######## decoder_scan_sequencer ########
==> decoder_scan_sequencer/clk_routes.png <==
(6 px per um)
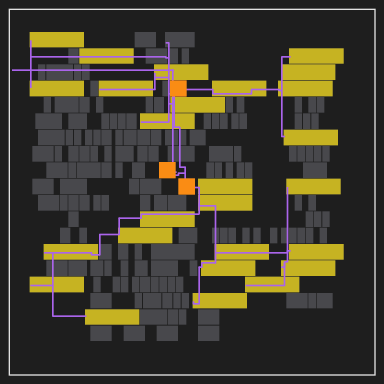
==> decoder_scan_sequencer/cell_density.png <==
(6 px per um) 6 x 6 tiles, from white (low) to dark blue (high), 0 to 100% covered.
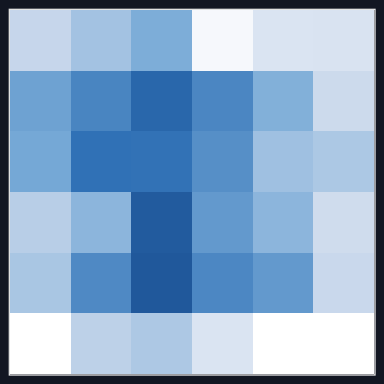
`src/rtl/decoder_scan_sequencer.sv`:
```
// decoder_scan_sequencer
//
// Generates the 4-bit select code {d,c,b,a} and the top-level enable en416
// for a downstream 4-to-16 decoder tree. The code steps up or down at a
// programmable rate (DIV clocks per advance) in RUN. It can be frozen and
// single-stepped in HOLD, and it is cleared in IDLE. A one-pass mode
// returns to IDLE after the first wrap. Every output is a flop, so the
// decoder always sees glitch-free selects.
//
// Ports
//   clk     in   rising-edge clock
//   rst     in   asynchronous active-high reset
//   start   in   enter RUN from IDLE, or resume RUN from HOLD
//   pause   in   RUN -> HOLD
//   halt    in   any state -> IDLE, code cleared
//   step    in   in HOLD, advance the code once per cycle while high
//   dir     in   1 = count up, 0 = count down (sampled on every advance)
//   single  in   sampled on IDLE -> RUN; 1 = one pass, then IDLE
//   d,c,b,a out  select code, d is the MSB
//   en416   out  decoder enable (RUN / HOLD)
//   busy    out  high while running
//   wrap    out  one-cycle pulse on a 15->0 or 0->15 advance
module decoder_scan_sequencer #(
    parameter int unsigned DIV = 4
) (
    input  logic clk,
    input  logic rst,
    input  logic start,
    input  logic pause,
    input  logic halt,
    input  logic step,
    input  logic dir,
    input  logic single,
    output logic d,
    output logic c,
    output logic b,
    output logic a,
    output logic en416,
    output logic busy,
    output logic wrap
);

    localparam logic [15:0] PRESC_MAX = 16'(DIV - 32'd1);

    typedef enum logic [1:0] {
        ST_IDLE = 2'd0,
        ST_RUN  = 2'd1,
        ST_HOLD = 2'd2
    } state_t;

    state_t      state_q, state_d;
    logic [3:0]  code_q, code_d;
    logic [15:0] presc_q, presc_d;
    logic        one_pass_q, one_pass_d;
    logic        wrap_q, wrap_d;
    logic        en416_q, en416_d;
    logic        busy_q, busy_d;
    logic        end_pass_s;

    // Modulo-16 neighbour of the current code in the requested direction.
    function automatic logic [3:0] code_next(input logic [3:0] code, input logic up);
        if (up) begin
            return code + 4'd1;
        end else begin
            return code - 4'd1;
        end
    endfunction

    // True when advancing from this code in this direction crosses the 15/0 seam.
    function automatic logic code_wraps(input logic [3:0] code, input logic up);
        if (up) begin
            return (code == 4'hF);
        end else begin
            return (code == 4'h0);
        end
    endfunction

    // Next-state, code, prescaler and pulse computation with halt > pause > start > step.
    always_comb begin
        state_d    = state_q;
        code_d     = code_q;
        presc_d    = presc_q;
        one_pass_d = one_pass_q;
        wrap_d     = 1'b0;
        end_pass_s = 1'b0;

        case (state_q)
            ST_IDLE: begin
                code_d  = 4'd0;
                presc_d = 16'd0;
                if (halt) begin
                    state_d = ST_IDLE;
                end else if (start) begin
                    state_d    = ST_RUN;
                    one_pass_d = single;
                end else begin
                    state_d = ST_IDLE;
                end
            end

            ST_RUN: begin
                if (halt) begin
                    state_d = ST_IDLE;
                    code_d  = 4'd0;
                    presc_d = 16'd0;
                end else if (pause) begin
                    state_d = ST_HOLD;
                    presc_d = 16'd0;
                end else if (presc_q >= PRESC_MAX) begin
                    code_d  = code_next(code_q, dir);
                    presc_d = 16'd0;
                    if (code_wraps(code_q, dir)) begin
                        wrap_d = 1'b1;
                        // A one-pass run ends on its wrapping advance. The wrapped
                        // code and wrap pulse are still shown for that cycle,
                        // and the enable drops one cycle later.
                        if (one_pass_q) begin
                            state_d    = ST_IDLE;
                            end_pass_s = 1'b1;
                        end else begin
                            state_d = ST_RUN;
                        end
                    end else begin
                        state_d = ST_RUN;
                    end
                end else begin
                    presc_d = presc_q + 16'd1;
                end
            end

            ST_HOLD: begin
                // pause is deliberately not decoded here: HOLD is already paused.
                if (halt) begin
                    state_d = ST_IDLE;
                    code_d  = 4'd0;
                    presc_d = 16'd0;
                end else if (start) begin
                    state_d = ST_RUN;
                    presc_d = 16'd0;
                end else if (step) begin
                    code_d = code_next(code_q, dir);
                    wrap_d = code_wraps(code_q, dir);
                end else begin
                    state_d = ST_HOLD;
                end
            end

            default: begin
                state_d    = ST_IDLE;
                code_d     = 4'd0;
                presc_d    = 16'd0;
                one_pass_d = 1'b0;
            end
        endcase

        // Outputs are derived from the next state so they line up with the state register.
        en416_d = (state_d != ST_IDLE) || end_pass_s;
        busy_d  = (state_d == ST_RUN)  || end_pass_s;
    end

    // State, code, prescaler and registered outputs.
    always_ff @(posedge clk or posedge rst) begin
        if (rst) begin
            state_q    <= ST_IDLE;
            code_q     <= 4'd0;
            presc_q    <= 16'd0;
            one_pass_q <= 1'b0;
            wrap_q     <= 1'b0;
            en416_q    <= 1'b0;
            busy_q     <= 1'b0;
        end else begin
            state_q    <= state_d;
            code_q     <= code_d;
            presc_q    <= presc_d;
            one_pass_q <= one_pass_d;
            wrap_q     <= wrap_d;
            en416_q    <= en416_d;
            busy_q     <= busy_d;
        end
    end

    assign d     = code_q[3];
    assign c     = code_q[2];
    assign b     = code_q[1];
    assign a     = code_q[0];
    assign en416 = en416_q;
    assign busy  = busy_q;
    assign wrap  = wrap_q;

endmodule
```
`config.mk`:
```
export PLATFORM = sky130hd
export DESIGN_NAME = decoder_scan_sequencer
export DESIGN_NICKNAME = d
export VERILOG_FILES = /design/src/rtl/decoder_scan_sequencer.sv
export SDC_FILE = /design/constraint.sdc
export NUM_CORES = 1
export LEC_CHECK = 0
export ABC_AREA = 1
export CAP_MARGIN = 20
export CORE_MARGIN = 3
export CORE_UTILIZATION = 45
export DETAILED_ROUTE_END_ITERATION = 7
export GPL_ROUTABILITY_DRIVEN = 1
export PLACE_DENSITY_LB_ADDON = 0.2
export SLEW_MARGIN = 20
export SYNTH_ARGS = -nofsm -noshare
export SYNTH_HDL_FRONTEND = slang
export SYNTH_SLANG_ARGS = --single-unit
```
`constraint.sdc`:
```
create_clock -name clk -period 2.2 [get_ports clk]
set_clock_uncertainty 0.15 [all_clocks]
set_input_delay 0.22 -clock clk [delete_from_list [all_inputs] [get_ports clk]]
set_output_delay 0.22 -clock clk [all_outputs]
set_load 0.02 [all_outputs]
```
==> impl_metrics.toml <==
# physical design summary
[status]
run_status = "completed"

[global_routing]
busiest_layer = "met2"

[synthesis]
simple_gate_share_pct = 25.5
yosys-top-cells-count = "inv_1 (33), nor2_1 (27), dfrtp_1 (26)"
syn_inst = 160

[cells_and_area]
largest_reg_flops = 16
fin_nets = 196
largestRegisters = "presc_q: 16 flops, code_q: 4 flops, state_q: 2 flops"
layout-drive-gt1-share_pct = 11.7

[floorplan]
row_count = 19

[setup_path]
path_buffers = 1
rrSetupSlack_ps = 500
cp_cell_sequence = "clkdlybuf4s50_1"
r2r-end = "code_q[2]$_DFFE_PP0P_"
crit_path_end = "a"

[power]
powerSeq_uw = 516

[drt]
drtPass1Iterations = 4
routed-via-count = 1008
About decoder_scan_sequencer/clk_routes.png:
Key: purple = clock wires [length 284 um]; yellow = flip-flops [count 26]; orange = clock drivers [count 3]
Position of the flops: spread over the die. There are 4 routed clock nets.
clock latency on the worst-skew pair: 310 ps
clock network power share: 25.7%
P_clk: 231 uW

About decoder_scan_sequencer/cell_density.png:
The fullest tile reaches 84%. The densest ninth of the die: center. 8.3% of the tiles are nearly empty. 8.3% of the tiles are over 75% full. The emptiest ninth of the die: south-east.


######## upcount_sequencer_flat ########
==> src/rtl/upcount_sequencer_if.sv <==
// rtl/upcount_sequencer_if.sv - control/status bundle between a run requester and upcount_sequencer
interface upcount_sequencer_if #(
  parameter int WIDTH  = 3,
  parameter int PASS_W = 4
);
  logic              start;
  logic              pause;
  logic              abort;
  logic [WIDTH-1:0]  term_val;
  logic [PASS_W-1:0] passes;
  logic [WIDTH-1:0]  count;
  logic [PASS_W-1:0] pass_idx;
  logic              busy;
  logic              wrap;
  logic              done;

  modport master (
    output start, pause, abort, term_val, passes,
    input  count, pass_idx, busy, wrap, done
  );

  modport slave (
    input  start, pause, abort, term_val, passes,
    output count, pass_idx, busy, wrap, done
  );
endinterface

==> src/rtl/upcount_sequencer.sv <==
// rtl/upcount_sequencer.sv - runs a 0..term counter for a fixed number of passes
module upcount_sequencer #(
  parameter int WIDTH  = 3,
  parameter int PASS_W = 4
) (
  input  logic clk,
  input  logic reset,
  upcount_sequencer_if.slave bus
);
  typedef enum logic [1:0] {IDLE, RUN, PAUSE, DONE} state_t;

  state_t            state, state_n;
  logic [WIDTH-1:0]  term_q, term_n;
  logic [PASS_W-1:0] passes_q, passes_n;
  logic [WIDTH-1:0]  count_q, count_n;
  logic [PASS_W-1:0] pass_q, pass_n;
  logic [PASS_W-1:0] pass_inc;
  logic              busy_q, busy_n;
  logic              wrap_q, wrap_n;
  logic              done_q, done_n;

  assign pass_inc = pass_q + PASS_W'(1);

  always_ff @(posedge clk or posedge reset) begin
    if (reset) begin
      state    <= IDLE;
      term_q   <= '0;
      passes_q <= '0;
      count_q  <= '0;
      pass_q   <= '0;
      busy_q   <= 1'b0;
      wrap_q   <= 1'b0;
      done_q   <= 1'b0;
    end else begin
      state    <= state_n;
      term_q   <= term_n;
      passes_q <= passes_n;
      count_q  <= count_n;
      pass_q   <= pass_n;
      busy_q   <= busy_n;
      wrap_q   <= wrap_n;
      done_q   <= done_n;
    end
  end

  always_comb begin
    state_n  = state;
    term_n   = term_q;
    passes_n = passes_q;
    count_n  = count_q;
    pass_n   = pass_q;
    busy_n   = busy_q;
    wrap_n   = 1'b0;
    done_n   = 1'b0;
    case (state)
      IDLE, DONE: begin
        // abort is meaningless outside a run, so only start matters here
        if (bus.start) begin
          term_n   = bus.term_val;
          passes_n = bus.passes;
          count_n  = '0;
          pass_n   = '0;
          if (bus.passes == '0) begin
            state_n = DONE;
            done_n  = 1'b1;
            busy_n  = 1'b0;
          end else begin
            state_n = RUN;
            busy_n  = 1'b1;
          end
        end
      end
      RUN: begin
        if (bus.abort) begin
          state_n = IDLE;
          count_n = '0;
          pass_n  = '0;
          busy_n  = 1'b0;
        end else if (bus.pause) begin
          state_n = PAUSE;
        end else if (count_q != term_q) begin
          count_n = count_q + WIDTH'(1);
        end else begin
          count_n = '0;
          pass_n  = pass_inc;
          wrap_n  = 1'b1;
          if (pass_inc == passes_q) begin
            state_n = DONE;
            done_n  = 1'b1;
            busy_n  = 1'b0;
          end
        end
      end
      PAUSE: begin
        // leaving PAUSE costs one held cycle before counting resumes
        if (bus.abort) begin
          state_n = IDLE;
          count_n = '0;
          pass_n  = '0;
          busy_n  = 1'b0;
        end else if (!bus.pause) begin
          state_n = RUN;
        end
      end
      default: begin
        state_n = IDLE;
        count_n = '0;
        pass_n  = '0;
        busy_n  = 1'b0;
      end
    endcase
  end

  assign bus.count    = count_q;
  assign bus.pass_idx = pass_q;
  assign bus.busy     = busy_q;
  assign bus.wrap     = wrap_q;
  assign bus.done     = done_q;
endmodule
==> src/flat_wrapper.sv <==
// flat-port wrapper written by rule: the top's interface ports become plain ports
module upcount_sequencer_flat 
#(
  parameter int WIDTH  = 3,
  parameter int PASS_W = 4
)
  (clk, reset, bus_start, bus_pause, bus_abort, bus_term_val, bus_passes, bus_count, bus_pass_idx, bus_busy, bus_wrap, bus_done);
  upcount_sequencer_if #(.WIDTH(WIDTH), .PASS_W(PASS_W)) bus_i ();
  input  logic clk;
  input  logic reset;
  input wire logic [$bits(bus_i.start)-1:0] bus_start;
  input wire logic [$bits(bus_i.pause)-1:0] bus_pause;
  input wire logic [$bits(bus_i.abort)-1:0] bus_abort;
  input wire logic [$bits(bus_i.term_val)-1:0] bus_term_val;
  input wire logic [$bits(bus_i.passes)-1:0] bus_passes;
  output wire logic [$bits(bus_i.count)-1:0] bus_count;
  output wire logic [$bits(bus_i.pass_idx)-1:0] bus_pass_idx;
  output wire logic [$bits(bus_i.busy)-1:0] bus_busy;
  output wire logic [$bits(bus_i.wrap)-1:0] bus_wrap;
  output wire logic [$bits(bus_i.done)-1:0] bus_done;
  assign bus_i.start = bus_start;
  assign bus_i.pause = bus_pause;
  assign bus_i.abort = bus_abort;
  assign bus_i.term_val = bus_term_val;
  assign bus_i.passes = bus_passes;
  assign bus_count = bus_i.count;
  assign bus_pass_idx = bus_i.pass_idx;
  assign bus_busy = bus_i.busy;
  assign bus_wrap = bus_i.wrap;
  assign bus_done = bus_i.done;
  upcount_sequencer #(.WIDTH(WIDTH), .PASS_W(PASS_W)) u_core (.clk(clk), .reset(reset), .bus(bus_i));
endmodule
==> config.mk <==
export PLATFORM = sky130hd
export DESIGN_NAME = upcount_sequencer_flat
export DESIGN_NICKNAME = d
export VERILOG_FILES = /design/src/rtl/upcount_sequencer_if.sv /design/src/rtl/upcount_sequencer.sv /design/src/flat_wrapper.sv
export SDC_FILE = /design/constraint.sdc
export NUM_CORES = 1
export LEC_CHECK = 0
export CAP_MARGIN = 25
export CELL_PAD_IN_SITES_DETAIL_PLACEMENT = 0
export CELL_PAD_IN_SITES_GLOBAL_PLACEMENT = 1
export CORE_MARGIN = 5
export CORE_UTILIZATION = 30
export DETAILED_ROUTE_END_ITERATION = 8
export PLACE_DENSITY_LB_ADDON = 0.1
export RECOVER_POWER = 25
export SETUP_SLACK_MARGIN = 0.2
export SLEW_MARGIN = 20
export SYNTH_ARGS = -nofsm -noshare
export SYNTH_HDL_FRONTEND = slang
export SYNTH_SLANG_ARGS = --single-unit
==> constraint.sdc <==
create_clock -name clk -period 2.25 [get_ports clk]
set_input_delay 0.45 -clock clk [delete_from_list [all_inputs] [get_ports clk]]
set_output_delay 0.45 -clock clk [all_outputs]
set_load 0.005 [all_outputs]
==> impl_metrics.toml <==
# physical design summary
[setup_path]
crit_path_end = "u_core.bus.busy$_DFFE_PP0P_"
arrival_ps = 2100
cp_slowest_stage_delay_ps = 390
critPathKind = "reg2reg"
cp.required_ps = 2450
crit_path_start = "u_core.state[0]$_DFFE_PP0P_"

[cells_and_area]
final_layout_top_logic_cell = "clkdlybuf4s50_1"
syn_to_final_growth_pct = 31.6
n_all_buffers = 25
fillCellCount = 368
lay_top_cells = "clkdlybuf4s50_1 (20), dfrtp_1 (19), nand2_1 (12)"
fin_cells = 168
clockNetworkAreaShare_pct = 1.97

[global_routing]
grt_use_met3_pct = 1.97
first_global_vias = 797
grt_pass1_wl_um = 3590
grt_use_met1_pct = 12.4
grt_max_degree = 20
antenna_found_initial = 0

[placed_design]
dp_hpwl_um = 1740
port_buffers = 21

[timing]
period_minus_slack_ps = 1900
worst_slew_pin_slew_ps = 1030
fin_setup_tns_ps = 0

[synthesis]
ys.flop_type = "dfrtp_1"
yosys-top-cells-area = "dfrtp_1 (47%), mux2_2 (8.9%), ha_1 (6.2%), xor2_1 (5.2%), nand2_1 (4.4%)"
netlist_area_um2 = 1010
syn-num-nets = 110
synth-area-yosys_um2 = 1010
yosys_cells = 93
yosysUniqueCellTypes = 26

[floorplan]
die_h_um = 68.2
chip_area_um2 = 4650
row_count = 21

[drt]
wl_met1_um = 972
wl_um = 2170
route.met3.wl_um = 106
ant_nets = 0

[clock_network]
cts_buffers = 3
cts_hold_buf = 0

[power]
top_power_group = "combinational cells"
p_leak_nw = 0.590

[min_path]
hp-class = "reg2reg"

[status]
run_status = "completed"
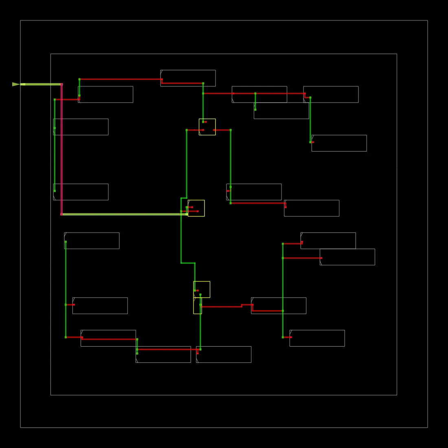
(upcount_sequencer_flat/clocks.png)
clock buffer count: 4
clock skew: 6.01 ps
clock latency on the worst-skew pair: 300 ps
P_clk: 174 uW
clk sinks: 19

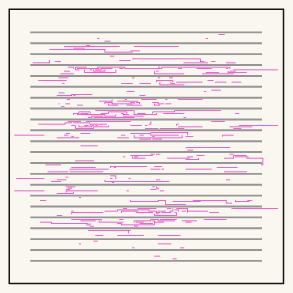
(upcount_sequencer_flat/layer_met1.png)
(4 px per um) Supply wires on this layer in gray.
The wires run mostly horizontal. 124 nets have wire on it.

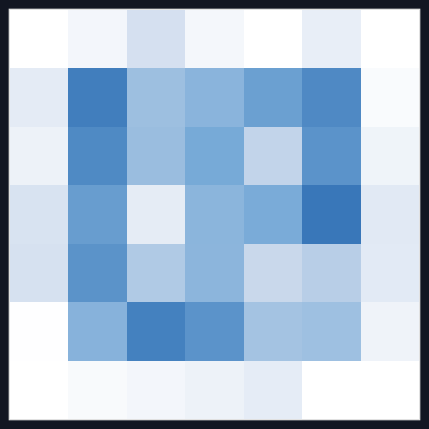
(upcount_sequencer_flat/cell_density.png)
(6 px per um) 7 x 7 tiles, from white (low) to dark blue (high), 0 to 100% covered.
The mean over all tiles is 28%. 14% of the tiles are nearly empty. The emptiest ninth of the die: south-east. The fullest tile reaches 71%.
Util after Layout: 40.3%
fp_density: 30.7%
core region area: 3310 um^2


######## fetch_unit ########
### src/rtl/cpu_pkg.sv
// ---------------------------------------------------------------------------
// cpu_pkg
// Definitions shared by the core front end: the data-word width, default
// program-memory depth, the default NOP encoding, the fetch FSM state
// encoding, and the sequential-PC wrap helper.
// ---------------------------------------------------------------------------
package cpu_pkg;

  localparam int unsigned WORD_W        = 32;
  localparam int unsigned DEF_MEM_DEPTH = 256;
  localparam logic [WORD_W-1:0] DEF_NOP_WORD = 32'h0000_0000;

  typedef enum logic [1:0] {
    BOOT  = 2'd0,
    RUN   = 2'd1,
    FAULT = 2'd2
  } fetch_state_e;

  // Sequential successor of a word index. It wraps from depth-1 back to 0.
  // An index that is already out of range also returns 0, so the PC can
  // never walk past the end of memory.
  function automatic logic [WORD_W-1:0] next_pc_wrap(
    input logic [WORD_W-1:0] pc,
    input logic [WORD_W-1:0] depth
  );
    logic [WORD_W-1:0] nxt;
    if (pc >= (depth - 32'd1)) begin
      nxt = 32'd0;
    end else begin
      nxt = pc + 32'd1;
    end
    return nxt;
  endfunction

endpackage

### src/rtl/pc_next_sel.sv
// ---------------------------------------------------------------------------
// pc_next_sel
// Combinational redirect selection for the fetch stage.
//
// Ports
//   pc_i           current program counter (word index)
//   id_pc_plus1_i  id_pc+1 of the instruction held in IF/ID
//   id_valid_i     IF/ID holds a valid instruction
//   jmp_valid_i    absolute jump request
//   jmp_target_i   absolute jump word address
//   br_taken_i     branch taken for the IF/ID instruction
//   br_offset_i    signed word offset relative to id_pc+1
//   redirect_o     a jump, or a branch qualified by id_valid, is active
//   target_o       redirect target (a jump wins over a branch)
//   range_fault_o  an active redirect target is outside memory
//   seq_pc_o       sequential successor of pc_i (wraps at MEM_DEPTH)
// ---------------------------------------------------------------------------
module pc_next_sel
  import cpu_pkg::*;
#(
  parameter int unsigned MEM_DEPTH = DEF_MEM_DEPTH
) (
  input  logic [31:0] pc_i,
  input  logic [31:0] id_pc_plus1_i,
  input  logic        id_valid_i,
  input  logic        jmp_valid_i,
  input  logic [31:0] jmp_target_i,
  input  logic        br_taken_i,
  input  logic [31:0] br_offset_i,
  output logic        redirect_o,
  output logic [31:0] target_o,
  output logic        range_fault_o,
  output logic [31:0] seq_pc_o
);

  localparam logic [31:0] DEPTH_W = 32'(MEM_DEPTH);

  // Select the redirect source, form its target, and range-check it.
  always_comb begin
    redirect_o = jmp_valid_i | (br_taken_i & id_valid_i);
    if (jmp_valid_i) begin
      target_o = jmp_target_i;
    end else begin
      // Two's-complement add: a negative offset is a plain 32-bit wrap.
      // A result that goes below zero becomes a huge unsigned value,
      // and the range check below catches it.
      target_o = id_pc_plus1_i + br_offset_i;
    end
    range_fault_o = redirect_o & (target_o >= DEPTH_W);
    seq_pc_o      = next_pc_wrap(pc_i, DEPTH_W);
  end

endmodule

### src/rtl/fetch_unit.sv
// ---------------------------------------------------------------------------
// fetch_unit
// Instruction-fetch stage. It owns the PC, reads a combinational program
// memory, and holds the IF/ID register with a valid/ready handshake toward
// decode. It also applies jump/branch redirects and stalls. A redirect to an
// out-of-range target locks the unit in FAULT until reset.
//
// Ports
//   clk, rst_n    rising-edge clock, asynchronous active-low reset
//   imem_pc       word address to program memory (equals PC)
//   imem_data     instruction at imem_pc, same cycle
//   stall         freezes PC and IF/ID unless a redirect is active
//   id_ready      decode accepts id_instr this cycle
//   br_taken      branch taken for the IF/ID instruction
//   br_offset     signed word offset relative to id_pc+1
//   jmp_valid     absolute jump request (has priority over a branch)
//   jmp_target    absolute word address
//   id_valid      IF/ID holds a valid instruction
//   id_instr      latched instruction (NOP_WORD when id_valid=0)
//   id_pc         PC of id_instr
//   id_pc_plus1   id_pc+1 modulo MEM_DEPTH
//   fault         sticky out-of-range redirect indicator
// ---------------------------------------------------------------------------
module fetch_unit
  import cpu_pkg::*;
#(
  parameter int unsigned MEM_DEPTH = DEF_MEM_DEPTH,
  parameter logic [31:0] RESET_PC  = 32'd0,
  parameter logic [31:0] NOP_WORD  = DEF_NOP_WORD
) (
  input  logic        clk,
  input  logic        rst_n,
  output logic [31:0] imem_pc,
  input  logic [31:0] imem_data,
  input  logic        stall,
  input  logic        id_ready,
  input  logic        br_taken,
  input  logic [31:0] br_offset,
  input  logic        jmp_valid,
  input  logic [31:0] jmp_target,
  output logic        id_valid,
  output logic [31:0] id_instr,
  output logic [31:0] id_pc,
  output logic [31:0] id_pc_plus1,
  output logic        fault
);

  fetch_state_e state_q, state_d;
  logic [31:0]  pc_q, pc_d;
  logic         id_valid_q, id_valid_d;
  logic [31:0]  id_instr_q, id_instr_d;
  logic [31:0]  id_pc_q, id_pc_d;
  logic [31:0]  id_pc_plus1_q, id_pc_plus1_d;
  logic         fault_q, fault_d;

  logic         redirect_s;
  logic [31:0]  target_s;
  logic         range_fault_s;
  logic [31:0]  seq_pc_s;

  pc_next_sel #(
    .MEM_DEPTH(MEM_DEPTH)
  ) u_pc_next_sel (
    .pc_i          (pc_q),
    .id_pc_plus1_i (id_pc_plus1_q),
    .id_valid_i    (id_valid_q),
    .jmp_valid_i   (jmp_valid),
    .jmp_target_i  (jmp_target),
    .br_taken_i    (br_taken),
    .br_offset_i   (br_offset),
    .redirect_o    (redirect_s),
    .target_o      (target_s),
    .range_fault_o (range_fault_s),
    .seq_pc_o      (seq_pc_s)
  );

  // Next-state and IF/ID update. In RUN the priority is
  // redirect > stall > advance > hold.
  always_comb begin
    state_d       = state_q;
    pc_d          = pc_q;
    id_valid_d    = id_valid_q;
    id_instr_d    = id_instr_q;
    id_pc_d       = id_pc_q;
    id_pc_plus1_d = id_pc_plus1_q;
    fault_d       = fault_q;

    case (state_q)
      BOOT: begin
        // One idle cycle after reset release. Nothing is latched.
        state_d = RUN;
      end
      RUN: begin
        if (redirect_s) begin
          // The word now at imem_data is on the wrong path, so squash it.
          // A redirect is honoured even while stalled.
          id_valid_d = 1'b0;
          id_instr_d = NOP_WORD;
          if (range_fault_s) begin
            state_d = FAULT;
            fault_d = 1'b1;
          end else begin
            pc_d = target_s;
          end
        end else if (stall) begin
          pc_d = pc_q;
        end else if (id_ready || !id_valid_q) begin
          id_instr_d    = imem_data;
          id_pc_d       = pc_q;
          id_pc_plus1_d = seq_pc_s;
          id_valid_d    = 1'b1;
          pc_d          = seq_pc_s;
        end else begin
          // Decode has not taken the held instruction yet.
          pc_d = pc_q;
        end
      end
      FAULT: begin
        // Terminal state: all inputs are ignored until reset.
        id_valid_d = 1'b0;
        id_instr_d = NOP_WORD;
        fault_d    = 1'b1;
      end
      default: begin
        // An illegal encoding is treated as a fault so it cannot keep fetching.
        state_d    = FAULT;
        id_valid_d = 1'b0;
        id_instr_d = NOP_WORD;
        fault_d    = 1'b1;
      end
    endcase
  end

  // State, PC and IF/ID registers.
  always_ff @(posedge clk or negedge rst_n) begin
    if (!rst_n) begin
      state_q       <= BOOT;
      pc_q          <= RESET_PC;
      id_valid_q    <= 1'b0;
      id_instr_q    <= NOP_WORD;
      id_pc_q       <= 32'd0;
      id_pc_plus1_q <= 32'd0;
      fault_q       <= 1'b0;
    end else begin
      state_q       <= state_d;
      pc_q          <= pc_d;
      id_valid_q    <= id_valid_d;
      id_instr_q    <= id_instr_d;
      id_pc_q       <= id_pc_d;
      id_pc_plus1_q <= id_pc_plus1_d;
      fault_q       <= fault_d;
    end
  end

  assign imem_pc     = pc_q;
  assign id_valid    = id_valid_q;
  assign id_instr    = id_instr_q;
  assign id_pc       = id_pc_q;
  assign id_pc_plus1 = id_pc_plus1_q;
  assign fault       = fault_q;

endmodule

### config.mk
export PLATFORM = sky130hd
export DESIGN_NAME = fetch_unit
export DESIGN_NICKNAME = d
export VERILOG_FILES = /design/src/rtl/cpu_pkg.sv /design/src/rtl/pc_next_sel.sv /design/src/rtl/fetch_unit.sv
export SDC_FILE = /design/constraint.sdc
export NUM_CORES = 1
export LEC_CHECK = 0
export ABC_AREA = 1
export CAP_MARGIN = 20
export CORE_UTILIZATION = 49
export DETAILED_ROUTE_END_ITERATION = 8
export GPL_TIMING_DRIVEN = 0
export PLACE_DENSITY = 0.93
export SLEW_MARGIN = 40
export SYNTH_ARGS = -nofsm -noshare
export SYNTH_HDL_FRONTEND = slang
export SYNTH_SLANG_ARGS = --single-unit
### constraint.sdc
create_clock -name clk -period 3.3 [get_ports clk]
set_input_delay 0.33 -clock clk [delete_from_list [all_inputs] [get_ports clk]]
set_output_delay 0.33 -clock clk [all_outputs]
set_load 0.005 [all_outputs]
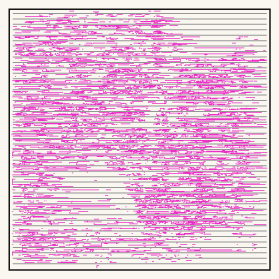
(fetch_unit/layer_met1.png)
(2 px per um) Supply wires on this layer in gray.
The layer carries 10200 um of wire. The longest straight run is 36.8 um.

==> impl_metrics.toml <==
# physical design summary
[cells_and_area]
flop_area_um2 = 3300
fin_nets = 1551
nNonClkInverters = 227

[timing]
period_minus_slack_ps = 3080
fin_setup_tns_ps = 0

[synthesis]
syn_avg_cell_area_um2 = 6.85
synth_warnings = 0
synth.logic.top_family = "simple AND/OR/NAND/NOR gates"

[clock_network]
postCtsSetupBuffers = 0

[drt]
routed-via-count = 8430
drc = 1
drt_iter0_drc = 614

[status]
run_status = "finished, violations left"
violations = "design-rule violations"

[setup_path]
crit_path_start = "id_pc_plus1[0]$_DFFE_PN0P_"
critical-path-top-delay-family = "simple AND/OR/NAND/NOR gates"
arrival_ps = 3390
cpMostUsedCell = "nand3_1"

[floorplan]
coreArea_um2 = 15900
row_count = 46

######## mult_seq_ctrl ########
## config.mk

```make
export PLATFORM = sky130hd
export DESIGN_NAME = mult_seq_ctrl
export DESIGN_NICKNAME = d
export VERILOG_FILES = /design/src/rtl/mult_seq_pkg.sv /design/src/rtl/mult_seq_cnt.sv /design/src/rtl/mult_seq_ctrl.sv
export SDC_FILE = /design/constraint.sdc
export NUM_CORES = 1
export LEC_CHECK = 0
export CORE_AREA = 10 10 47 49
export CTS_CLUSTER_DIAMETER = 40
export DETAILED_ROUTE_END_ITERATION = 16
export DIE_AREA = 0 0 57 59
export HOLD_SLACK_MARGIN = 0.08
export MAX_ROUTING_LAYER = met4
export PLACE_DENSITY = 0.54
export REMOVE_ABC_BUFFERS = 1
export SETUP_SLACK_MARGIN = 0.2
export SLEW_MARGIN = 30
export SYNTH_ARGS = -nofsm -noshare
export SYNTH_HDL_FRONTEND = slang
export SYNTH_SLANG_ARGS = --single-unit
export TNS_END_PERCENT = 20
```

## constraint.sdc

```tcl
create_clock -name clk -period 1.5 [get_ports clk]
set_clock_uncertainty 0.15 [all_clocks]
set_input_delay 0.15 -clock clk [delete_from_list [all_inputs] [get_ports clk]]
set_output_delay 0.15 -clock clk [all_outputs]
set_load 0.05 [all_outputs]
```

## src/rtl/mult_seq_pkg.sv

```systemverilog
// mult_seq_pkg: state encoding and counter sizing shared by the multiplier sequencer.
package mult_seq_pkg;
    localparam logic [2:0] S_IDLE = 3'd0;
    localparam logic [2:0] S_CLR  = 3'd1;
    localparam logic [2:0] S_LOAD = 3'd2;
    localparam logic [2:0] S_ADD  = 3'd3;
    localparam logic [2:0] S_SHP  = 3'd4;
    localparam logic [2:0] S_SHB  = 3'd5;
    localparam logic [2:0] S_DONE = 3'd6;

    typedef enum logic [2:0] {
        IDLE = S_IDLE,
        CLR  = S_CLR,
        LOAD = S_LOAD,
        ADD  = S_ADD,
        SHP  = S_SHP,
        SHB  = S_SHB,
        DONE = S_DONE
    } state_t;

    function automatic int cnt_width(input int w);
        return (w < 2) ? 1 : $clog2(w);
    endfunction
endpackage

```

## src/rtl/mult_seq_cnt.sv

```systemverilog
// mult_seq_cnt: iteration counter for the multiplier sequencer.
import mult_seq_pkg::*;

module mult_seq_cnt #(
    parameter int WIDTH = 4
) (
    input  logic                          clk,
    input  logic                          reset,
    input  logic                          clear,
    input  logic                          inc,
    output logic [cnt_width(WIDTH)-1:0]   count
);
    always_ff @(posedge clk or posedge reset) begin
        if (reset)
            count <= '0;
        else if (clear)
            count <= '0;
        else if (inc)
            count <= count + 1'b1;
    end
endmodule

```

## src/rtl/mult_seq_ctrl.sv

```systemverilog
// mult_seq_ctrl: shift-add multiplier control FSM.
// Define MULT_SEQ_SKIP_ZERO_EN to suppress the product load on zero multiplier bits.
import mult_seq_pkg::*;

module mult_seq_ctrl #(
    parameter int WIDTH = 4
) (
    input  logic clk,
    input  logic reset,
    input  logic start,
    input  logic mbit,
    output logic clr,
    output logic ld,
    output logic ldp,
    output logic shp,
    output logic shb,
    output logic busy,
    output logic done
);
    localparam int CW = cnt_width(WIDTH);

    state_t          state, nxt;
    logic [CW-1:0]   count;
    logic            last;

    assign last = (count == CW'(WIDTH - 1));

    mult_seq_cnt #(.WIDTH(WIDTH)) u_cnt (
        .clk   (clk),
        .reset (reset),
        .clear (state == LOAD),
        .inc   (state == SHB),
        .count (count)
    );

`ifdef MULT_SEQ_SKIP_ZERO_EN
    logic add_en;
    assign add_en = mbit;
`else
    logic add_en;
    logic unused_mbit;
    assign add_en      = 1'b1;
    assign unused_mbit = mbit;
`endif

    always_ff @(posedge clk or posedge reset) begin
        if (reset)
            state <= IDLE;
        else
            state <= nxt;
    end

    // Illegal encodings fall to the default arm: outputs stay 0, return to IDLE.
    always_comb begin
        nxt  = IDLE;
        clr  = 1'b0;
        ld   = 1'b0;
        ldp  = 1'b0;
        shp  = 1'b0;
        shb  = 1'b0;
        busy = 1'b0;
        done = 1'b0;
        case (state)
            IDLE: nxt = start ? CLR : IDLE;
            CLR: begin
                clr  = 1'b1;
                busy = 1'b1;
                nxt  = LOAD;
            end
            LOAD: begin
                ld   = 1'b1;
                busy = 1'b1;
                nxt  = ADD;
            end
            ADD: begin
                ldp  = add_en;
                busy = 1'b1;
                nxt  = last ? DONE : SHP;
            end
            SHP: begin
                shp  = 1'b1;
                busy = 1'b1;
                nxt  = SHB;
            end
            SHB: begin
                shb  = 1'b1;
                busy = 1'b1;
                nxt  = ADD;
            end
            DONE: begin
                done = 1'b1;
                busy = 1'b1;
                nxt  = IDLE;
            end
            default: nxt = IDLE;
        endcase
    end
endmodule
```

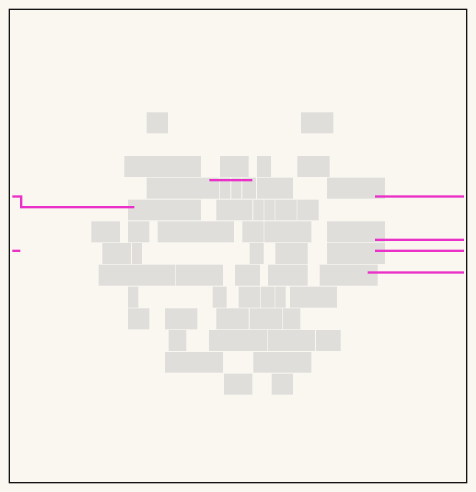
(mult_seq_ctrl/layer_met3.png)
(8 px per um)
7 nets have wire on it. The longest straight run is 14.0 um. The layer carries 66.2 um of wire. The layer holds 8.6% of the routed length. The wires run mostly horizontal.

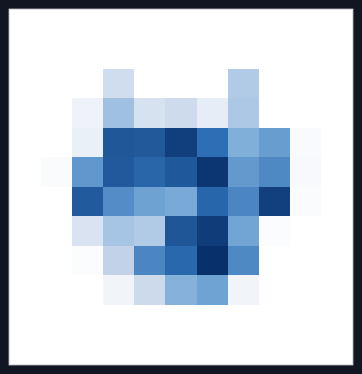
(mult_seq_ctrl/cell_density.png)
(6 px per um) 11 x 12 tiles, from white (low) to dark blue (high), 0 to 100% covered.
The fullest tile reaches 100%. 11% of the tiles are over 75% full. The densest ninth of the die: center. 62% of the tiles are nearly empty. The mean over all tiles is 19%.

==> impl_metrics.toml <==
# physical design summary
[status]
run_status = "completed"

[setup_path]
rrSetupSlack_ps = 110
cp_slowest_stage_delay_ps = 460
crit_path_start = "state[1]$_DFF_PP0_"

[synthesis]
synth-area-yosys_um2 = 312
ys.flop_type = "dfrtp_1"
ys_seq_elements = 5
synthArstFlopShare_pct = 100
ys_sh_adder_pct = 4.02
synth_warnings = 0
syn_inst = 34
syn_avg_cell_area_um2 = 9.16

[floorplan]
chip_area_um2 = 3360
row_count = 14

[cells_and_area]
final_layout_top_logic_cell = "buf_12"
fin_area_um2 = 642
nonClkBufAreaFrac_pct = 34.7
nNonClkInverters = 4
fillCellCount = 141
n_all_buffers = 16
clkbuf_count = 4
syn_to_final_growth_pct = 106
largestRegisters = "state: 3 flops, u_cnt.count: 2 flops"

[placed_design]
pre_cts_ws_ps = 135
dp.cells = 60

[drt]
routed-via-count = 297
drt_iter0_drc = 2

[power]
pwr-share-clk_pct = 9.2
switchingPower_uw = 787
switching_share_pct = 47.4
ir_drop_v = 0.000988

[timing]
timing.final.ws_setup_ps = 13.5
worst_slew_pin_slew_ps = 193
clock.fmax_mhz = 673
finalCritPeriodShare_pct = 99.1
timing.hold.ws_ps = 444
fin_setup_tns_ps = 0

[min_path]
hp-class = "reg2reg"
min-delay-start = "u_cnt.count[0]$_DFFE_PP0P_"

[global_routing]
first_global_vias = 324

[clock_network]
cts_tree = "built"

######## sum_accum_flat ########
==> sum_accum_flat/layer_met3.png <==
(3 px per um)
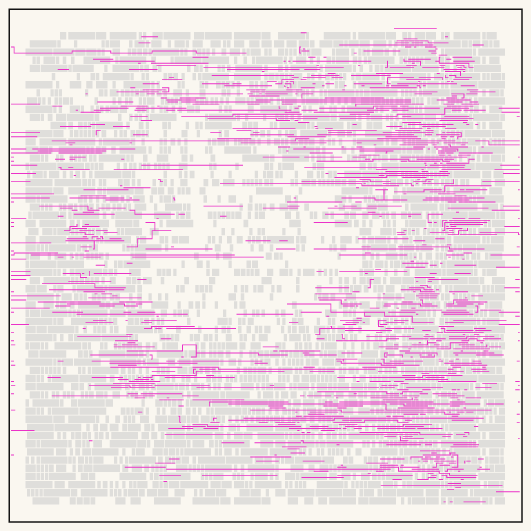
==> sum_accum_flat/cell_density.png <==
(2 px per um) 17 x 17 tiles, from white (low) to dark blue (high), 0 to 100% covered.
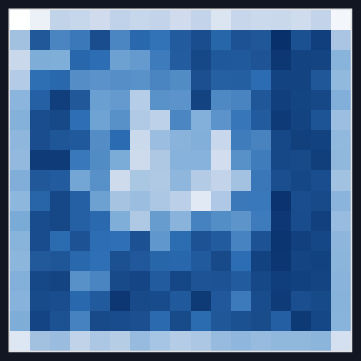
==> sum_accum_flat/clocks.png <==
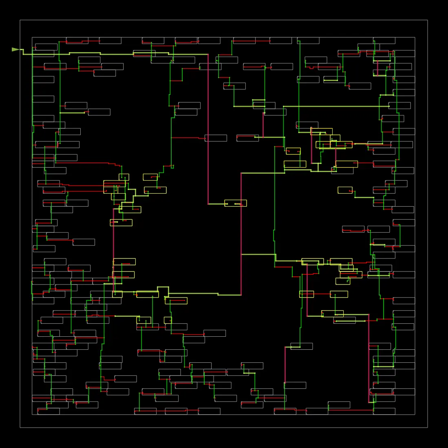
File: config.mk
export PLATFORM = sky130hd
export DESIGN_NAME = sum_accum_flat
export DESIGN_NICKNAME = d
export VERILOG_FILES = /design/src/rtl/sum_accum_if.sv /design/src/rtl/sum_accum.sv /design/src/flat_wrapper.sv
export SDC_FILE = /design/constraint.sdc
export NUM_CORES = 1
export LEC_CHECK = 0
export ABC_AREA = 1
export CORE_MARGIN = 5
export CORE_UTILIZATION = 55
export DETAILED_ROUTE_END_ITERATION = 16
export GPL_TIMING_DRIVEN = 0
export HOLD_SLACK_MARGIN = 0.05
export PLACE_DENSITY = 0.78
export SYNTH_ARGS = -nofsm -noshare
export SYNTH_HDL_FRONTEND = slang
export SYNTH_SLANG_ARGS = --single-unit
File: constraint.sdc
create_clock -name clk -period 2.5 [get_ports clk]
set_input_delay 0.5 -clock clk [delete_from_list [all_inputs] [get_ports clk]]
set_output_delay 0.5 -clock clk [all_outputs]
set_load 0.01 [all_outputs]
File: src/rtl/sum_accum_if.sv
// Stream handshake between the adder tree, the block accumulator and its consumer.
// The bundle carries the input beat channel and the block result channel.
interface sum_accum_if #(
  parameter int unsigned DSIZE = 64,
  parameter int unsigned ACC_W = 72,
  parameter int unsigned CNT_W = 8
);
  logic             in_valid;
  logic             in_ready;
  logic [DSIZE-1:0] in_data;
  logic [CNT_W-1:0] blk_len;
  logic             flush;
  logic             out_valid;
  logic             out_ready;
  logic [ACC_W-1:0] out_data;
  logic [CNT_W-1:0] out_count;
  logic             out_ovf;

  modport master (
    output in_valid, in_data, blk_len, flush, out_ready,
    input  in_ready, out_valid, out_data, out_count, out_ovf
  );

  modport slave (
    input  in_valid, in_data, blk_len, flush, out_ready,
    output in_ready, out_valid, out_data, out_count, out_ovf
  );
endinterface

File: src/rtl/sum_accum.sv
// Block accumulator: sums blk_len beats of adder-tree output and presents one
// wide total per block, stalling the input while the total waits downstream.
module sum_accum #(
  parameter int unsigned DSIZE = 64,
  parameter int unsigned ACC_W = 72,
  parameter int unsigned CNT_W = 8
) (
  input  logic        clk,
  input  logic        rst_n,
  sum_accum_if.slave  bus
);

  localparam int unsigned SUM_W = ACC_W + 1;

  typedef enum logic [1:0] {
    IDLE  = 2'd0,
    ACCUM = 2'd1,
    HOLD  = 2'd2
  } state_t;

  state_t             state_q, state_d;
  logic [ACC_W-1:0]   acc_q, acc_d;
  logic [CNT_W-1:0]   cnt_q, cnt_d;
  logic [CNT_W-1:0]   len_q, len_d;
  logic               ovf_q, ovf_d;

  logic               in_ready_q;
  logic               out_valid_q;
  logic [ACC_W-1:0]   out_data_q;
  logic [CNT_W-1:0]   out_count_q;
  logic               out_ovf_q;

  logic               beat;
  logic [SUM_W-1:0]   sum_w;
  logic [CNT_W-1:0]   cnt_inc;
  logic [CNT_W-1:0]   len_eff;

  // Next-state and datapath update
  always_comb begin
    state_d = state_q;
    acc_d   = acc_q;
    cnt_d   = cnt_q;
    len_d   = len_q;
    ovf_d   = ovf_q;
    beat    = bus.in_valid & (state_q != HOLD);
    sum_w   = {1'b0, acc_q} + SUM_W'(bus.in_data);
    cnt_inc = cnt_q + CNT_W'(1);
    len_eff = (bus.blk_len == '0) ? CNT_W'(1) : bus.blk_len;

    case (state_q)
      IDLE: begin
        if (beat) begin
          acc_d = ACC_W'(bus.in_data);
          cnt_d = CNT_W'(1);
          len_d = len_eff;
          ovf_d = 1'b0;
          state_d = (len_eff == CNT_W'(1) || bus.flush) ? HOLD : ACCUM;
        end
      end
      ACCUM: begin
        if (beat) begin
          acc_d = sum_w[ACC_W-1:0];
          cnt_d = cnt_inc;
          ovf_d = ovf_q | sum_w[ACC_W];
          if (cnt_inc == len_q || bus.flush) begin
            state_d = HOLD;
          end
        end else if (bus.flush) begin
          // Early close without a beat keeps the partial total as-is
          state_d = HOLD;
        end
      end
      HOLD: begin
        if (bus.out_ready) begin
          state_d = IDLE;
        end
      end
      default: state_d = IDLE;
    endcase
  end

  // State, accumulator and registered handshake outputs
  always_ff @(posedge clk or negedge rst_n) begin
    if (!rst_n) begin
      state_q     <= IDLE;
      acc_q       <= '0;
      cnt_q       <= '0;
      len_q       <= '0;
      ovf_q       <= 1'b0;
      in_ready_q  <= 1'b1;
      out_valid_q <= 1'b0;
      out_data_q  <= '0;
      out_count_q <= '0;
      out_ovf_q   <= 1'b0;
    end else begin
      state_q     <= state_d;
      acc_q       <= acc_d;
      cnt_q       <= cnt_d;
      len_q       <= len_d;
      ovf_q       <= ovf_d;
      in_ready_q  <= (state_d != HOLD);
      out_valid_q <= (state_d == HOLD);
      // Result is captured on entry to HOLD and then left untouched
      if (state_d == HOLD && state_q != HOLD) begin
        out_data_q  <= acc_d;
        out_count_q <= cnt_d;
        out_ovf_q   <= ovf_d;
      end
    end
  end

  assign bus.in_ready  = in_ready_q;
  assign bus.out_valid = out_valid_q;
  assign bus.out_data  = out_data_q;
  assign bus.out_count = out_count_q;
  assign bus.out_ovf   = out_ovf_q;

endmodule

File: src/flat_wrapper.sv
// flat-port wrapper written by rule: the top's interface ports become plain ports
module sum_accum_flat 
#(
  parameter int unsigned DSIZE = 64,
  parameter int unsigned ACC_W = 72,
  parameter int unsigned CNT_W = 8
)
  (clk, rst_n, bus_in_valid, bus_in_data, bus_blk_len, bus_flush, bus_out_ready, bus_in_ready, bus_out_valid, bus_out_data, bus_out_count, bus_out_ovf);
  sum_accum_if #(.DSIZE(DSIZE), .ACC_W(ACC_W), .CNT_W(CNT_W)) bus_i ();
  input  logic clk;
  input  logic rst_n;
  input wire logic [$bits(bus_i.in_valid)-1:0] bus_in_valid;
  input wire logic [$bits(bus_i.in_data)-1:0] bus_in_data;
  input wire logic [$bits(bus_i.blk_len)-1:0] bus_blk_len;
  input wire logic [$bits(bus_i.flush)-1:0] bus_flush;
  input wire logic [$bits(bus_i.out_ready)-1:0] bus_out_ready;
  output wire logic [$bits(bus_i.in_ready)-1:0] bus_in_ready;
  output wire logic [$bits(bus_i.out_valid)-1:0] bus_out_valid;
  output wire logic [$bits(bus_i.out_data)-1:0] bus_out_data;
  output wire logic [$bits(bus_i.out_count)-1:0] bus_out_count;
  output wire logic [$bits(bus_i.out_ovf)-1:0] bus_out_ovf;
  assign bus_i.in_valid = bus_in_valid;
  assign bus_i.in_data = bus_in_data;
  assign bus_i.blk_len = bus_blk_len;
  assign bus_i.flush = bus_flush;
  assign bus_i.out_ready = bus_out_ready;
  assign bus_in_ready = bus_i.in_ready;
  assign bus_out_valid = bus_i.out_valid;
  assign bus_out_data = bus_i.out_data;
  assign bus_out_count = bus_i.out_count;
  assign bus_out_ovf = bus_i.out_ovf;
  sum_accum #(.DSIZE(DSIZE), .ACC_W(ACC_W), .CNT_W(CNT_W)) u_core (.clk(clk), .rst_n(rst_n), .bus(bus_i));
endmodule
==> impl_metrics.toml <==
# physical design summary
[synthesis]
simple_gate_share_pct = 40.5
ys.flop_type = "dfrtp_1"

[setup_path]
rrSetupSlack_ps = -310
r2r_start = "u_core.acc_q[18]$_DFF_PN0_"

[clock_network]
cts_tree = "built"
clockBufferDepth = 2

[cells_and_area]
comb_area_um2 = 10200
largest_class = "logic gates"

[drt]
drtPass1Iterations = 9
route.met3.wl_um = 7670

[timing]
setup_viol = 54
timing.final.ws_setup_ps = -309

[status]
violations = "negative setup slack"
run_status = "finished, violations left"

[power]
p_comb_mw = 16.9
p_total_mw = 24.9

[placed_design]
dp_hpwl_um = 44300
## Picture notes: sum_accum_flat/layer_met3.png
The layer holds 12% of the routed length. The wires run mostly horizontal. 564 nets have wire on it.

## Picture notes: sum_accum_flat/cell_density.png
0.30% of the tiles are nearly empty. The mean over all tiles is 66%. 48% of the tiles are over 75% full. The fullest tile reaches 100%. The emptiest ninth of the die: center.
Util after Layout: 77.0%
fp_density: 56.1%
core region area: 25300 um^2

## Picture notes: sum_accum_flat/clocks.png
P_clk: 3.13 mW
flop count: 174
cts bufs inserted: 17


######## mem_arbiter ########
[src/rtl/mem_arbiter.sv]
`default_nettype none
// ============================================================================
// Module   : mem_arbiter
// Purpose  : Two-port (fetch / data) arbiter in front of one shared memory,
//            alternating on conflict, with a wait-cycle timeout abort.
// Revision : 1.0 - initial release
// ============================================================================
module mem_arbiter #(
    parameter int DATA_WIDTH = 32,
    parameter int TIMEOUT    = 255
) (
    input  logic                  clk,
    input  logic                  rst,

    input  logic                  if_req,
    input  logic [DATA_WIDTH-1:0] if_addr,
    output logic [DATA_WIDTH-1:0] if_rdata,
    output logic                  if_ready,

    input  logic                  dm_req,
    input  logic                  dm_rw,
    input  logic [3:0]            dm_select,
    input  logic [DATA_WIDTH-1:0] dm_addr,
    input  logic [DATA_WIDTH-1:0] dm_wdata,
    output logic [DATA_WIDTH-1:0] dm_rdata,
    output logic                  dm_ready,

    output logic                  mem_access,
    output logic                  mem_rw,
    output logic [3:0]            mem_select,
    output logic [DATA_WIDTH-1:0] mem_addr,
    output logic [DATA_WIDTH-1:0] mem_wdata,
    input  logic [DATA_WIDTH-1:0] mem_rdata,
    input  logic                  mem_ready,

    output logic                  if_stall,
    output logic                  mem_stall,
    output logic                  bus_err
);

    localparam logic [1:0] c_IDLE    = 2'd0;
    localparam logic [1:0] c_GRANT_I = 2'd1;
    localparam logic [1:0] c_GRANT_D = 2'd2;
    // Counter value in the last permitted wait cycle of a grant.
    localparam logic [7:0] c_WAIT_LIMIT = 8'(TIMEOUT - 1);

    logic [1:0]            r_state;
    logic [1:0]            w_state_next;
    logic                  r_last_d;
    logic                  w_last_d_next;
    logic [7:0]            r_wait_cnt;
    logic [7:0]            w_wait_cnt_next;

    logic                  r_if_ready,   w_if_ready_next;
    logic                  r_dm_ready,   w_dm_ready_next;
    logic                  r_bus_err,    w_bus_err_next;
    logic [DATA_WIDTH-1:0] r_if_rdata,   w_if_rdata_next;
    logic [DATA_WIDTH-1:0] r_dm_rdata,   w_dm_rdata_next;
    logic                  r_mem_access, w_mem_access_next;
    logic                  r_mem_rw,     w_mem_rw_next;
    logic [3:0]            r_mem_select, w_mem_select_next;
    logic [DATA_WIDTH-1:0] r_mem_addr,   w_mem_addr_next;
    logic [DATA_WIDTH-1:0] r_mem_wdata,  w_mem_wdata_next;

    logic w_in_grant;
    logic w_timeout;
    logic w_done;
    logic w_pick_d;
    logic w_pick_i;

    assign w_in_grant = (r_state == c_GRANT_I) || (r_state == c_GRANT_D);
    assign w_timeout  = w_in_grant && !mem_ready && (r_wait_cnt == c_WAIT_LIMIT);
    assign w_done     = w_in_grant && (mem_ready || w_timeout);

    // On conflict the side that did not win last time gets the memory.
    assign w_pick_d = dm_req && (!if_req || !r_last_d);
    assign w_pick_i = if_req && !w_pick_d;

    always_ff @(posedge clk) begin
        if (rst) begin
            r_state      <= c_IDLE;
            r_last_d     <= 1'b0;
            r_wait_cnt   <= 8'd0;
            r_if_ready   <= 1'b0;
            r_dm_ready   <= 1'b0;
            r_bus_err    <= 1'b0;
            r_if_rdata   <= '0;
            r_dm_rdata   <= '0;
            r_mem_access <= 1'b0;
            r_mem_rw     <= 1'b0;
            r_mem_select <= 4'h0;
            r_mem_addr   <= '0;
            r_mem_wdata  <= '0;
        end else begin
            r_state      <= w_state_next;
            r_last_d     <= w_last_d_next;
            r_wait_cnt   <= w_wait_cnt_next;
            r_if_ready   <= w_if_ready_next;
            r_dm_ready   <= w_dm_ready_next;
            r_bus_err    <= w_bus_err_next;
            r_if_rdata   <= w_if_rdata_next;
            r_dm_rdata   <= w_dm_rdata_next;
            r_mem_access <= w_mem_access_next;
            r_mem_rw     <= w_mem_rw_next;
            r_mem_select <= w_mem_select_next;
            r_mem_addr   <= w_mem_addr_next;
            r_mem_wdata  <= w_mem_wdata_next;
        end
    end

    always_comb begin
        w_state_next = r_state;
        case (r_state)
            c_IDLE: begin
                if (w_pick_d) begin
                    w_state_next = c_GRANT_D;
                end else if (w_pick_i) begin
                    w_state_next = c_GRANT_I;
                end
            end
            c_GRANT_I, c_GRANT_D: begin
                if (w_done) begin
                    w_state_next = c_IDLE;
                end
            end
            default: w_state_next = c_IDLE;
        endcase
    end

    always_comb begin
        w_mem_access_next = (w_state_next != c_IDLE);
        w_mem_rw_next     = r_mem_rw;
        w_mem_select_next = r_mem_select;
        w_mem_addr_next   = r_mem_addr;
        w_mem_wdata_next  = r_mem_wdata;
        w_if_ready_next   = 1'b0;
        w_dm_ready_next   = 1'b0;
        w_bus_err_next    = w_timeout;
        w_if_rdata_next   = r_if_rdata;
        w_dm_rdata_next   = r_dm_rdata;
        w_wait_cnt_next   = r_wait_cnt;
        w_last_d_next     = r_last_d;

        if (r_state == c_IDLE) begin
            w_wait_cnt_next = 8'd0;
            if (w_pick_d) begin
                w_mem_rw_next     = dm_rw;
                w_mem_select_next = dm_select;
                w_mem_addr_next   = dm_addr;
                w_mem_wdata_next  = dm_wdata;
            end else if (w_pick_i) begin
                w_mem_rw_next     = 1'b0;
                w_mem_select_next = 4'hF;
                w_mem_addr_next   = if_addr;
                w_mem_wdata_next  = '0;
            end
        end else if (w_in_grant) begin
            if (!mem_ready) begin
                w_wait_cnt_next = r_wait_cnt + 8'd1;
            end
            // An aborted transfer still completes towards the requester, with zero data.
            if (w_done) begin
                if (r_state == c_GRANT_I) begin
                    w_if_ready_next = 1'b1;
                    w_if_rdata_next = mem_ready ? mem_rdata : '0;
                    w_last_d_next   = 1'b0;
                end else begin
                    w_dm_ready_next = 1'b1;
                    w_dm_rdata_next = mem_ready ? mem_rdata : '0;
                    w_last_d_next   = 1'b1;
                end
            end
        end
    end

    assign if_ready   = r_if_ready;
    assign dm_ready   = r_dm_ready;
    assign bus_err    = r_bus_err;
    assign if_rdata   = r_if_rdata;
    assign dm_rdata   = r_dm_rdata;
    assign mem_access = r_mem_access;
    assign mem_rw     = r_mem_rw;
    assign mem_select = r_mem_select;
    assign mem_addr   = r_mem_addr;
    assign mem_wdata  = r_mem_wdata;

    assign if_stall  = if_req & ~r_if_ready;
    assign mem_stall = dm_req & ~r_dm_ready;

endmodule
`default_nettype wire

[config.mk]
export PLATFORM = sky130hd
export DESIGN_NAME = mem_arbiter
export DESIGN_NICKNAME = d
export VERILOG_FILES = /design/src/rtl/mem_arbiter.sv
export SDC_FILE = /design/constraint.sdc
export NUM_CORES = 1
export LEC_CHECK = 0
export ABC_AREA = 1
export CAP_MARGIN = 30
export CORE_AREA = 4 4 126 128
export CTS_CLUSTER_SIZE = 25
export DETAILED_ROUTE_END_ITERATION = 10
export DIE_AREA = 0 0 130 132
export PLACE_DENSITY_LB_ADDON = 0.25
export SLEW_MARGIN = 20
export SYNTH_ARGS = -nofsm -noshare
export SYNTH_HDL_FRONTEND = slang
export SYNTH_SLANG_ARGS = --single-unit
[constraint.sdc]
create_clock -name clk -period 2.14 [get_ports clk]
set_clock_uncertainty 0.1 [all_clocks]
set_input_delay 0.428 -clock clk [delete_from_list [all_inputs] [get_ports clk]]
set_output_delay 0.428 -clock clk [all_outputs]
set_load 0.02 [all_outputs]
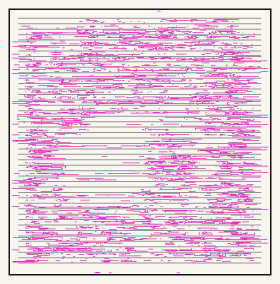
(mem_arbiter/layer_met1.png)
(2 px per um) Supply wires on this layer in gray.
1090 nets have wire on it. The longest straight run is 34.5 um. The wires run mostly horizontal. The layer holds 41% of the routed length. The layer carries 7510 um of wire.
final WL: 18500 um
vias: 6316

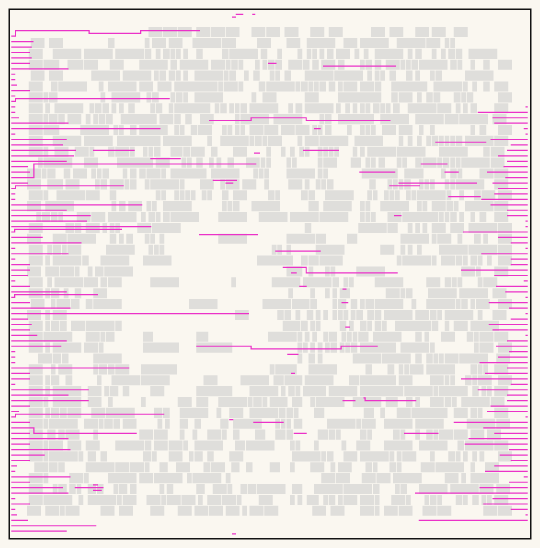
(mem_arbiter/layer_met3.png)
(4 px per um)
The longest straight run is 59.1 um. The wires run mostly horizontal. 190 nets have wire on it.
met3 Usage GRT: 9.56%

==> impl_metrics.toml <==
# physical design summary
[drt]
drc = 0
wire_per_inst_um = 14.1
drt_iter0_drc = 379
drtPass1Iterations = 4

[floorplan]
ios = 277
die_x_um = 130
row_count = 45

[cells_and_area]
clockNetworkAreaShare_pct = 6.38
fillCellCount = 1306
fin_area_um2 = 9740
fin_nets = 1256
largest_class = "buffers"
fin_cells = 1313

[setup_path]
critPathKind = "in2out"
cp_slowest_stage_delay_ps = 480
r2r-end = "r_wait_cnt[5]$_SDFFE_PP0P_"
path_buffers = 3
crit_path_start_kind = "input port"

[status]
run_status = "completed"

[synthesis]
syn_avg_cell_area_um2 = 7.09
muxShareOfSynthArea_pct = 0
ys_seq_elements = 148
yosysTopAreaCell = "dfxtp_1"
aoi_share_pct = 15.3
synth_warnings = 0

[global_routing]
grt_use_met1_pct = 24.8
use_met2_pct = 34.4
grt_overflow_total = 0

[power]
p_leak_nw = 3.98
pwr-share-clk_pct = 39.3
seq_power_share_pct = 38.4

[min_path]
holdPathStages = 2
whs_endpoint = "mem_wdata[3]$_SDFFE_PP0P_"
min-delay-start = "mem_wdata[3]$_SDFFE_PP0P_"

[timing]
finalCritPeriodShare_pct = 91.8
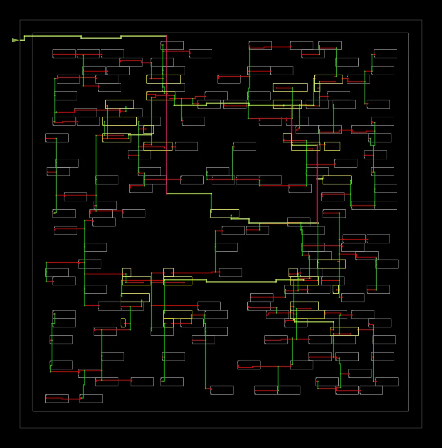
(mem_arbiter/clocks.png)
clock latency on the worst-skew pair: 410 ps
clk sinks: 148
flop count: 148


######## pfl_boot_sequencer ########
==> pfl_boot_sequencer/layer_met1.png <==
(3 px per um) Supply wires on this layer in gray.
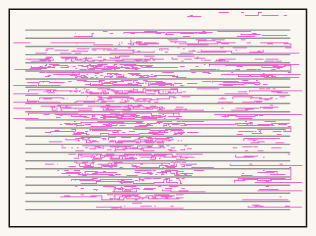
==> pfl_boot_sequencer/clk_routes.png <==
(4 px per um)
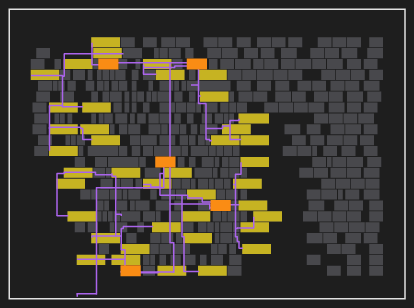
==> pfl_boot_sequencer/layer_met3.png <==
(4 px per um)
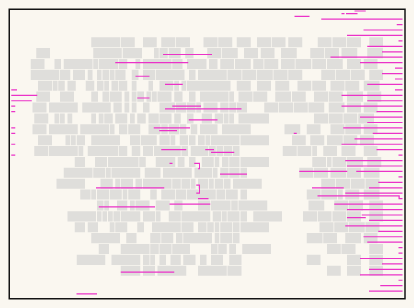
### config.mk
export PLATFORM = sky130hd
export DESIGN_NAME = pfl_boot_sequencer
export DESIGN_NICKNAME = d
export VERILOG_FILES = /design/src/rtl/pfl_seq_pkg.sv /design/src/rtl/pfl_seq_cnt.sv /design/src/rtl/pfl_boot_sequencer.sv
export SDC_FILE = /design/constraint.sdc
export NUM_CORES = 1
export LEC_CHECK = 0
export CAP_MARGIN = 20
export CORE_ASPECT_RATIO = 0.7
export CORE_MARGIN = 5
export CORE_UTILIZATION = 45
export CTS_CLUSTER_SIZE = 40
export DETAILED_ROUTE_END_ITERATION = 10
export GPL_ROUTABILITY_DRIVEN = 0
export PLACE_DENSITY = 0.95
export SLEW_MARGIN = 20
export SYNTH_ARGS = -nofsm -noshare
export SYNTH_HDL_FRONTEND = slang
export SYNTH_SLANG_ARGS = --single-unit
### constraint.sdc
create_clock -name clkin_max_100_i -period 5.1 [get_ports clkin_max_100_i]
set_input_delay 1.02 -clock clkin_max_100_i [delete_from_list [all_inputs] [get_ports clkin_max_100_i]]
set_output_delay 1.02 -clock clkin_max_100_i [all_outputs]
set_load 0.01 [all_outputs]
### src/rtl/pfl_seq_pkg.sv
// pfl_seq_pkg: state encodings and page clamp shared by the PFL boot sequencer.
package pfl_seq_pkg;

    typedef enum logic [3:0] {
        S_IDLE     = 4'd0,
        S_LATCH    = 4'd1,
        S_GAP      = 4'd2,
        S_GRANT    = 4'd3,
        S_RECFG    = 4'd4,
        S_WAIT_CFG = 4'd5,
        S_FAIL     = 4'd6,
        S_DONE     = 4'd7,
        S_HALT     = 4'd8
    } state_e;

    function automatic int unsigned clamp_page(input int unsigned page, input int unsigned num_pages);
        return (page < num_pages) ? page : 32'd0;
    endfunction

endpackage

### src/rtl/pfl_seq_cnt.sv
// pfl_seq_cnt: loadable saturating down-counter with zero flag.
module pfl_seq_cnt #(
    parameter int unsigned W = 24
) (
    input  logic         clk_i,
    input  logic         rst_n_i,
    input  logic         load_i,
    input  logic [W-1:0] val_i,
    output logic         zero_o
);

    logic [W-1:0] cnt_q, cnt_d;

    always_comb cnt_d = load_i ? val_i : (cnt_q != '0) ? cnt_q - W'(1) : cnt_q;

    always_ff @(posedge clk_i) begin
        if (!rst_n_i) cnt_q <= '0;
        else          cnt_q <= cnt_d;
    end

    assign zero_o = (cnt_q == '0);

endmodule

### src/rtl/pfl_boot_sequencer.sv
// pfl_boot_sequencer: flash bus arbitration and PFL reconfiguration sequencing with retry/timeout.
// Define PFL_SEQ_FALLBACK_EN to fall back to factory page 0 once retries on another page are exhausted.
module pfl_boot_sequencer
    import pfl_seq_pkg::*;
#(
    parameter int unsigned ADDR_W      = 25,
    parameter int unsigned DATA_W      = 16,
    parameter int unsigned PAGE_W      = 3,
    parameter int unsigned NUM_PAGES   = 3,
    parameter int unsigned RST_CYC     = 16,
    parameter int unsigned RECFG_CYC   = 64,
    parameter int unsigned CFG_TIMEOUT = 2**24-1,
    parameter int unsigned MAX_RETRY   = 2
) (
    input  logic              clkin_max_100_i,
    input  logic              sys_resetn_i,
    input  logic              fc_done_i,
    input  logic [PAGE_W-1:0] fc_page_i,
    output logic              fc_req_o,
    input  logic              load_n_i,
    output logic              pfl_grant_o,
    output logic              pfl_nreset_o,
    output logic              pfl_nreconfigure_o,
    output logic [PAGE_W-1:0] fpga_pgm_o,
    input  logic              fpga_conf_done_i,
    input  logic              fpga_statusn_i,
    input  logic              fl_cen_i,
    input  logic              fl_oen_i,
    input  logic              fl_wen_i,
    input  logic              fl_advn_i,
    input  logic [ADDR_W-1:0] fl_addr_i,
    input  logic              pfl_cen_i,
    input  logic              pfl_oen_i,
    input  logic              pfl_wen_i,
    input  logic              pfl_advn_i,
    input  logic [ADDR_W-1:0] pfl_addr_i,
    output logic              flash_cen_o,
    output logic              flash_oen_o,
    output logic              flash_wen_o,
    output logic              flash_advn_o,
    output logic [ADDR_W-1:0] fsm_a_o,
    output logic              cfg_ok_o,
    output logic              cfg_fail_o,
    output logic [3:0]        state_dbg_o
);

    localparam int unsigned CW = $clog2(CFG_TIMEOUT + 1);
    localparam int unsigned RW = $clog2(MAX_RETRY + 2);

    state_e            state_q;
    logic [RW-1:0]     retry_q;
    logic              load_n_q, fc_req_q, pfl_grant_q, pfl_nreset_q, pfl_nreconfigure_q, cfg_ok_q, cfg_fail_q;
    logic [PAGE_W-1:0] fpga_pgm_q, page_clamped;
    logic              load_fall, gap, cnt_load, cnt_zero, fail_retry, fail_fallback, unused_cfg;
    logic [CW-1:0]     cnt_val;

    assign unused_cfg   = DATA_W[0];
    assign load_fall    = load_n_q & ~load_n_i;
    assign page_clamped = PAGE_W'(clamp_page(32'(fc_page_i), NUM_PAGES));
    assign fail_retry   = retry_q < RW'(MAX_RETRY);
`ifdef PFL_SEQ_FALLBACK_EN
    assign fail_fallback = (fpga_pgm_q != '0);
`else
    assign fail_fallback = 1'b0;
`endif

    // One shared counter times reset, reconfigure pulse and conf_done timeout in turn.
    assign cnt_load = (state_q == S_GAP) || (state_q == S_FAIL) || (state_q == S_DONE && load_fall) ||
                      (cnt_zero && (state_q == S_GRANT || state_q == S_RECFG));
    assign cnt_val  = (state_q == S_GAP)   ? CW'(RST_CYC - 1) :
                      (state_q == S_RECFG) ? CW'(CFG_TIMEOUT - 1) : CW'(RECFG_CYC - 1);

    pfl_seq_cnt #(.W(CW)) u_cnt (
        .clk_i   (clkin_max_100_i),
        .rst_n_i (sys_resetn_i),
        .load_i  (cnt_load),
        .val_i   (cnt_val),
        .zero_o  (cnt_zero)
    );

    always_ff @(posedge clkin_max_100_i) begin
        if (!sys_resetn_i) begin
            state_q            <= S_IDLE;
            retry_q            <= '0;
            load_n_q           <= 1'b1;
            fc_req_q           <= 1'b0;
            pfl_grant_q        <= 1'b0;
            pfl_nreset_q       <= 1'b0;
            pfl_nreconfigure_q <= 1'b1;
            fpga_pgm_q         <= '0;
            cfg_ok_q           <= 1'b0;
            cfg_fail_q         <= 1'b0;
        end else begin
            load_n_q <= load_n_i;
            case (state_q)
                S_IDLE: if (fc_done_i) state_q <= S_LATCH;
                S_LATCH: begin
                    fc_req_q   <= 1'b1;
                    fpga_pgm_q <= page_clamped;
                    retry_q    <= '0;
                    state_q    <= S_GAP;
                end
                S_GAP: begin
                    pfl_grant_q  <= 1'b1;
                    pfl_nreset_q <= 1'b0;
                    state_q      <= S_GRANT;
                end
                S_GRANT: if (cnt_zero) begin
                    pfl_nreset_q       <= 1'b1;
                    pfl_nreconfigure_q <= 1'b0;
                    state_q            <= S_RECFG;
                end
                S_RECFG: if (cnt_zero) begin
                    pfl_nreconfigure_q <= 1'b1;
                    state_q            <= S_WAIT_CFG;
                end
                S_WAIT_CFG: begin
                    if (fpga_conf_done_i) begin
                        cfg_ok_q <= 1'b1;
                        state_q  <= S_DONE;
                    end else if (!fpga_statusn_i || cnt_zero) begin
                        state_q <= S_FAIL;
                    end
                end
                S_FAIL: begin
                    if (fail_retry || fail_fallback) begin
                        retry_q            <= fail_retry ? retry_q + RW'(1) : '0;
                        fpga_pgm_q         <= fail_retry ? fpga_pgm_q : '0;
                        pfl_nreconfigure_q <= 1'b0;
                        state_q            <= S_RECFG;
                    end else begin
                        cfg_fail_q  <= 1'b1;
                        pfl_grant_q <= 1'b1;
                        state_q     <= S_HALT;
                    end
                end
                S_DONE: if (load_fall) begin
                    fpga_pgm_q         <= page_clamped;
                    cfg_ok_q           <= 1'b0;
                    retry_q            <= '0;
                    pfl_nreconfigure_q <= 1'b0;
                    state_q            <= S_RECFG;
                end
                S_HALT: begin
                    cfg_fail_q  <= 1'b1;
                    pfl_grant_q <= 1'b1;
                end
                default: state_q <= S_IDLE;
            endcase
        end
    end

    // Bus handover: strobes parked inactive for the GAP cycle so neither master overlaps.
    assign gap          = (state_q == S_GAP);
    assign flash_cen_o  = gap | (pfl_grant_q ? pfl_cen_i : fl_cen_i);
    assign flash_oen_o  = gap | (pfl_grant_q ? pfl_oen_i : fl_oen_i);
    assign flash_wen_o  = gap | (pfl_grant_q ? pfl_wen_i : fl_wen_i);
    assign flash_advn_o = pfl_grant_q ? pfl_advn_i : fl_advn_i;
    assign fsm_a_o      = pfl_grant_q ? pfl_addr_i : fl_addr_i;

    assign fc_req_o           = fc_req_q;
    assign pfl_grant_o        = pfl_grant_q;
    assign pfl_nreset_o       = pfl_nreset_q;
    assign pfl_nreconfigure_o = pfl_nreconfigure_q;
    assign fpga_pgm_o         = fpga_pgm_q;
    assign cfg_ok_o           = cfg_ok_q;
    assign cfg_fail_o         = cfg_fail_q;
    assign state_dbg_o        = state_q;

endmodule

==> impl_metrics.toml <==
# physical design summary
[status]
run_status = "completed"

[synthesis]
synthArstFlopShare_pct = 0
yosysUniqueCellTypes = 51

[power]
switchingPower_uw = 783
p_comb_mw = 1.03
powerSeq_uw = 585
p_per_area_nw_per_um2 = 510
p_leak_nw = 1.36

[clock_network]
cts_root_buf = "clkbuf_8"
clockBufferDepth = 2

[cells_and_area]
fillCellCount = 413
regMostFlops = "u_cnt.cnt_q"
lay_top_cells = "clkdlybuf4s50_1 (108), dfxtp_1 (39), nor2_1 (28)"

[drt]
route.met3.wl_um = 668
drt_iter0_drc = 185
drc = 0
ant_nets = 0

[placed_design]
dp_hpwl_um = 6040
pre_cts_ws_ps = 1830

[global_routing]
grt_max_degree = 28
antenna_found_initial = 0

[setup_path]
rrSetupSlack_ps = 2800
critPathMaxFanout = 17

[timing]
timing.final.ws_setup_ps = 1850

[floorplan]
row_count = 22
## Picture notes: pfl_boot_sequencer/layer_met1.png
The longest straight run is 29.9 um. The layer carries 3110 um of wire. The layer holds 40% of the routed length. The wires run mostly horizontal.

## Picture notes: pfl_boot_sequencer/clk_routes.png
Key: yellow = flip-flops [count 40]; orange = clock drivers [count 5]; purple = clock wires [length 485 um]
There are 6 routed clock nets.

## Picture notes: pfl_boot_sequencer/layer_met3.png
The layer carries 669 um of wire. The longest straight run is 20.2 um. 78 nets have wire on it. The layer holds 8.6% of the routed length. The wires run mostly horizontal.


######## alu_issue_stage ########
==> alu_issue_stage/layer_met1.png <==
(2 px per um) Supply wires on this layer in gray.
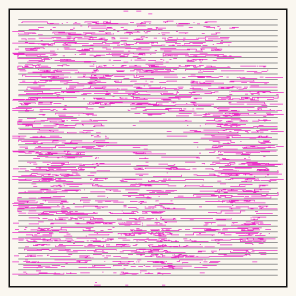
==> alu_issue_stage/clk_routes.png <==
(3 px per um)
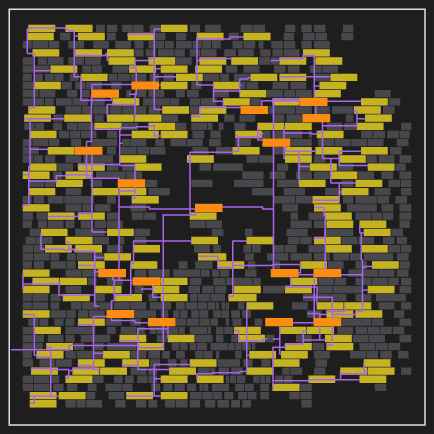
==> alu_issue_stage/layer_met3.png <==
(3 px per um)
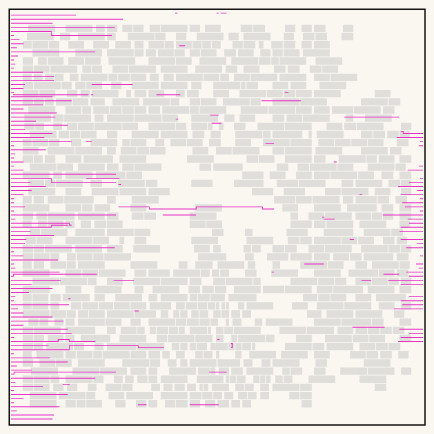
===== config.mk =====
export PLATFORM = sky130hd
export DESIGN_NAME = alu_issue_stage
export DESIGN_NICKNAME = d
export VERILOG_FILES = /design/src/rtl/alu_issue_stage.sv
export SDC_FILE = /design/constraint.sdc
export NUM_CORES = 1
export LEC_CHECK = 0
export CAP_MARGIN = 20
export CORE_MARGIN = 4
export CORE_UTILIZATION = 41
export DETAILED_ROUTE_END_ITERATION = 10
export PLACE_DENSITY = 0.81
export SLEW_MARGIN = 25
export SYNTH_ARGS = -nofsm -noshare
export SYNTH_HDL_FRONTEND = slang
export SYNTH_SLANG_ARGS = --single-unit

===== constraint.sdc =====
create_clock -name clk -period 1.4 [get_ports clk]
set_input_delay 0.14 -clock clk [delete_from_list [all_inputs] [get_ports clk]]
set_output_delay 0.14 -clock clk [all_outputs]
set_load 0.01 [all_outputs]

===== src/rtl/alu_issue_stage.sv =====
// Issue/retire wrapper around a combinational 32-bit ALU: one registered EX stage feeding the ALU,
// a 2-entry retire FIFO toward writeback, a sticky overflow flag and a retired-op counter.
module alu_issue_stage #(
   parameter int unsigned TAGW = 4
) (
   input  logic            clk,
   input  logic            rst_n,
   input  logic            in_valid,
   output logic            in_ready,
   input  logic [31:0]     in_a,
   input  logic [31:0]     in_b,
   input  logic [2:0]      in_cmd,
   input  logic [TAGW-1:0] in_tag,
   output logic [31:0]     alu_a,
   output logic [31:0]     alu_b,
   output logic [2:0]      alu_cmd,
   input  logic [31:0]     alu_result,
   input  logic            alu_carryout,
   input  logic            alu_zero,
   input  logic            alu_overflow,
   output logic            out_valid,
   input  logic            out_ready,
   output logic [31:0]     out_result,
   output logic            out_carryout,
   output logic            out_zero,
   output logic            out_overflow,
   output logic [TAGW-1:0] out_tag,
   output logic            sticky_ovf,
   input  logic            sticky_clr,
   output logic [15:0]     retired
);

   localparam int unsigned EntW = TAGW + 35;

   logic            r_ex_valid;
   logic [31:0]     r_ex_a;
   logic [31:0]     r_ex_b;
   logic [2:0]      r_ex_cmd;
   logic [TAGW-1:0] r_ex_tag;
   logic [EntW-1:0] r_mem [2];
   logic            r_head;
   logic            r_tail;
   logic [1:0]      r_cnt;
   logic            r_sticky;
   logic [15:0]     r_retired;

   logic            w_acc;
   logic            w_pop;
   logic            w_push;
   logic [EntW-1:0] w_head;

   assign out_valid = (r_cnt != 2'd0);
   assign w_pop     = out_valid & out_ready;
   // A full FIFO still takes the EX op when the head leaves in the same cycle.
   assign w_push    = r_ex_valid & ((r_cnt < 2'd2) | w_pop);
   assign in_ready  = ~r_ex_valid | w_push;
   assign w_acc     = in_valid & in_ready;

   assign alu_a   = r_ex_a;
   assign alu_b   = r_ex_b;
   assign alu_cmd = r_ex_cmd;

   assign w_head = r_mem[r_head];
   assign {out_result, out_carryout, out_zero, out_overflow, out_tag} = w_head;

   assign sticky_ovf = r_sticky;
   assign retired    = r_retired;

   always_ff @(posedge clk or negedge rst_n) begin
      if (!rst_n) begin
         r_ex_valid <= 1'b0;
         r_ex_a     <= '0;
         r_ex_b     <= '0;
         r_ex_cmd   <= '0;
         r_ex_tag   <= '0;
      end else if (w_acc) begin
         r_ex_valid <= 1'b1;
         r_ex_a     <= in_a;
         r_ex_b     <= in_b;
         r_ex_cmd   <= in_cmd;
         r_ex_tag   <= in_tag;
      end else if (w_push) begin
         r_ex_valid <= 1'b0;
      end
   end

   always_ff @(posedge clk or negedge rst_n) begin
      if (!rst_n) begin
         r_mem[0] <= '0;
         r_mem[1] <= '0;
         r_head   <= 1'b0;
         r_tail   <= 1'b0;
         r_cnt    <= 2'd0;
      end else begin
         if (w_push) begin
            r_mem[r_tail] <= {alu_result, alu_carryout, alu_zero, alu_overflow, r_ex_tag};
            r_tail        <= ~r_tail;
         end
         if (w_pop) begin
            r_head <= ~r_head;
         end
         if (w_push & ~w_pop) begin
            r_cnt <= r_cnt + 2'd1;
         end else if (w_pop & ~w_push) begin
            r_cnt <= r_cnt - 2'd1;
         end
      end
   end

   always_ff @(posedge clk or negedge rst_n) begin
      if (!rst_n) begin
         r_sticky  <= 1'b0;
         r_retired <= 16'd0;
      end else begin
         r_sticky <= (r_sticky & ~sticky_clr) | (w_push & alu_overflow);
         if (w_pop) begin
            r_retired <= r_retired + 16'd1;
         end
      end
   end

endmodule


==> impl_metrics.toml <==
# physical design summary
[synthesis]
netlist_area_um2 = 6930
syn_inst = 441
yosys-top-cells-count = "mux2_2 (188), dfrtp_1 (171), xnor2_1 (13)"
yosysUniqueCellTypes = 24
muxShareOfSynthArea_pct = 30.5
ys_sh_xor_pct = 2.53
synth-area-yosys_um2 = 6930
syn-num-nets = 554

[timing]
setup_viol = 202
drv_slew = 0
slew_headroom_pct = 78.7
timing.hold.ws_ps = 160
timing.final.ws_setup_ps = -327
finClkSkew_ps = 11.4

[clock_network]
clk_pin_slew_ps = 70
cts_root_buf = "clkbuf_16"

[drt]
ant_nets = 0
wl_um = 21500
routed-via-count = 4938
wire_per_inst_um = 21.6

[global_routing]
first_global_vias = 5800
grt_use_met3_pct = 8.46

[power]
p_per_area_nw_per_um2 = 2060
switching_share_pct = 30.5
switchingPower_mw = 7.51

[setup_path]
crit_path_end = "out_result[19]"
r2r_start = "r_cnt[1]$_DFFE_PN0P_"
cp_cell_sequence = "buf_12 > buf_12 > mux2_4 > buf_6"
cp_slowest_stage_delay_ps = 440
critical-path-top-delay-family = "flip-flops"

[status]
run_status = "finished, violations left"
violations = "negative setup slack"

[floorplan]
coreArea_um2 = 16600

[cells_and_area]
final_layout_top_logic_cell = "dfrtp_1"
fin_area_um2 = 12000
fillCellCount = 1055

[placed_design]
port_buffers = 235
## Picture notes: alu_issue_stage/layer_met1.png
The longest straight run is 41.9 um. The layer holds 39% of the routed length. The wires run mostly horizontal. 786 nets have wire on it. The layer carries 8300 um of wire.

## Picture notes: alu_issue_stage/clk_routes.png
Key: orange = clock drivers [count 17]; yellow = flip-flops [count 171]; purple = clock wires [length 2020 um]
There are 18 routed clock nets. Position of the flops: spread over the die.

## Picture notes: alu_issue_stage/layer_met3.png
The layer holds 7.3% of the routed length. The layer carries 1560 um of wire. The longest straight run is 37.0 um. 154 nets have wire on it.


######## spi_frame_ctrl ########
`config.mk`:
```
export PLATFORM = sky130hd
export DESIGN_NAME = spi_frame_ctrl
export DESIGN_NICKNAME = d
export VERILOG_FILES = /design/src/rtl/spi_ctrl_pkg.sv /design/src/rtl/spi_frame_ctrl_sync.sv /design/src/rtl/spi_frame_ctrl.sv
export SDC_FILE = /design/constraint.sdc
export NUM_CORES = 1
export LEC_CHECK = 0
export CAP_MARGIN = 20
export CORE_MARGIN = 10
export CORE_UTILIZATION = 49
export CTS_CLUSTER_DIAMETER = 60
export CTS_CLUSTER_SIZE = 28
export DETAILED_ROUTE_END_ITERATION = 8
export PLACE_DENSITY = 0.87
export SLEW_MARGIN = 20
export SYNTH_ARGS = -nofsm -noshare
export SYNTH_HDL_FRONTEND = slang
export SYNTH_SLANG_ARGS = --single-unit
```
`constraint.sdc`:
```
create_clock -name clk -period 1.8 [get_ports clk]
set_input_delay 0.36 -clock clk [delete_from_list [all_inputs] [get_ports clk]]
set_output_delay 0.36 -clock clk [all_outputs]
set_load 0.05 [all_outputs]
```
`src/rtl/spi_ctrl_pkg.sv`:
```
// Shared definitions for the SPI frame controller: FSM state encoding,
// command-byte layout and byte width.
package spi_ctrl_pkg;

    typedef enum logic [1:0] {
        ST_IDLE    = 2'd0,
        ST_CMD     = 2'd1,
        ST_DATA    = 2'd2,
        ST_DISCARD = 2'd3
    } ctrl_state_t;

    // Bit of the command byte that selects write (1) or read (0).
    localparam int CMD_WR_BIT = 7;

    // Width of one SPI byte.
    localparam int BYTE_W = 8;

endpackage

```
`src/rtl/spi_frame_ctrl_sync.sv`:
```
// Multi-stage synchronizer for one raw SPI pin, with a registered copy of the
// synchronized value so the parent can detect edges without another flop.
module spi_sync_edge #(
    parameter int   SYNC_STAGES = 2,
    parameter logic RESET_VAL   = 1'b1
) (
    input  logic clk,
    input  logic rst,
    input  logic pin,
    output logic sync,
    output logic sync_prev
);

    logic [SYNC_STAGES-1:0] stages;

    // Shift the pin through the synchronizer chain and keep the last synchronized value.
    always_ff @(posedge clk) begin
        if (rst) begin
            stages    <= {SYNC_STAGES{RESET_VAL}};
            sync_prev <= RESET_VAL;
        end else begin
            stages    <= {stages[SYNC_STAGES-2:0], pin};
            sync_prev <= stages[SYNC_STAGES-1];
        end
    end

    assign sync = stages[SYNC_STAGES-1];

endmodule

```
`src/rtl/spi_frame_ctrl.sv`:
```
// Frame-level SPI controller: synchronizes the SPI pins, drives the byte
// deserializer (shift strobe, realignment reset) and turns each write frame
// into register-file write strobes.
// Optional burst mode: define SPI_CTRL_AUTOINC_EN to keep writing with an
// auto-incrementing address; otherwise only one data byte per frame is legal.
module spi_frame_ctrl
    import spi_ctrl_pkg::*;
#(
    parameter int ADDR_W      = 7,
    parameter int SYNC_STAGES = 2
) (
    input  logic              clk,
    input  logic              rst,
    input  logic              spi_sclk,
    input  logic              spi_cs_n,
    input  logic              spi_mosi,
    output logic              pkt_din,
    output logic              pkt_en,
    output logic              pkt_rst,
    input  logic [BYTE_W-1:0] pkt_byte,
    input  logic              pkt_byte_flg,
    output logic              wr_en,
    output logic [ADDR_W-1:0] wr_addr,
    output logic [BYTE_W-1:0] wr_data,
    output logic              frame_err,
    output logic              busy
);

    logic sclk_sync, sclk_prev;
    logic cs_n_sync, cs_n_prev;
    logic mosi_sync, unused_mosi_prev;

    logic sclk_rise, cs_rise, byte_rise;
    logic flg_prev;
    logic [2:0] bit_cnt;

    ctrl_state_t state, next_state;
    logic [ADDR_W-1:0] addr, next_addr;
    logic ovf_pend, next_ovf;
    logic wr_en_d, err_d;

    spi_sync_edge #(.SYNC_STAGES(SYNC_STAGES), .RESET_VAL(1'b1)) u_sync_sclk (
        .clk       (clk),
        .rst       (rst),
        .pin       (spi_sclk),
        .sync      (sclk_sync),
        .sync_prev (sclk_prev)
    );

    spi_sync_edge #(.SYNC_STAGES(SYNC_STAGES), .RESET_VAL(1'b1)) u_sync_cs_n (
        .clk       (clk),
        .rst       (rst),
        .pin       (spi_cs_n),
        .sync      (cs_n_sync),
        .sync_prev (cs_n_prev)
    );

    spi_sync_edge #(.SYNC_STAGES(SYNC_STAGES), .RESET_VAL(1'b0)) u_sync_mosi (
        .clk       (clk),
        .rst       (rst),
        .pin       (spi_mosi),
        .sync      (mosi_sync),
        .sync_prev (unused_mosi_prev)
    );

    assign sclk_rise = sclk_sync & ~sclk_prev;
    assign cs_rise   = cs_n_sync & ~cs_n_prev;
    assign byte_rise = pkt_byte_flg & ~flg_prev;
    assign pkt_din   = mosi_sync;
    assign pkt_rst   = rst | cs_n_sync;

    // Shift strobe, bit position within the current byte, flag history and frame-active indication.
    always_ff @(posedge clk) begin
        if (rst) begin
            pkt_en   <= 1'b0;
            bit_cnt  <= 3'd0;
            flg_prev <= 1'b0;
            busy     <= 1'b0;
        end else begin
            pkt_en   <= sclk_rise & ~cs_n_sync;
            flg_prev <= pkt_byte_flg;
            busy     <= ~cs_n_sync;
            if (cs_n_sync) begin
                bit_cnt <= 3'd0;
            end else if (sclk_rise) begin
                bit_cnt <= bit_cnt + 3'd1;
            end
        end
    end

    // FSM state, latched address and registered write/error outputs.
    always_ff @(posedge clk) begin
        if (rst) begin
            state     <= ST_IDLE;
            addr      <= '0;
            ovf_pend  <= 1'b0;
            wr_en     <= 1'b0;
            wr_addr   <= '0;
            wr_data   <= '0;
            frame_err <= 1'b0;
        end else begin
            state     <= next_state;
            addr      <= next_addr;
            ovf_pend  <= next_ovf;
            wr_en     <= wr_en_d;
            frame_err <= err_d;
            if (wr_en_d) begin
                wr_addr <= addr;
                wr_data <= pkt_byte;
            end
        end
    end

    // Frame decode: command byte, data writes, discard handling, then chip-select release overrides.
    always_comb begin
        next_state = state;
        next_addr  = addr;
        next_ovf   = ovf_pend;
        wr_en_d    = 1'b0;
        err_d      = 1'b0;

        case (state)
            ST_IDLE: begin
                next_ovf = 1'b0;
                if (!cs_n_sync) begin
                    next_state = ST_CMD;
                end
            end
            ST_CMD: begin
                if (byte_rise) begin
                    if (pkt_byte[CMD_WR_BIT]) begin
                        next_addr  = pkt_byte[ADDR_W-1:0];
                        next_state = ST_DATA;
                    end else begin
                        next_state = ST_DISCARD;
                    end
                end
            end
            ST_DATA: begin
                if (byte_rise) begin
                    wr_en_d = 1'b1;
`ifdef SPI_CTRL_AUTOINC_EN
                    next_addr = addr + ADDR_W'(1);
`else
                    next_state = ST_DISCARD;
                    next_ovf   = 1'b1;
`endif
                end
            end
            ST_DISCARD: begin
                if (byte_rise && ovf_pend) begin
                    err_d    = 1'b1;
                    next_ovf = 1'b0;
                end
            end
            default: begin
                next_state = ST_IDLE;
            end
        endcase

        // A byte finishing in the same cycle has already been handled above.
        if (cs_rise) begin
            next_state = ST_IDLE;
            next_ovf   = 1'b0;
            if ((bit_cnt != 3'd0) && (state != ST_DISCARD)) begin
                err_d = 1'b1;
            end
        end
    end

endmodule

```
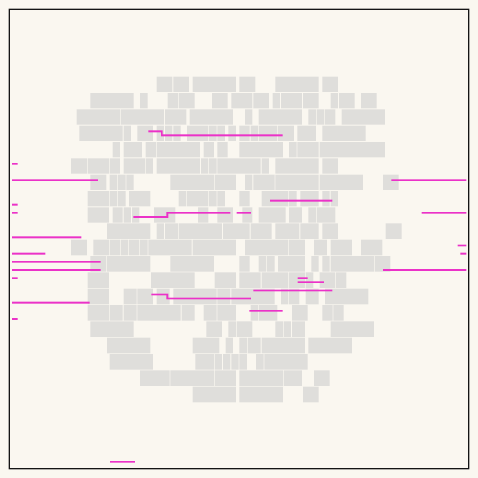
(spi_frame_ctrl/layer_met3.png)
(6 px per um)
The longest straight run is 20.0 um. The wires run mostly horizontal. The layer carries 207 um of wire.

==> impl_metrics.toml <==
# physical design summary
[synthesis]
ys_sh_xor_pct = 1.13
ys.flop_type = "dfxtp_1"
top_cell_area_share_pct = 52.8
syn_inst = 165

[clock_network]
insertion_delay_ps = 350
cts_buffers = 5
cts_num_sinks = 41
cts_resized = 0
cts_root_buf = "clkbuf_4"

[global_routing]
grt_use_met3_pct = 4.83
grt_overflow_total = 0
first_global_vias = 1140

[drt]
drc = 0
wire_per_inst_um = 13.1

[cells_and_area]
comb_area_um2 = 644
regMostFlops = "wr_data"
n_all_buffers = 37
nonClkBufAreaFrac_pct = 16.5
final_layout_top_logic_cell = "dfxtp_1"

[timing]
clock.fmax_mhz = 614
setup_viol = 0
timing.final.ws_setup_ps = 170

[floorplan]
chip_area_um2 = 5820
die_h_um = 76.3

[setup_path]
r2r-end = "state[0]$_SDFFE_PP0P_"
crit_path_end = "pkt_rst"
critical_path_depth = 4

[status]
run_status = "completed"

[power]
ir_drop_v = 0.000658
p_per_area_nw_per_um2 = 959

[placed_design]
pre_cts_ws_ps = 64.6

[min_path]
hp-class = "reg2reg"
min-delay-start = "u_sync_sclk.stages[0]$_SDFF_PP1_"

######## carrier_nco ########
==> carrier_nco/clk_routes.png <==
(2 px per um)
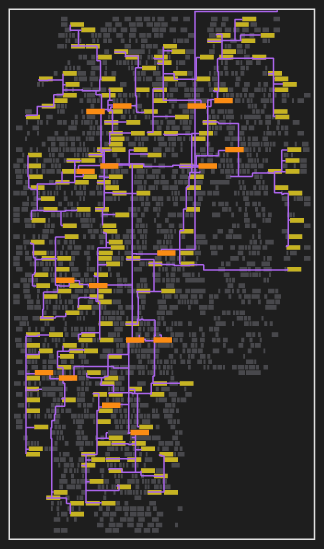
--- src/rtl/carrier_nco.sv ---
// Carrier NCO: center frequency plus latched loop offset drives a 32-bit phase
// accumulator; quarter-wave table with quadrant fold yields sin/cos for the DDC mixer.
module carrier_nco #(
  parameter int OUT_W  = 10,
  parameter int LUT_AW = 6
) (
  input  logic                    clk,
  input  logic                    reset,
  input  logic                    clkEn,
  input  logic                    cs,
  input  logic [1:0]              addr,
  input  logic                    wr0,
  input  logic                    wr1,
  input  logic                    wr2,
  input  logic                    wr3,
  input  logic [31:0]             din,
  output logic [31:0]             dout,
  input  logic [31:0]             carrierFreqOffset,
  input  logic                    carrierFreqEn,
  output logic [31:0]             freqWord,
  output logic [7:0]              ncoPhase,
  output logic signed [OUT_W-1:0] ncoSin,
  output logic signed [OUT_W-1:0] ncoCos,
  output logic                    ncoValid,
  output logic                    wrapPulse
);
  localparam int STAGES = 2;

  // round(511*sin(2*pi*(k+0.5)/256)); never 0 or 512, so negation is safe
  localparam int LUT [64] = '{
      6,  19,  31,  44,  56,  69,  81,  94, 106, 118, 130, 142, 154, 166, 178, 190,
    201, 213, 224, 235, 246, 257, 268, 279, 289, 299, 309, 319, 329, 338, 348, 357,
    366, 374, 383, 391, 399, 407, 414, 421, 428, 435, 441, 448, 454, 459, 465, 470,
    474, 479, 483, 487, 491, 494, 497, 500, 502, 505, 506, 508, 509, 510, 511, 511};

  logic [31:0]       centerFreq, phaseOffset, offsetReg, phaseAccum;
  logic              offsetEn, holdOffset;
  logic [3:0]        byteWr;
  logic              clearPhase;
  logic [STAGES-1:0] vldPipe;
  logic              wrapS1;

  assign byteWr     = {wr3, wr2, wr1, wr0} & {4{cs}};
  assign clearPhase = byteWr[0] && (addr == 2'd1) && din[2];

  function automatic logic [31:0] mergeBytes(input logic [31:0] old, input logic [31:0] d,
                                             input logic [3:0] be);
    logic [31:0] r;
    for (int i = 0; i < 4; i++) r[8*i +: 8] = be[i] ? d[8*i +: 8] : old[8*i +: 8];
    return r;
  endfunction

  always_ff @(posedge clk) begin
    if (reset) begin
      centerFreq  <= '0;
      phaseOffset <= '0;
      offsetEn    <= 1'b0;
      holdOffset  <= 1'b0;
      offsetReg   <= '0;
      freqWord    <= '0;
    end else begin
      if (addr == 2'd0) centerFreq  <= mergeBytes(centerFreq, din, byteWr);
      if (addr == 2'd2) phaseOffset <= mergeBytes(phaseOffset, din, byteWr);
      if (addr == 2'd1 && byteWr[0]) {holdOffset, offsetEn} <= din[1:0];
      if (carrierFreqEn && !holdOffset) offsetReg <= carrierFreqOffset;
      freqWord <= centerFreq + (offsetEn ? offsetReg : 32'd0);
    end
  end

  always_comb begin
    dout = '0;
    if (cs) begin
      case (addr)
        2'd0:    dout = centerFreq;
        2'd1:    dout = {30'd0, holdOffset, offsetEn};
        2'd2:    dout = phaseOffset;
        default: dout = freqWord;
      endcase
    end
  end

  // A negative word wraps when the add does not carry (borrow below zero)
  logic [32:0] accSum;
  logic        wrapDet;
  assign accSum  = {1'b0, phaseAccum} + {1'b0, freqWord};
  assign wrapDet = (freqWord != '0) && (freqWord[31] ? !accSum[32] : accSum[32]);

  always_ff @(posedge clk) begin
    if (reset) begin
      phaseAccum <= '0;
      vldPipe    <= '0;
      wrapS1     <= 1'b0;
    end else begin
      vldPipe <= {vldPipe[STAGES-2:0], clkEn};
      wrapS1  <= clkEn && wrapDet && !clearPhase;
      if (clearPhase)  phaseAccum <= '0;
      else if (clkEn)  phaseAccum <= accSum[31:0];
    end
  end

  logic [31:0]             p;
  logic [1:0]              quad;
  logic [LUT_AW-1:0]       fIdx;
  logic signed [OUT_W-1:0] lutF, lutR;

  assign p    = phaseAccum + phaseOffset;
  assign quad = p[31:30];
  assign fIdx = p[29 -: LUT_AW];
  assign lutF = OUT_W'(LUT[fIdx]);
  assign lutR = OUT_W'(LUT[~fIdx]);

  always_ff @(posedge clk) begin
    if (reset) begin
      ncoPhase  <= '0;
      ncoSin    <= '0;
      ncoCos    <= '0;
      wrapPulse <= 1'b0;
    end else begin
      wrapPulse <= wrapS1;
      if (vldPipe[0]) begin
        ncoPhase <= p[31:24];
        case (quad)
          2'd0:    begin ncoSin <=  lutF; ncoCos <=  lutR; end
          2'd1:    begin ncoSin <=  lutR; ncoCos <= -lutF; end
          2'd2:    begin ncoSin <= -lutF; ncoCos <= -lutR; end
          default: begin ncoSin <= -lutR; ncoCos <=  lutF; end
        endcase
      end
    end
  end

  assign ncoValid = vldPipe[STAGES-1];
endmodule

--- config.mk ---
export PLATFORM = sky130hd
export DESIGN_NAME = carrier_nco
export DESIGN_NICKNAME = d
export VERILOG_FILES = /design/src/rtl/carrier_nco.sv
export SDC_FILE = /design/constraint.sdc
export NUM_CORES = 1
export LEC_CHECK = 0
export CORE_ASPECT_RATIO = 1.75
export CORE_UTILIZATION = 35
export DETAILED_ROUTE_END_ITERATION = 8
export PLACE_DENSITY = 0.61
export SLEW_MARGIN = 5
export SYNTH_ARGS = -nofsm -noshare
export SYNTH_HDL_FRONTEND = slang
export SYNTH_SLANG_ARGS = --single-unit
export TNS_END_PERCENT = 10
--- constraint.sdc ---
create_clock -name clk -period 12.51 [get_ports clk]
set_input_delay 1.251 -clock clk [delete_from_list [all_inputs] [get_ports clk]]
set_output_delay 1.251 -clock clk [all_outputs]
set_load 0.03 [all_outputs]
==> impl_metrics.toml <==
# physical design summary
[floorplan]
tap_cells = 485
chip_area_um2 = 40100

[cells_and_area]
clkbuf_count = 21
sh_comb_area_pct = 57.0
largest_class = "logic gates"

[setup_path]
r2r_start = "phaseOffset[2]$_SDFFE_PP0P_"
arrival_ps = 6040
critPathKind = "reg2reg"
cp_cell_sequence = "ha_1 > a21oi_1 > a21oi_1 > nor4_2 > o21ai_1 > o21a_1 > nor2_2 > ha_1 > inv_1 > nand3_1 > a221oi_1 > a211oi_1 > a221oi_1 > nand3_1 > o41ai_2 > xnor2_1 > nor2b_1 > nor4_1"
crit_path_end = "ncoCos[8]$_SDFFE_PP0P_"
critical-path-top-delay-family = "AND-OR/OR-AND gates"

[power]
intPower_mw = 1.08
p_total_mw = 1.50

[synthesis]
synth-edff-count = 0
muxShareOfSynthArea_pct = 6.16
syn_avg_cell_area_um2 = 7.87
ys_seq_elements = 194
synth.logic.top_family = "AND-OR/OR-AND gates"

[status]
run_status = "completed"

[timing]
period_minus_slack_ps = 5690
slew_headroom_pct = 24.6
setup_viol = 0

[drt]
routed-via-count = 13300
drt_iter0_drc = 635

[clock_network]
clockBufferDepth = 2

[global_routing]
grtUsageTotal_pct = 22.5
About carrier_nco/clk_routes.png:
Key: yellow = flip-flops [count 194]; purple = clock wires [length 2720 um]; orange = clock drivers [count 17]
Position of the flops: spread over the die. There are 18 routed clock nets.



==> notes/layouts.md <==
Pictures saved along the way, in no particular order.

Clock wires, drivers and flops.
Plate I
(4 px per um)
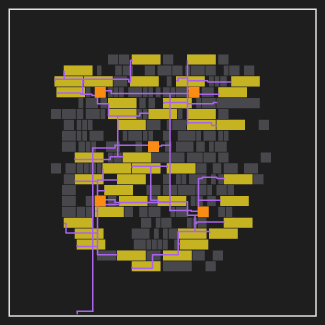
Plate II
(3 px per um)
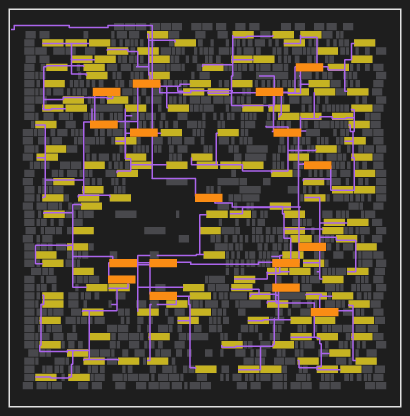
Plate III
(2 px per um)
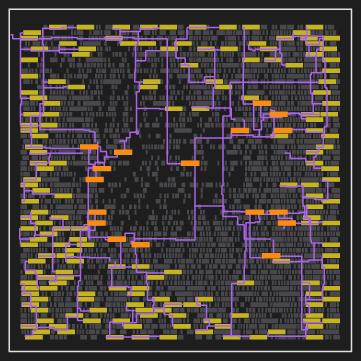
Plate IV
(6 px per um)
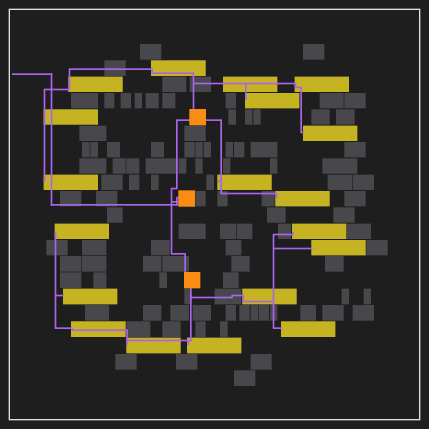
Plate V
(6 px per um)
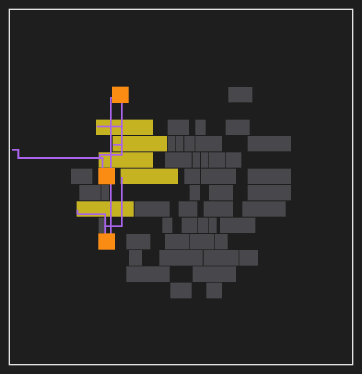
Plate VI
(3 px per um)
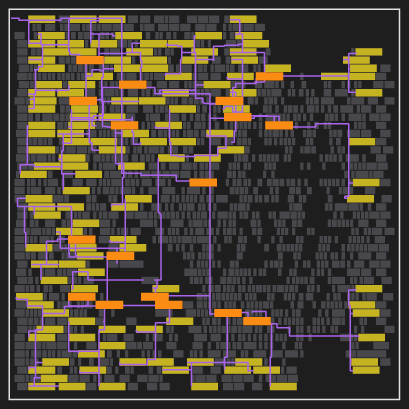
Plate II is mem_arbiter.
Plate I is spi_frame_ctrl.
Plate VI is fetch_unit.
Plate V is mult_seq_ctrl.
Plate III is sum_accum_flat.
Plate IV is upcount_sequencer_flat.
The one with the smallest die is Plate V.
The one with the largest die is Plate III.

Key to Plate III:
Key: yellow = flip-flops [count 174]; purple = clock wires [length 2920 um]; orange = clock drivers [count 17]
There are 18 routed clock nets. Position of the flops: spread over the die.


==> notes/layouts.md <==
Pictures saved along the way, in no particular order.

M3 wires.
picture 1
(2 px per um)
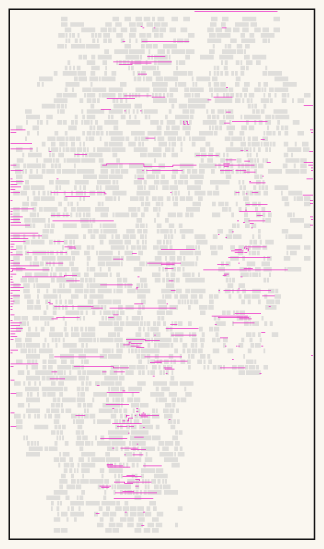
picture 2
(4 px per um)
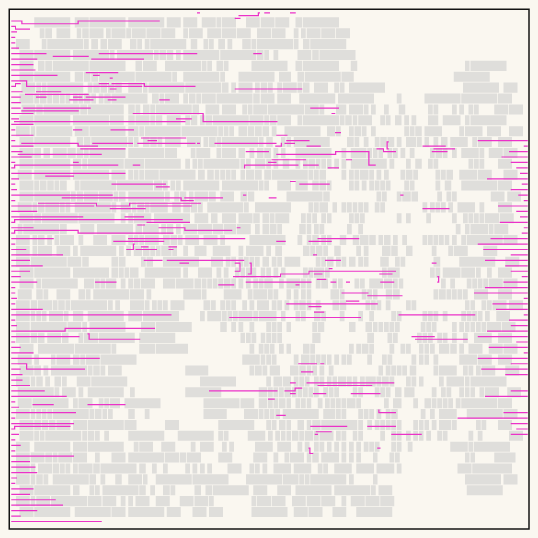
picture 3
(8 px per um)
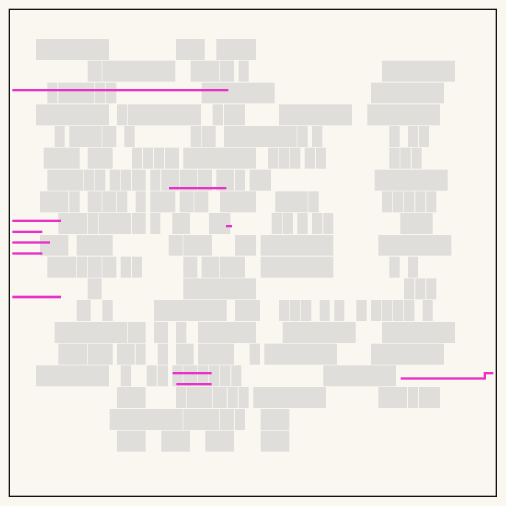
picture 4
(6 px per um)
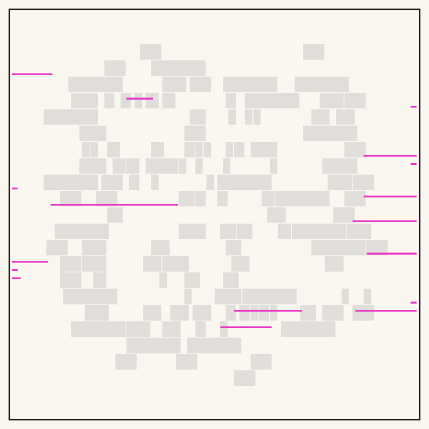
upcount_sequencer_flat is picture 4.
fetch_unit is picture 2.
carrier_nco is picture 1.
decoder_scan_sequencer is picture 3.
Of these, largest die: picture 1

Key to picture 1:
The longest straight run is 41.9 um. The wires run mostly horizontal. 204 nets have wire on it.

Power figures rest on the tool's default switching activity, not on a simulated workload.
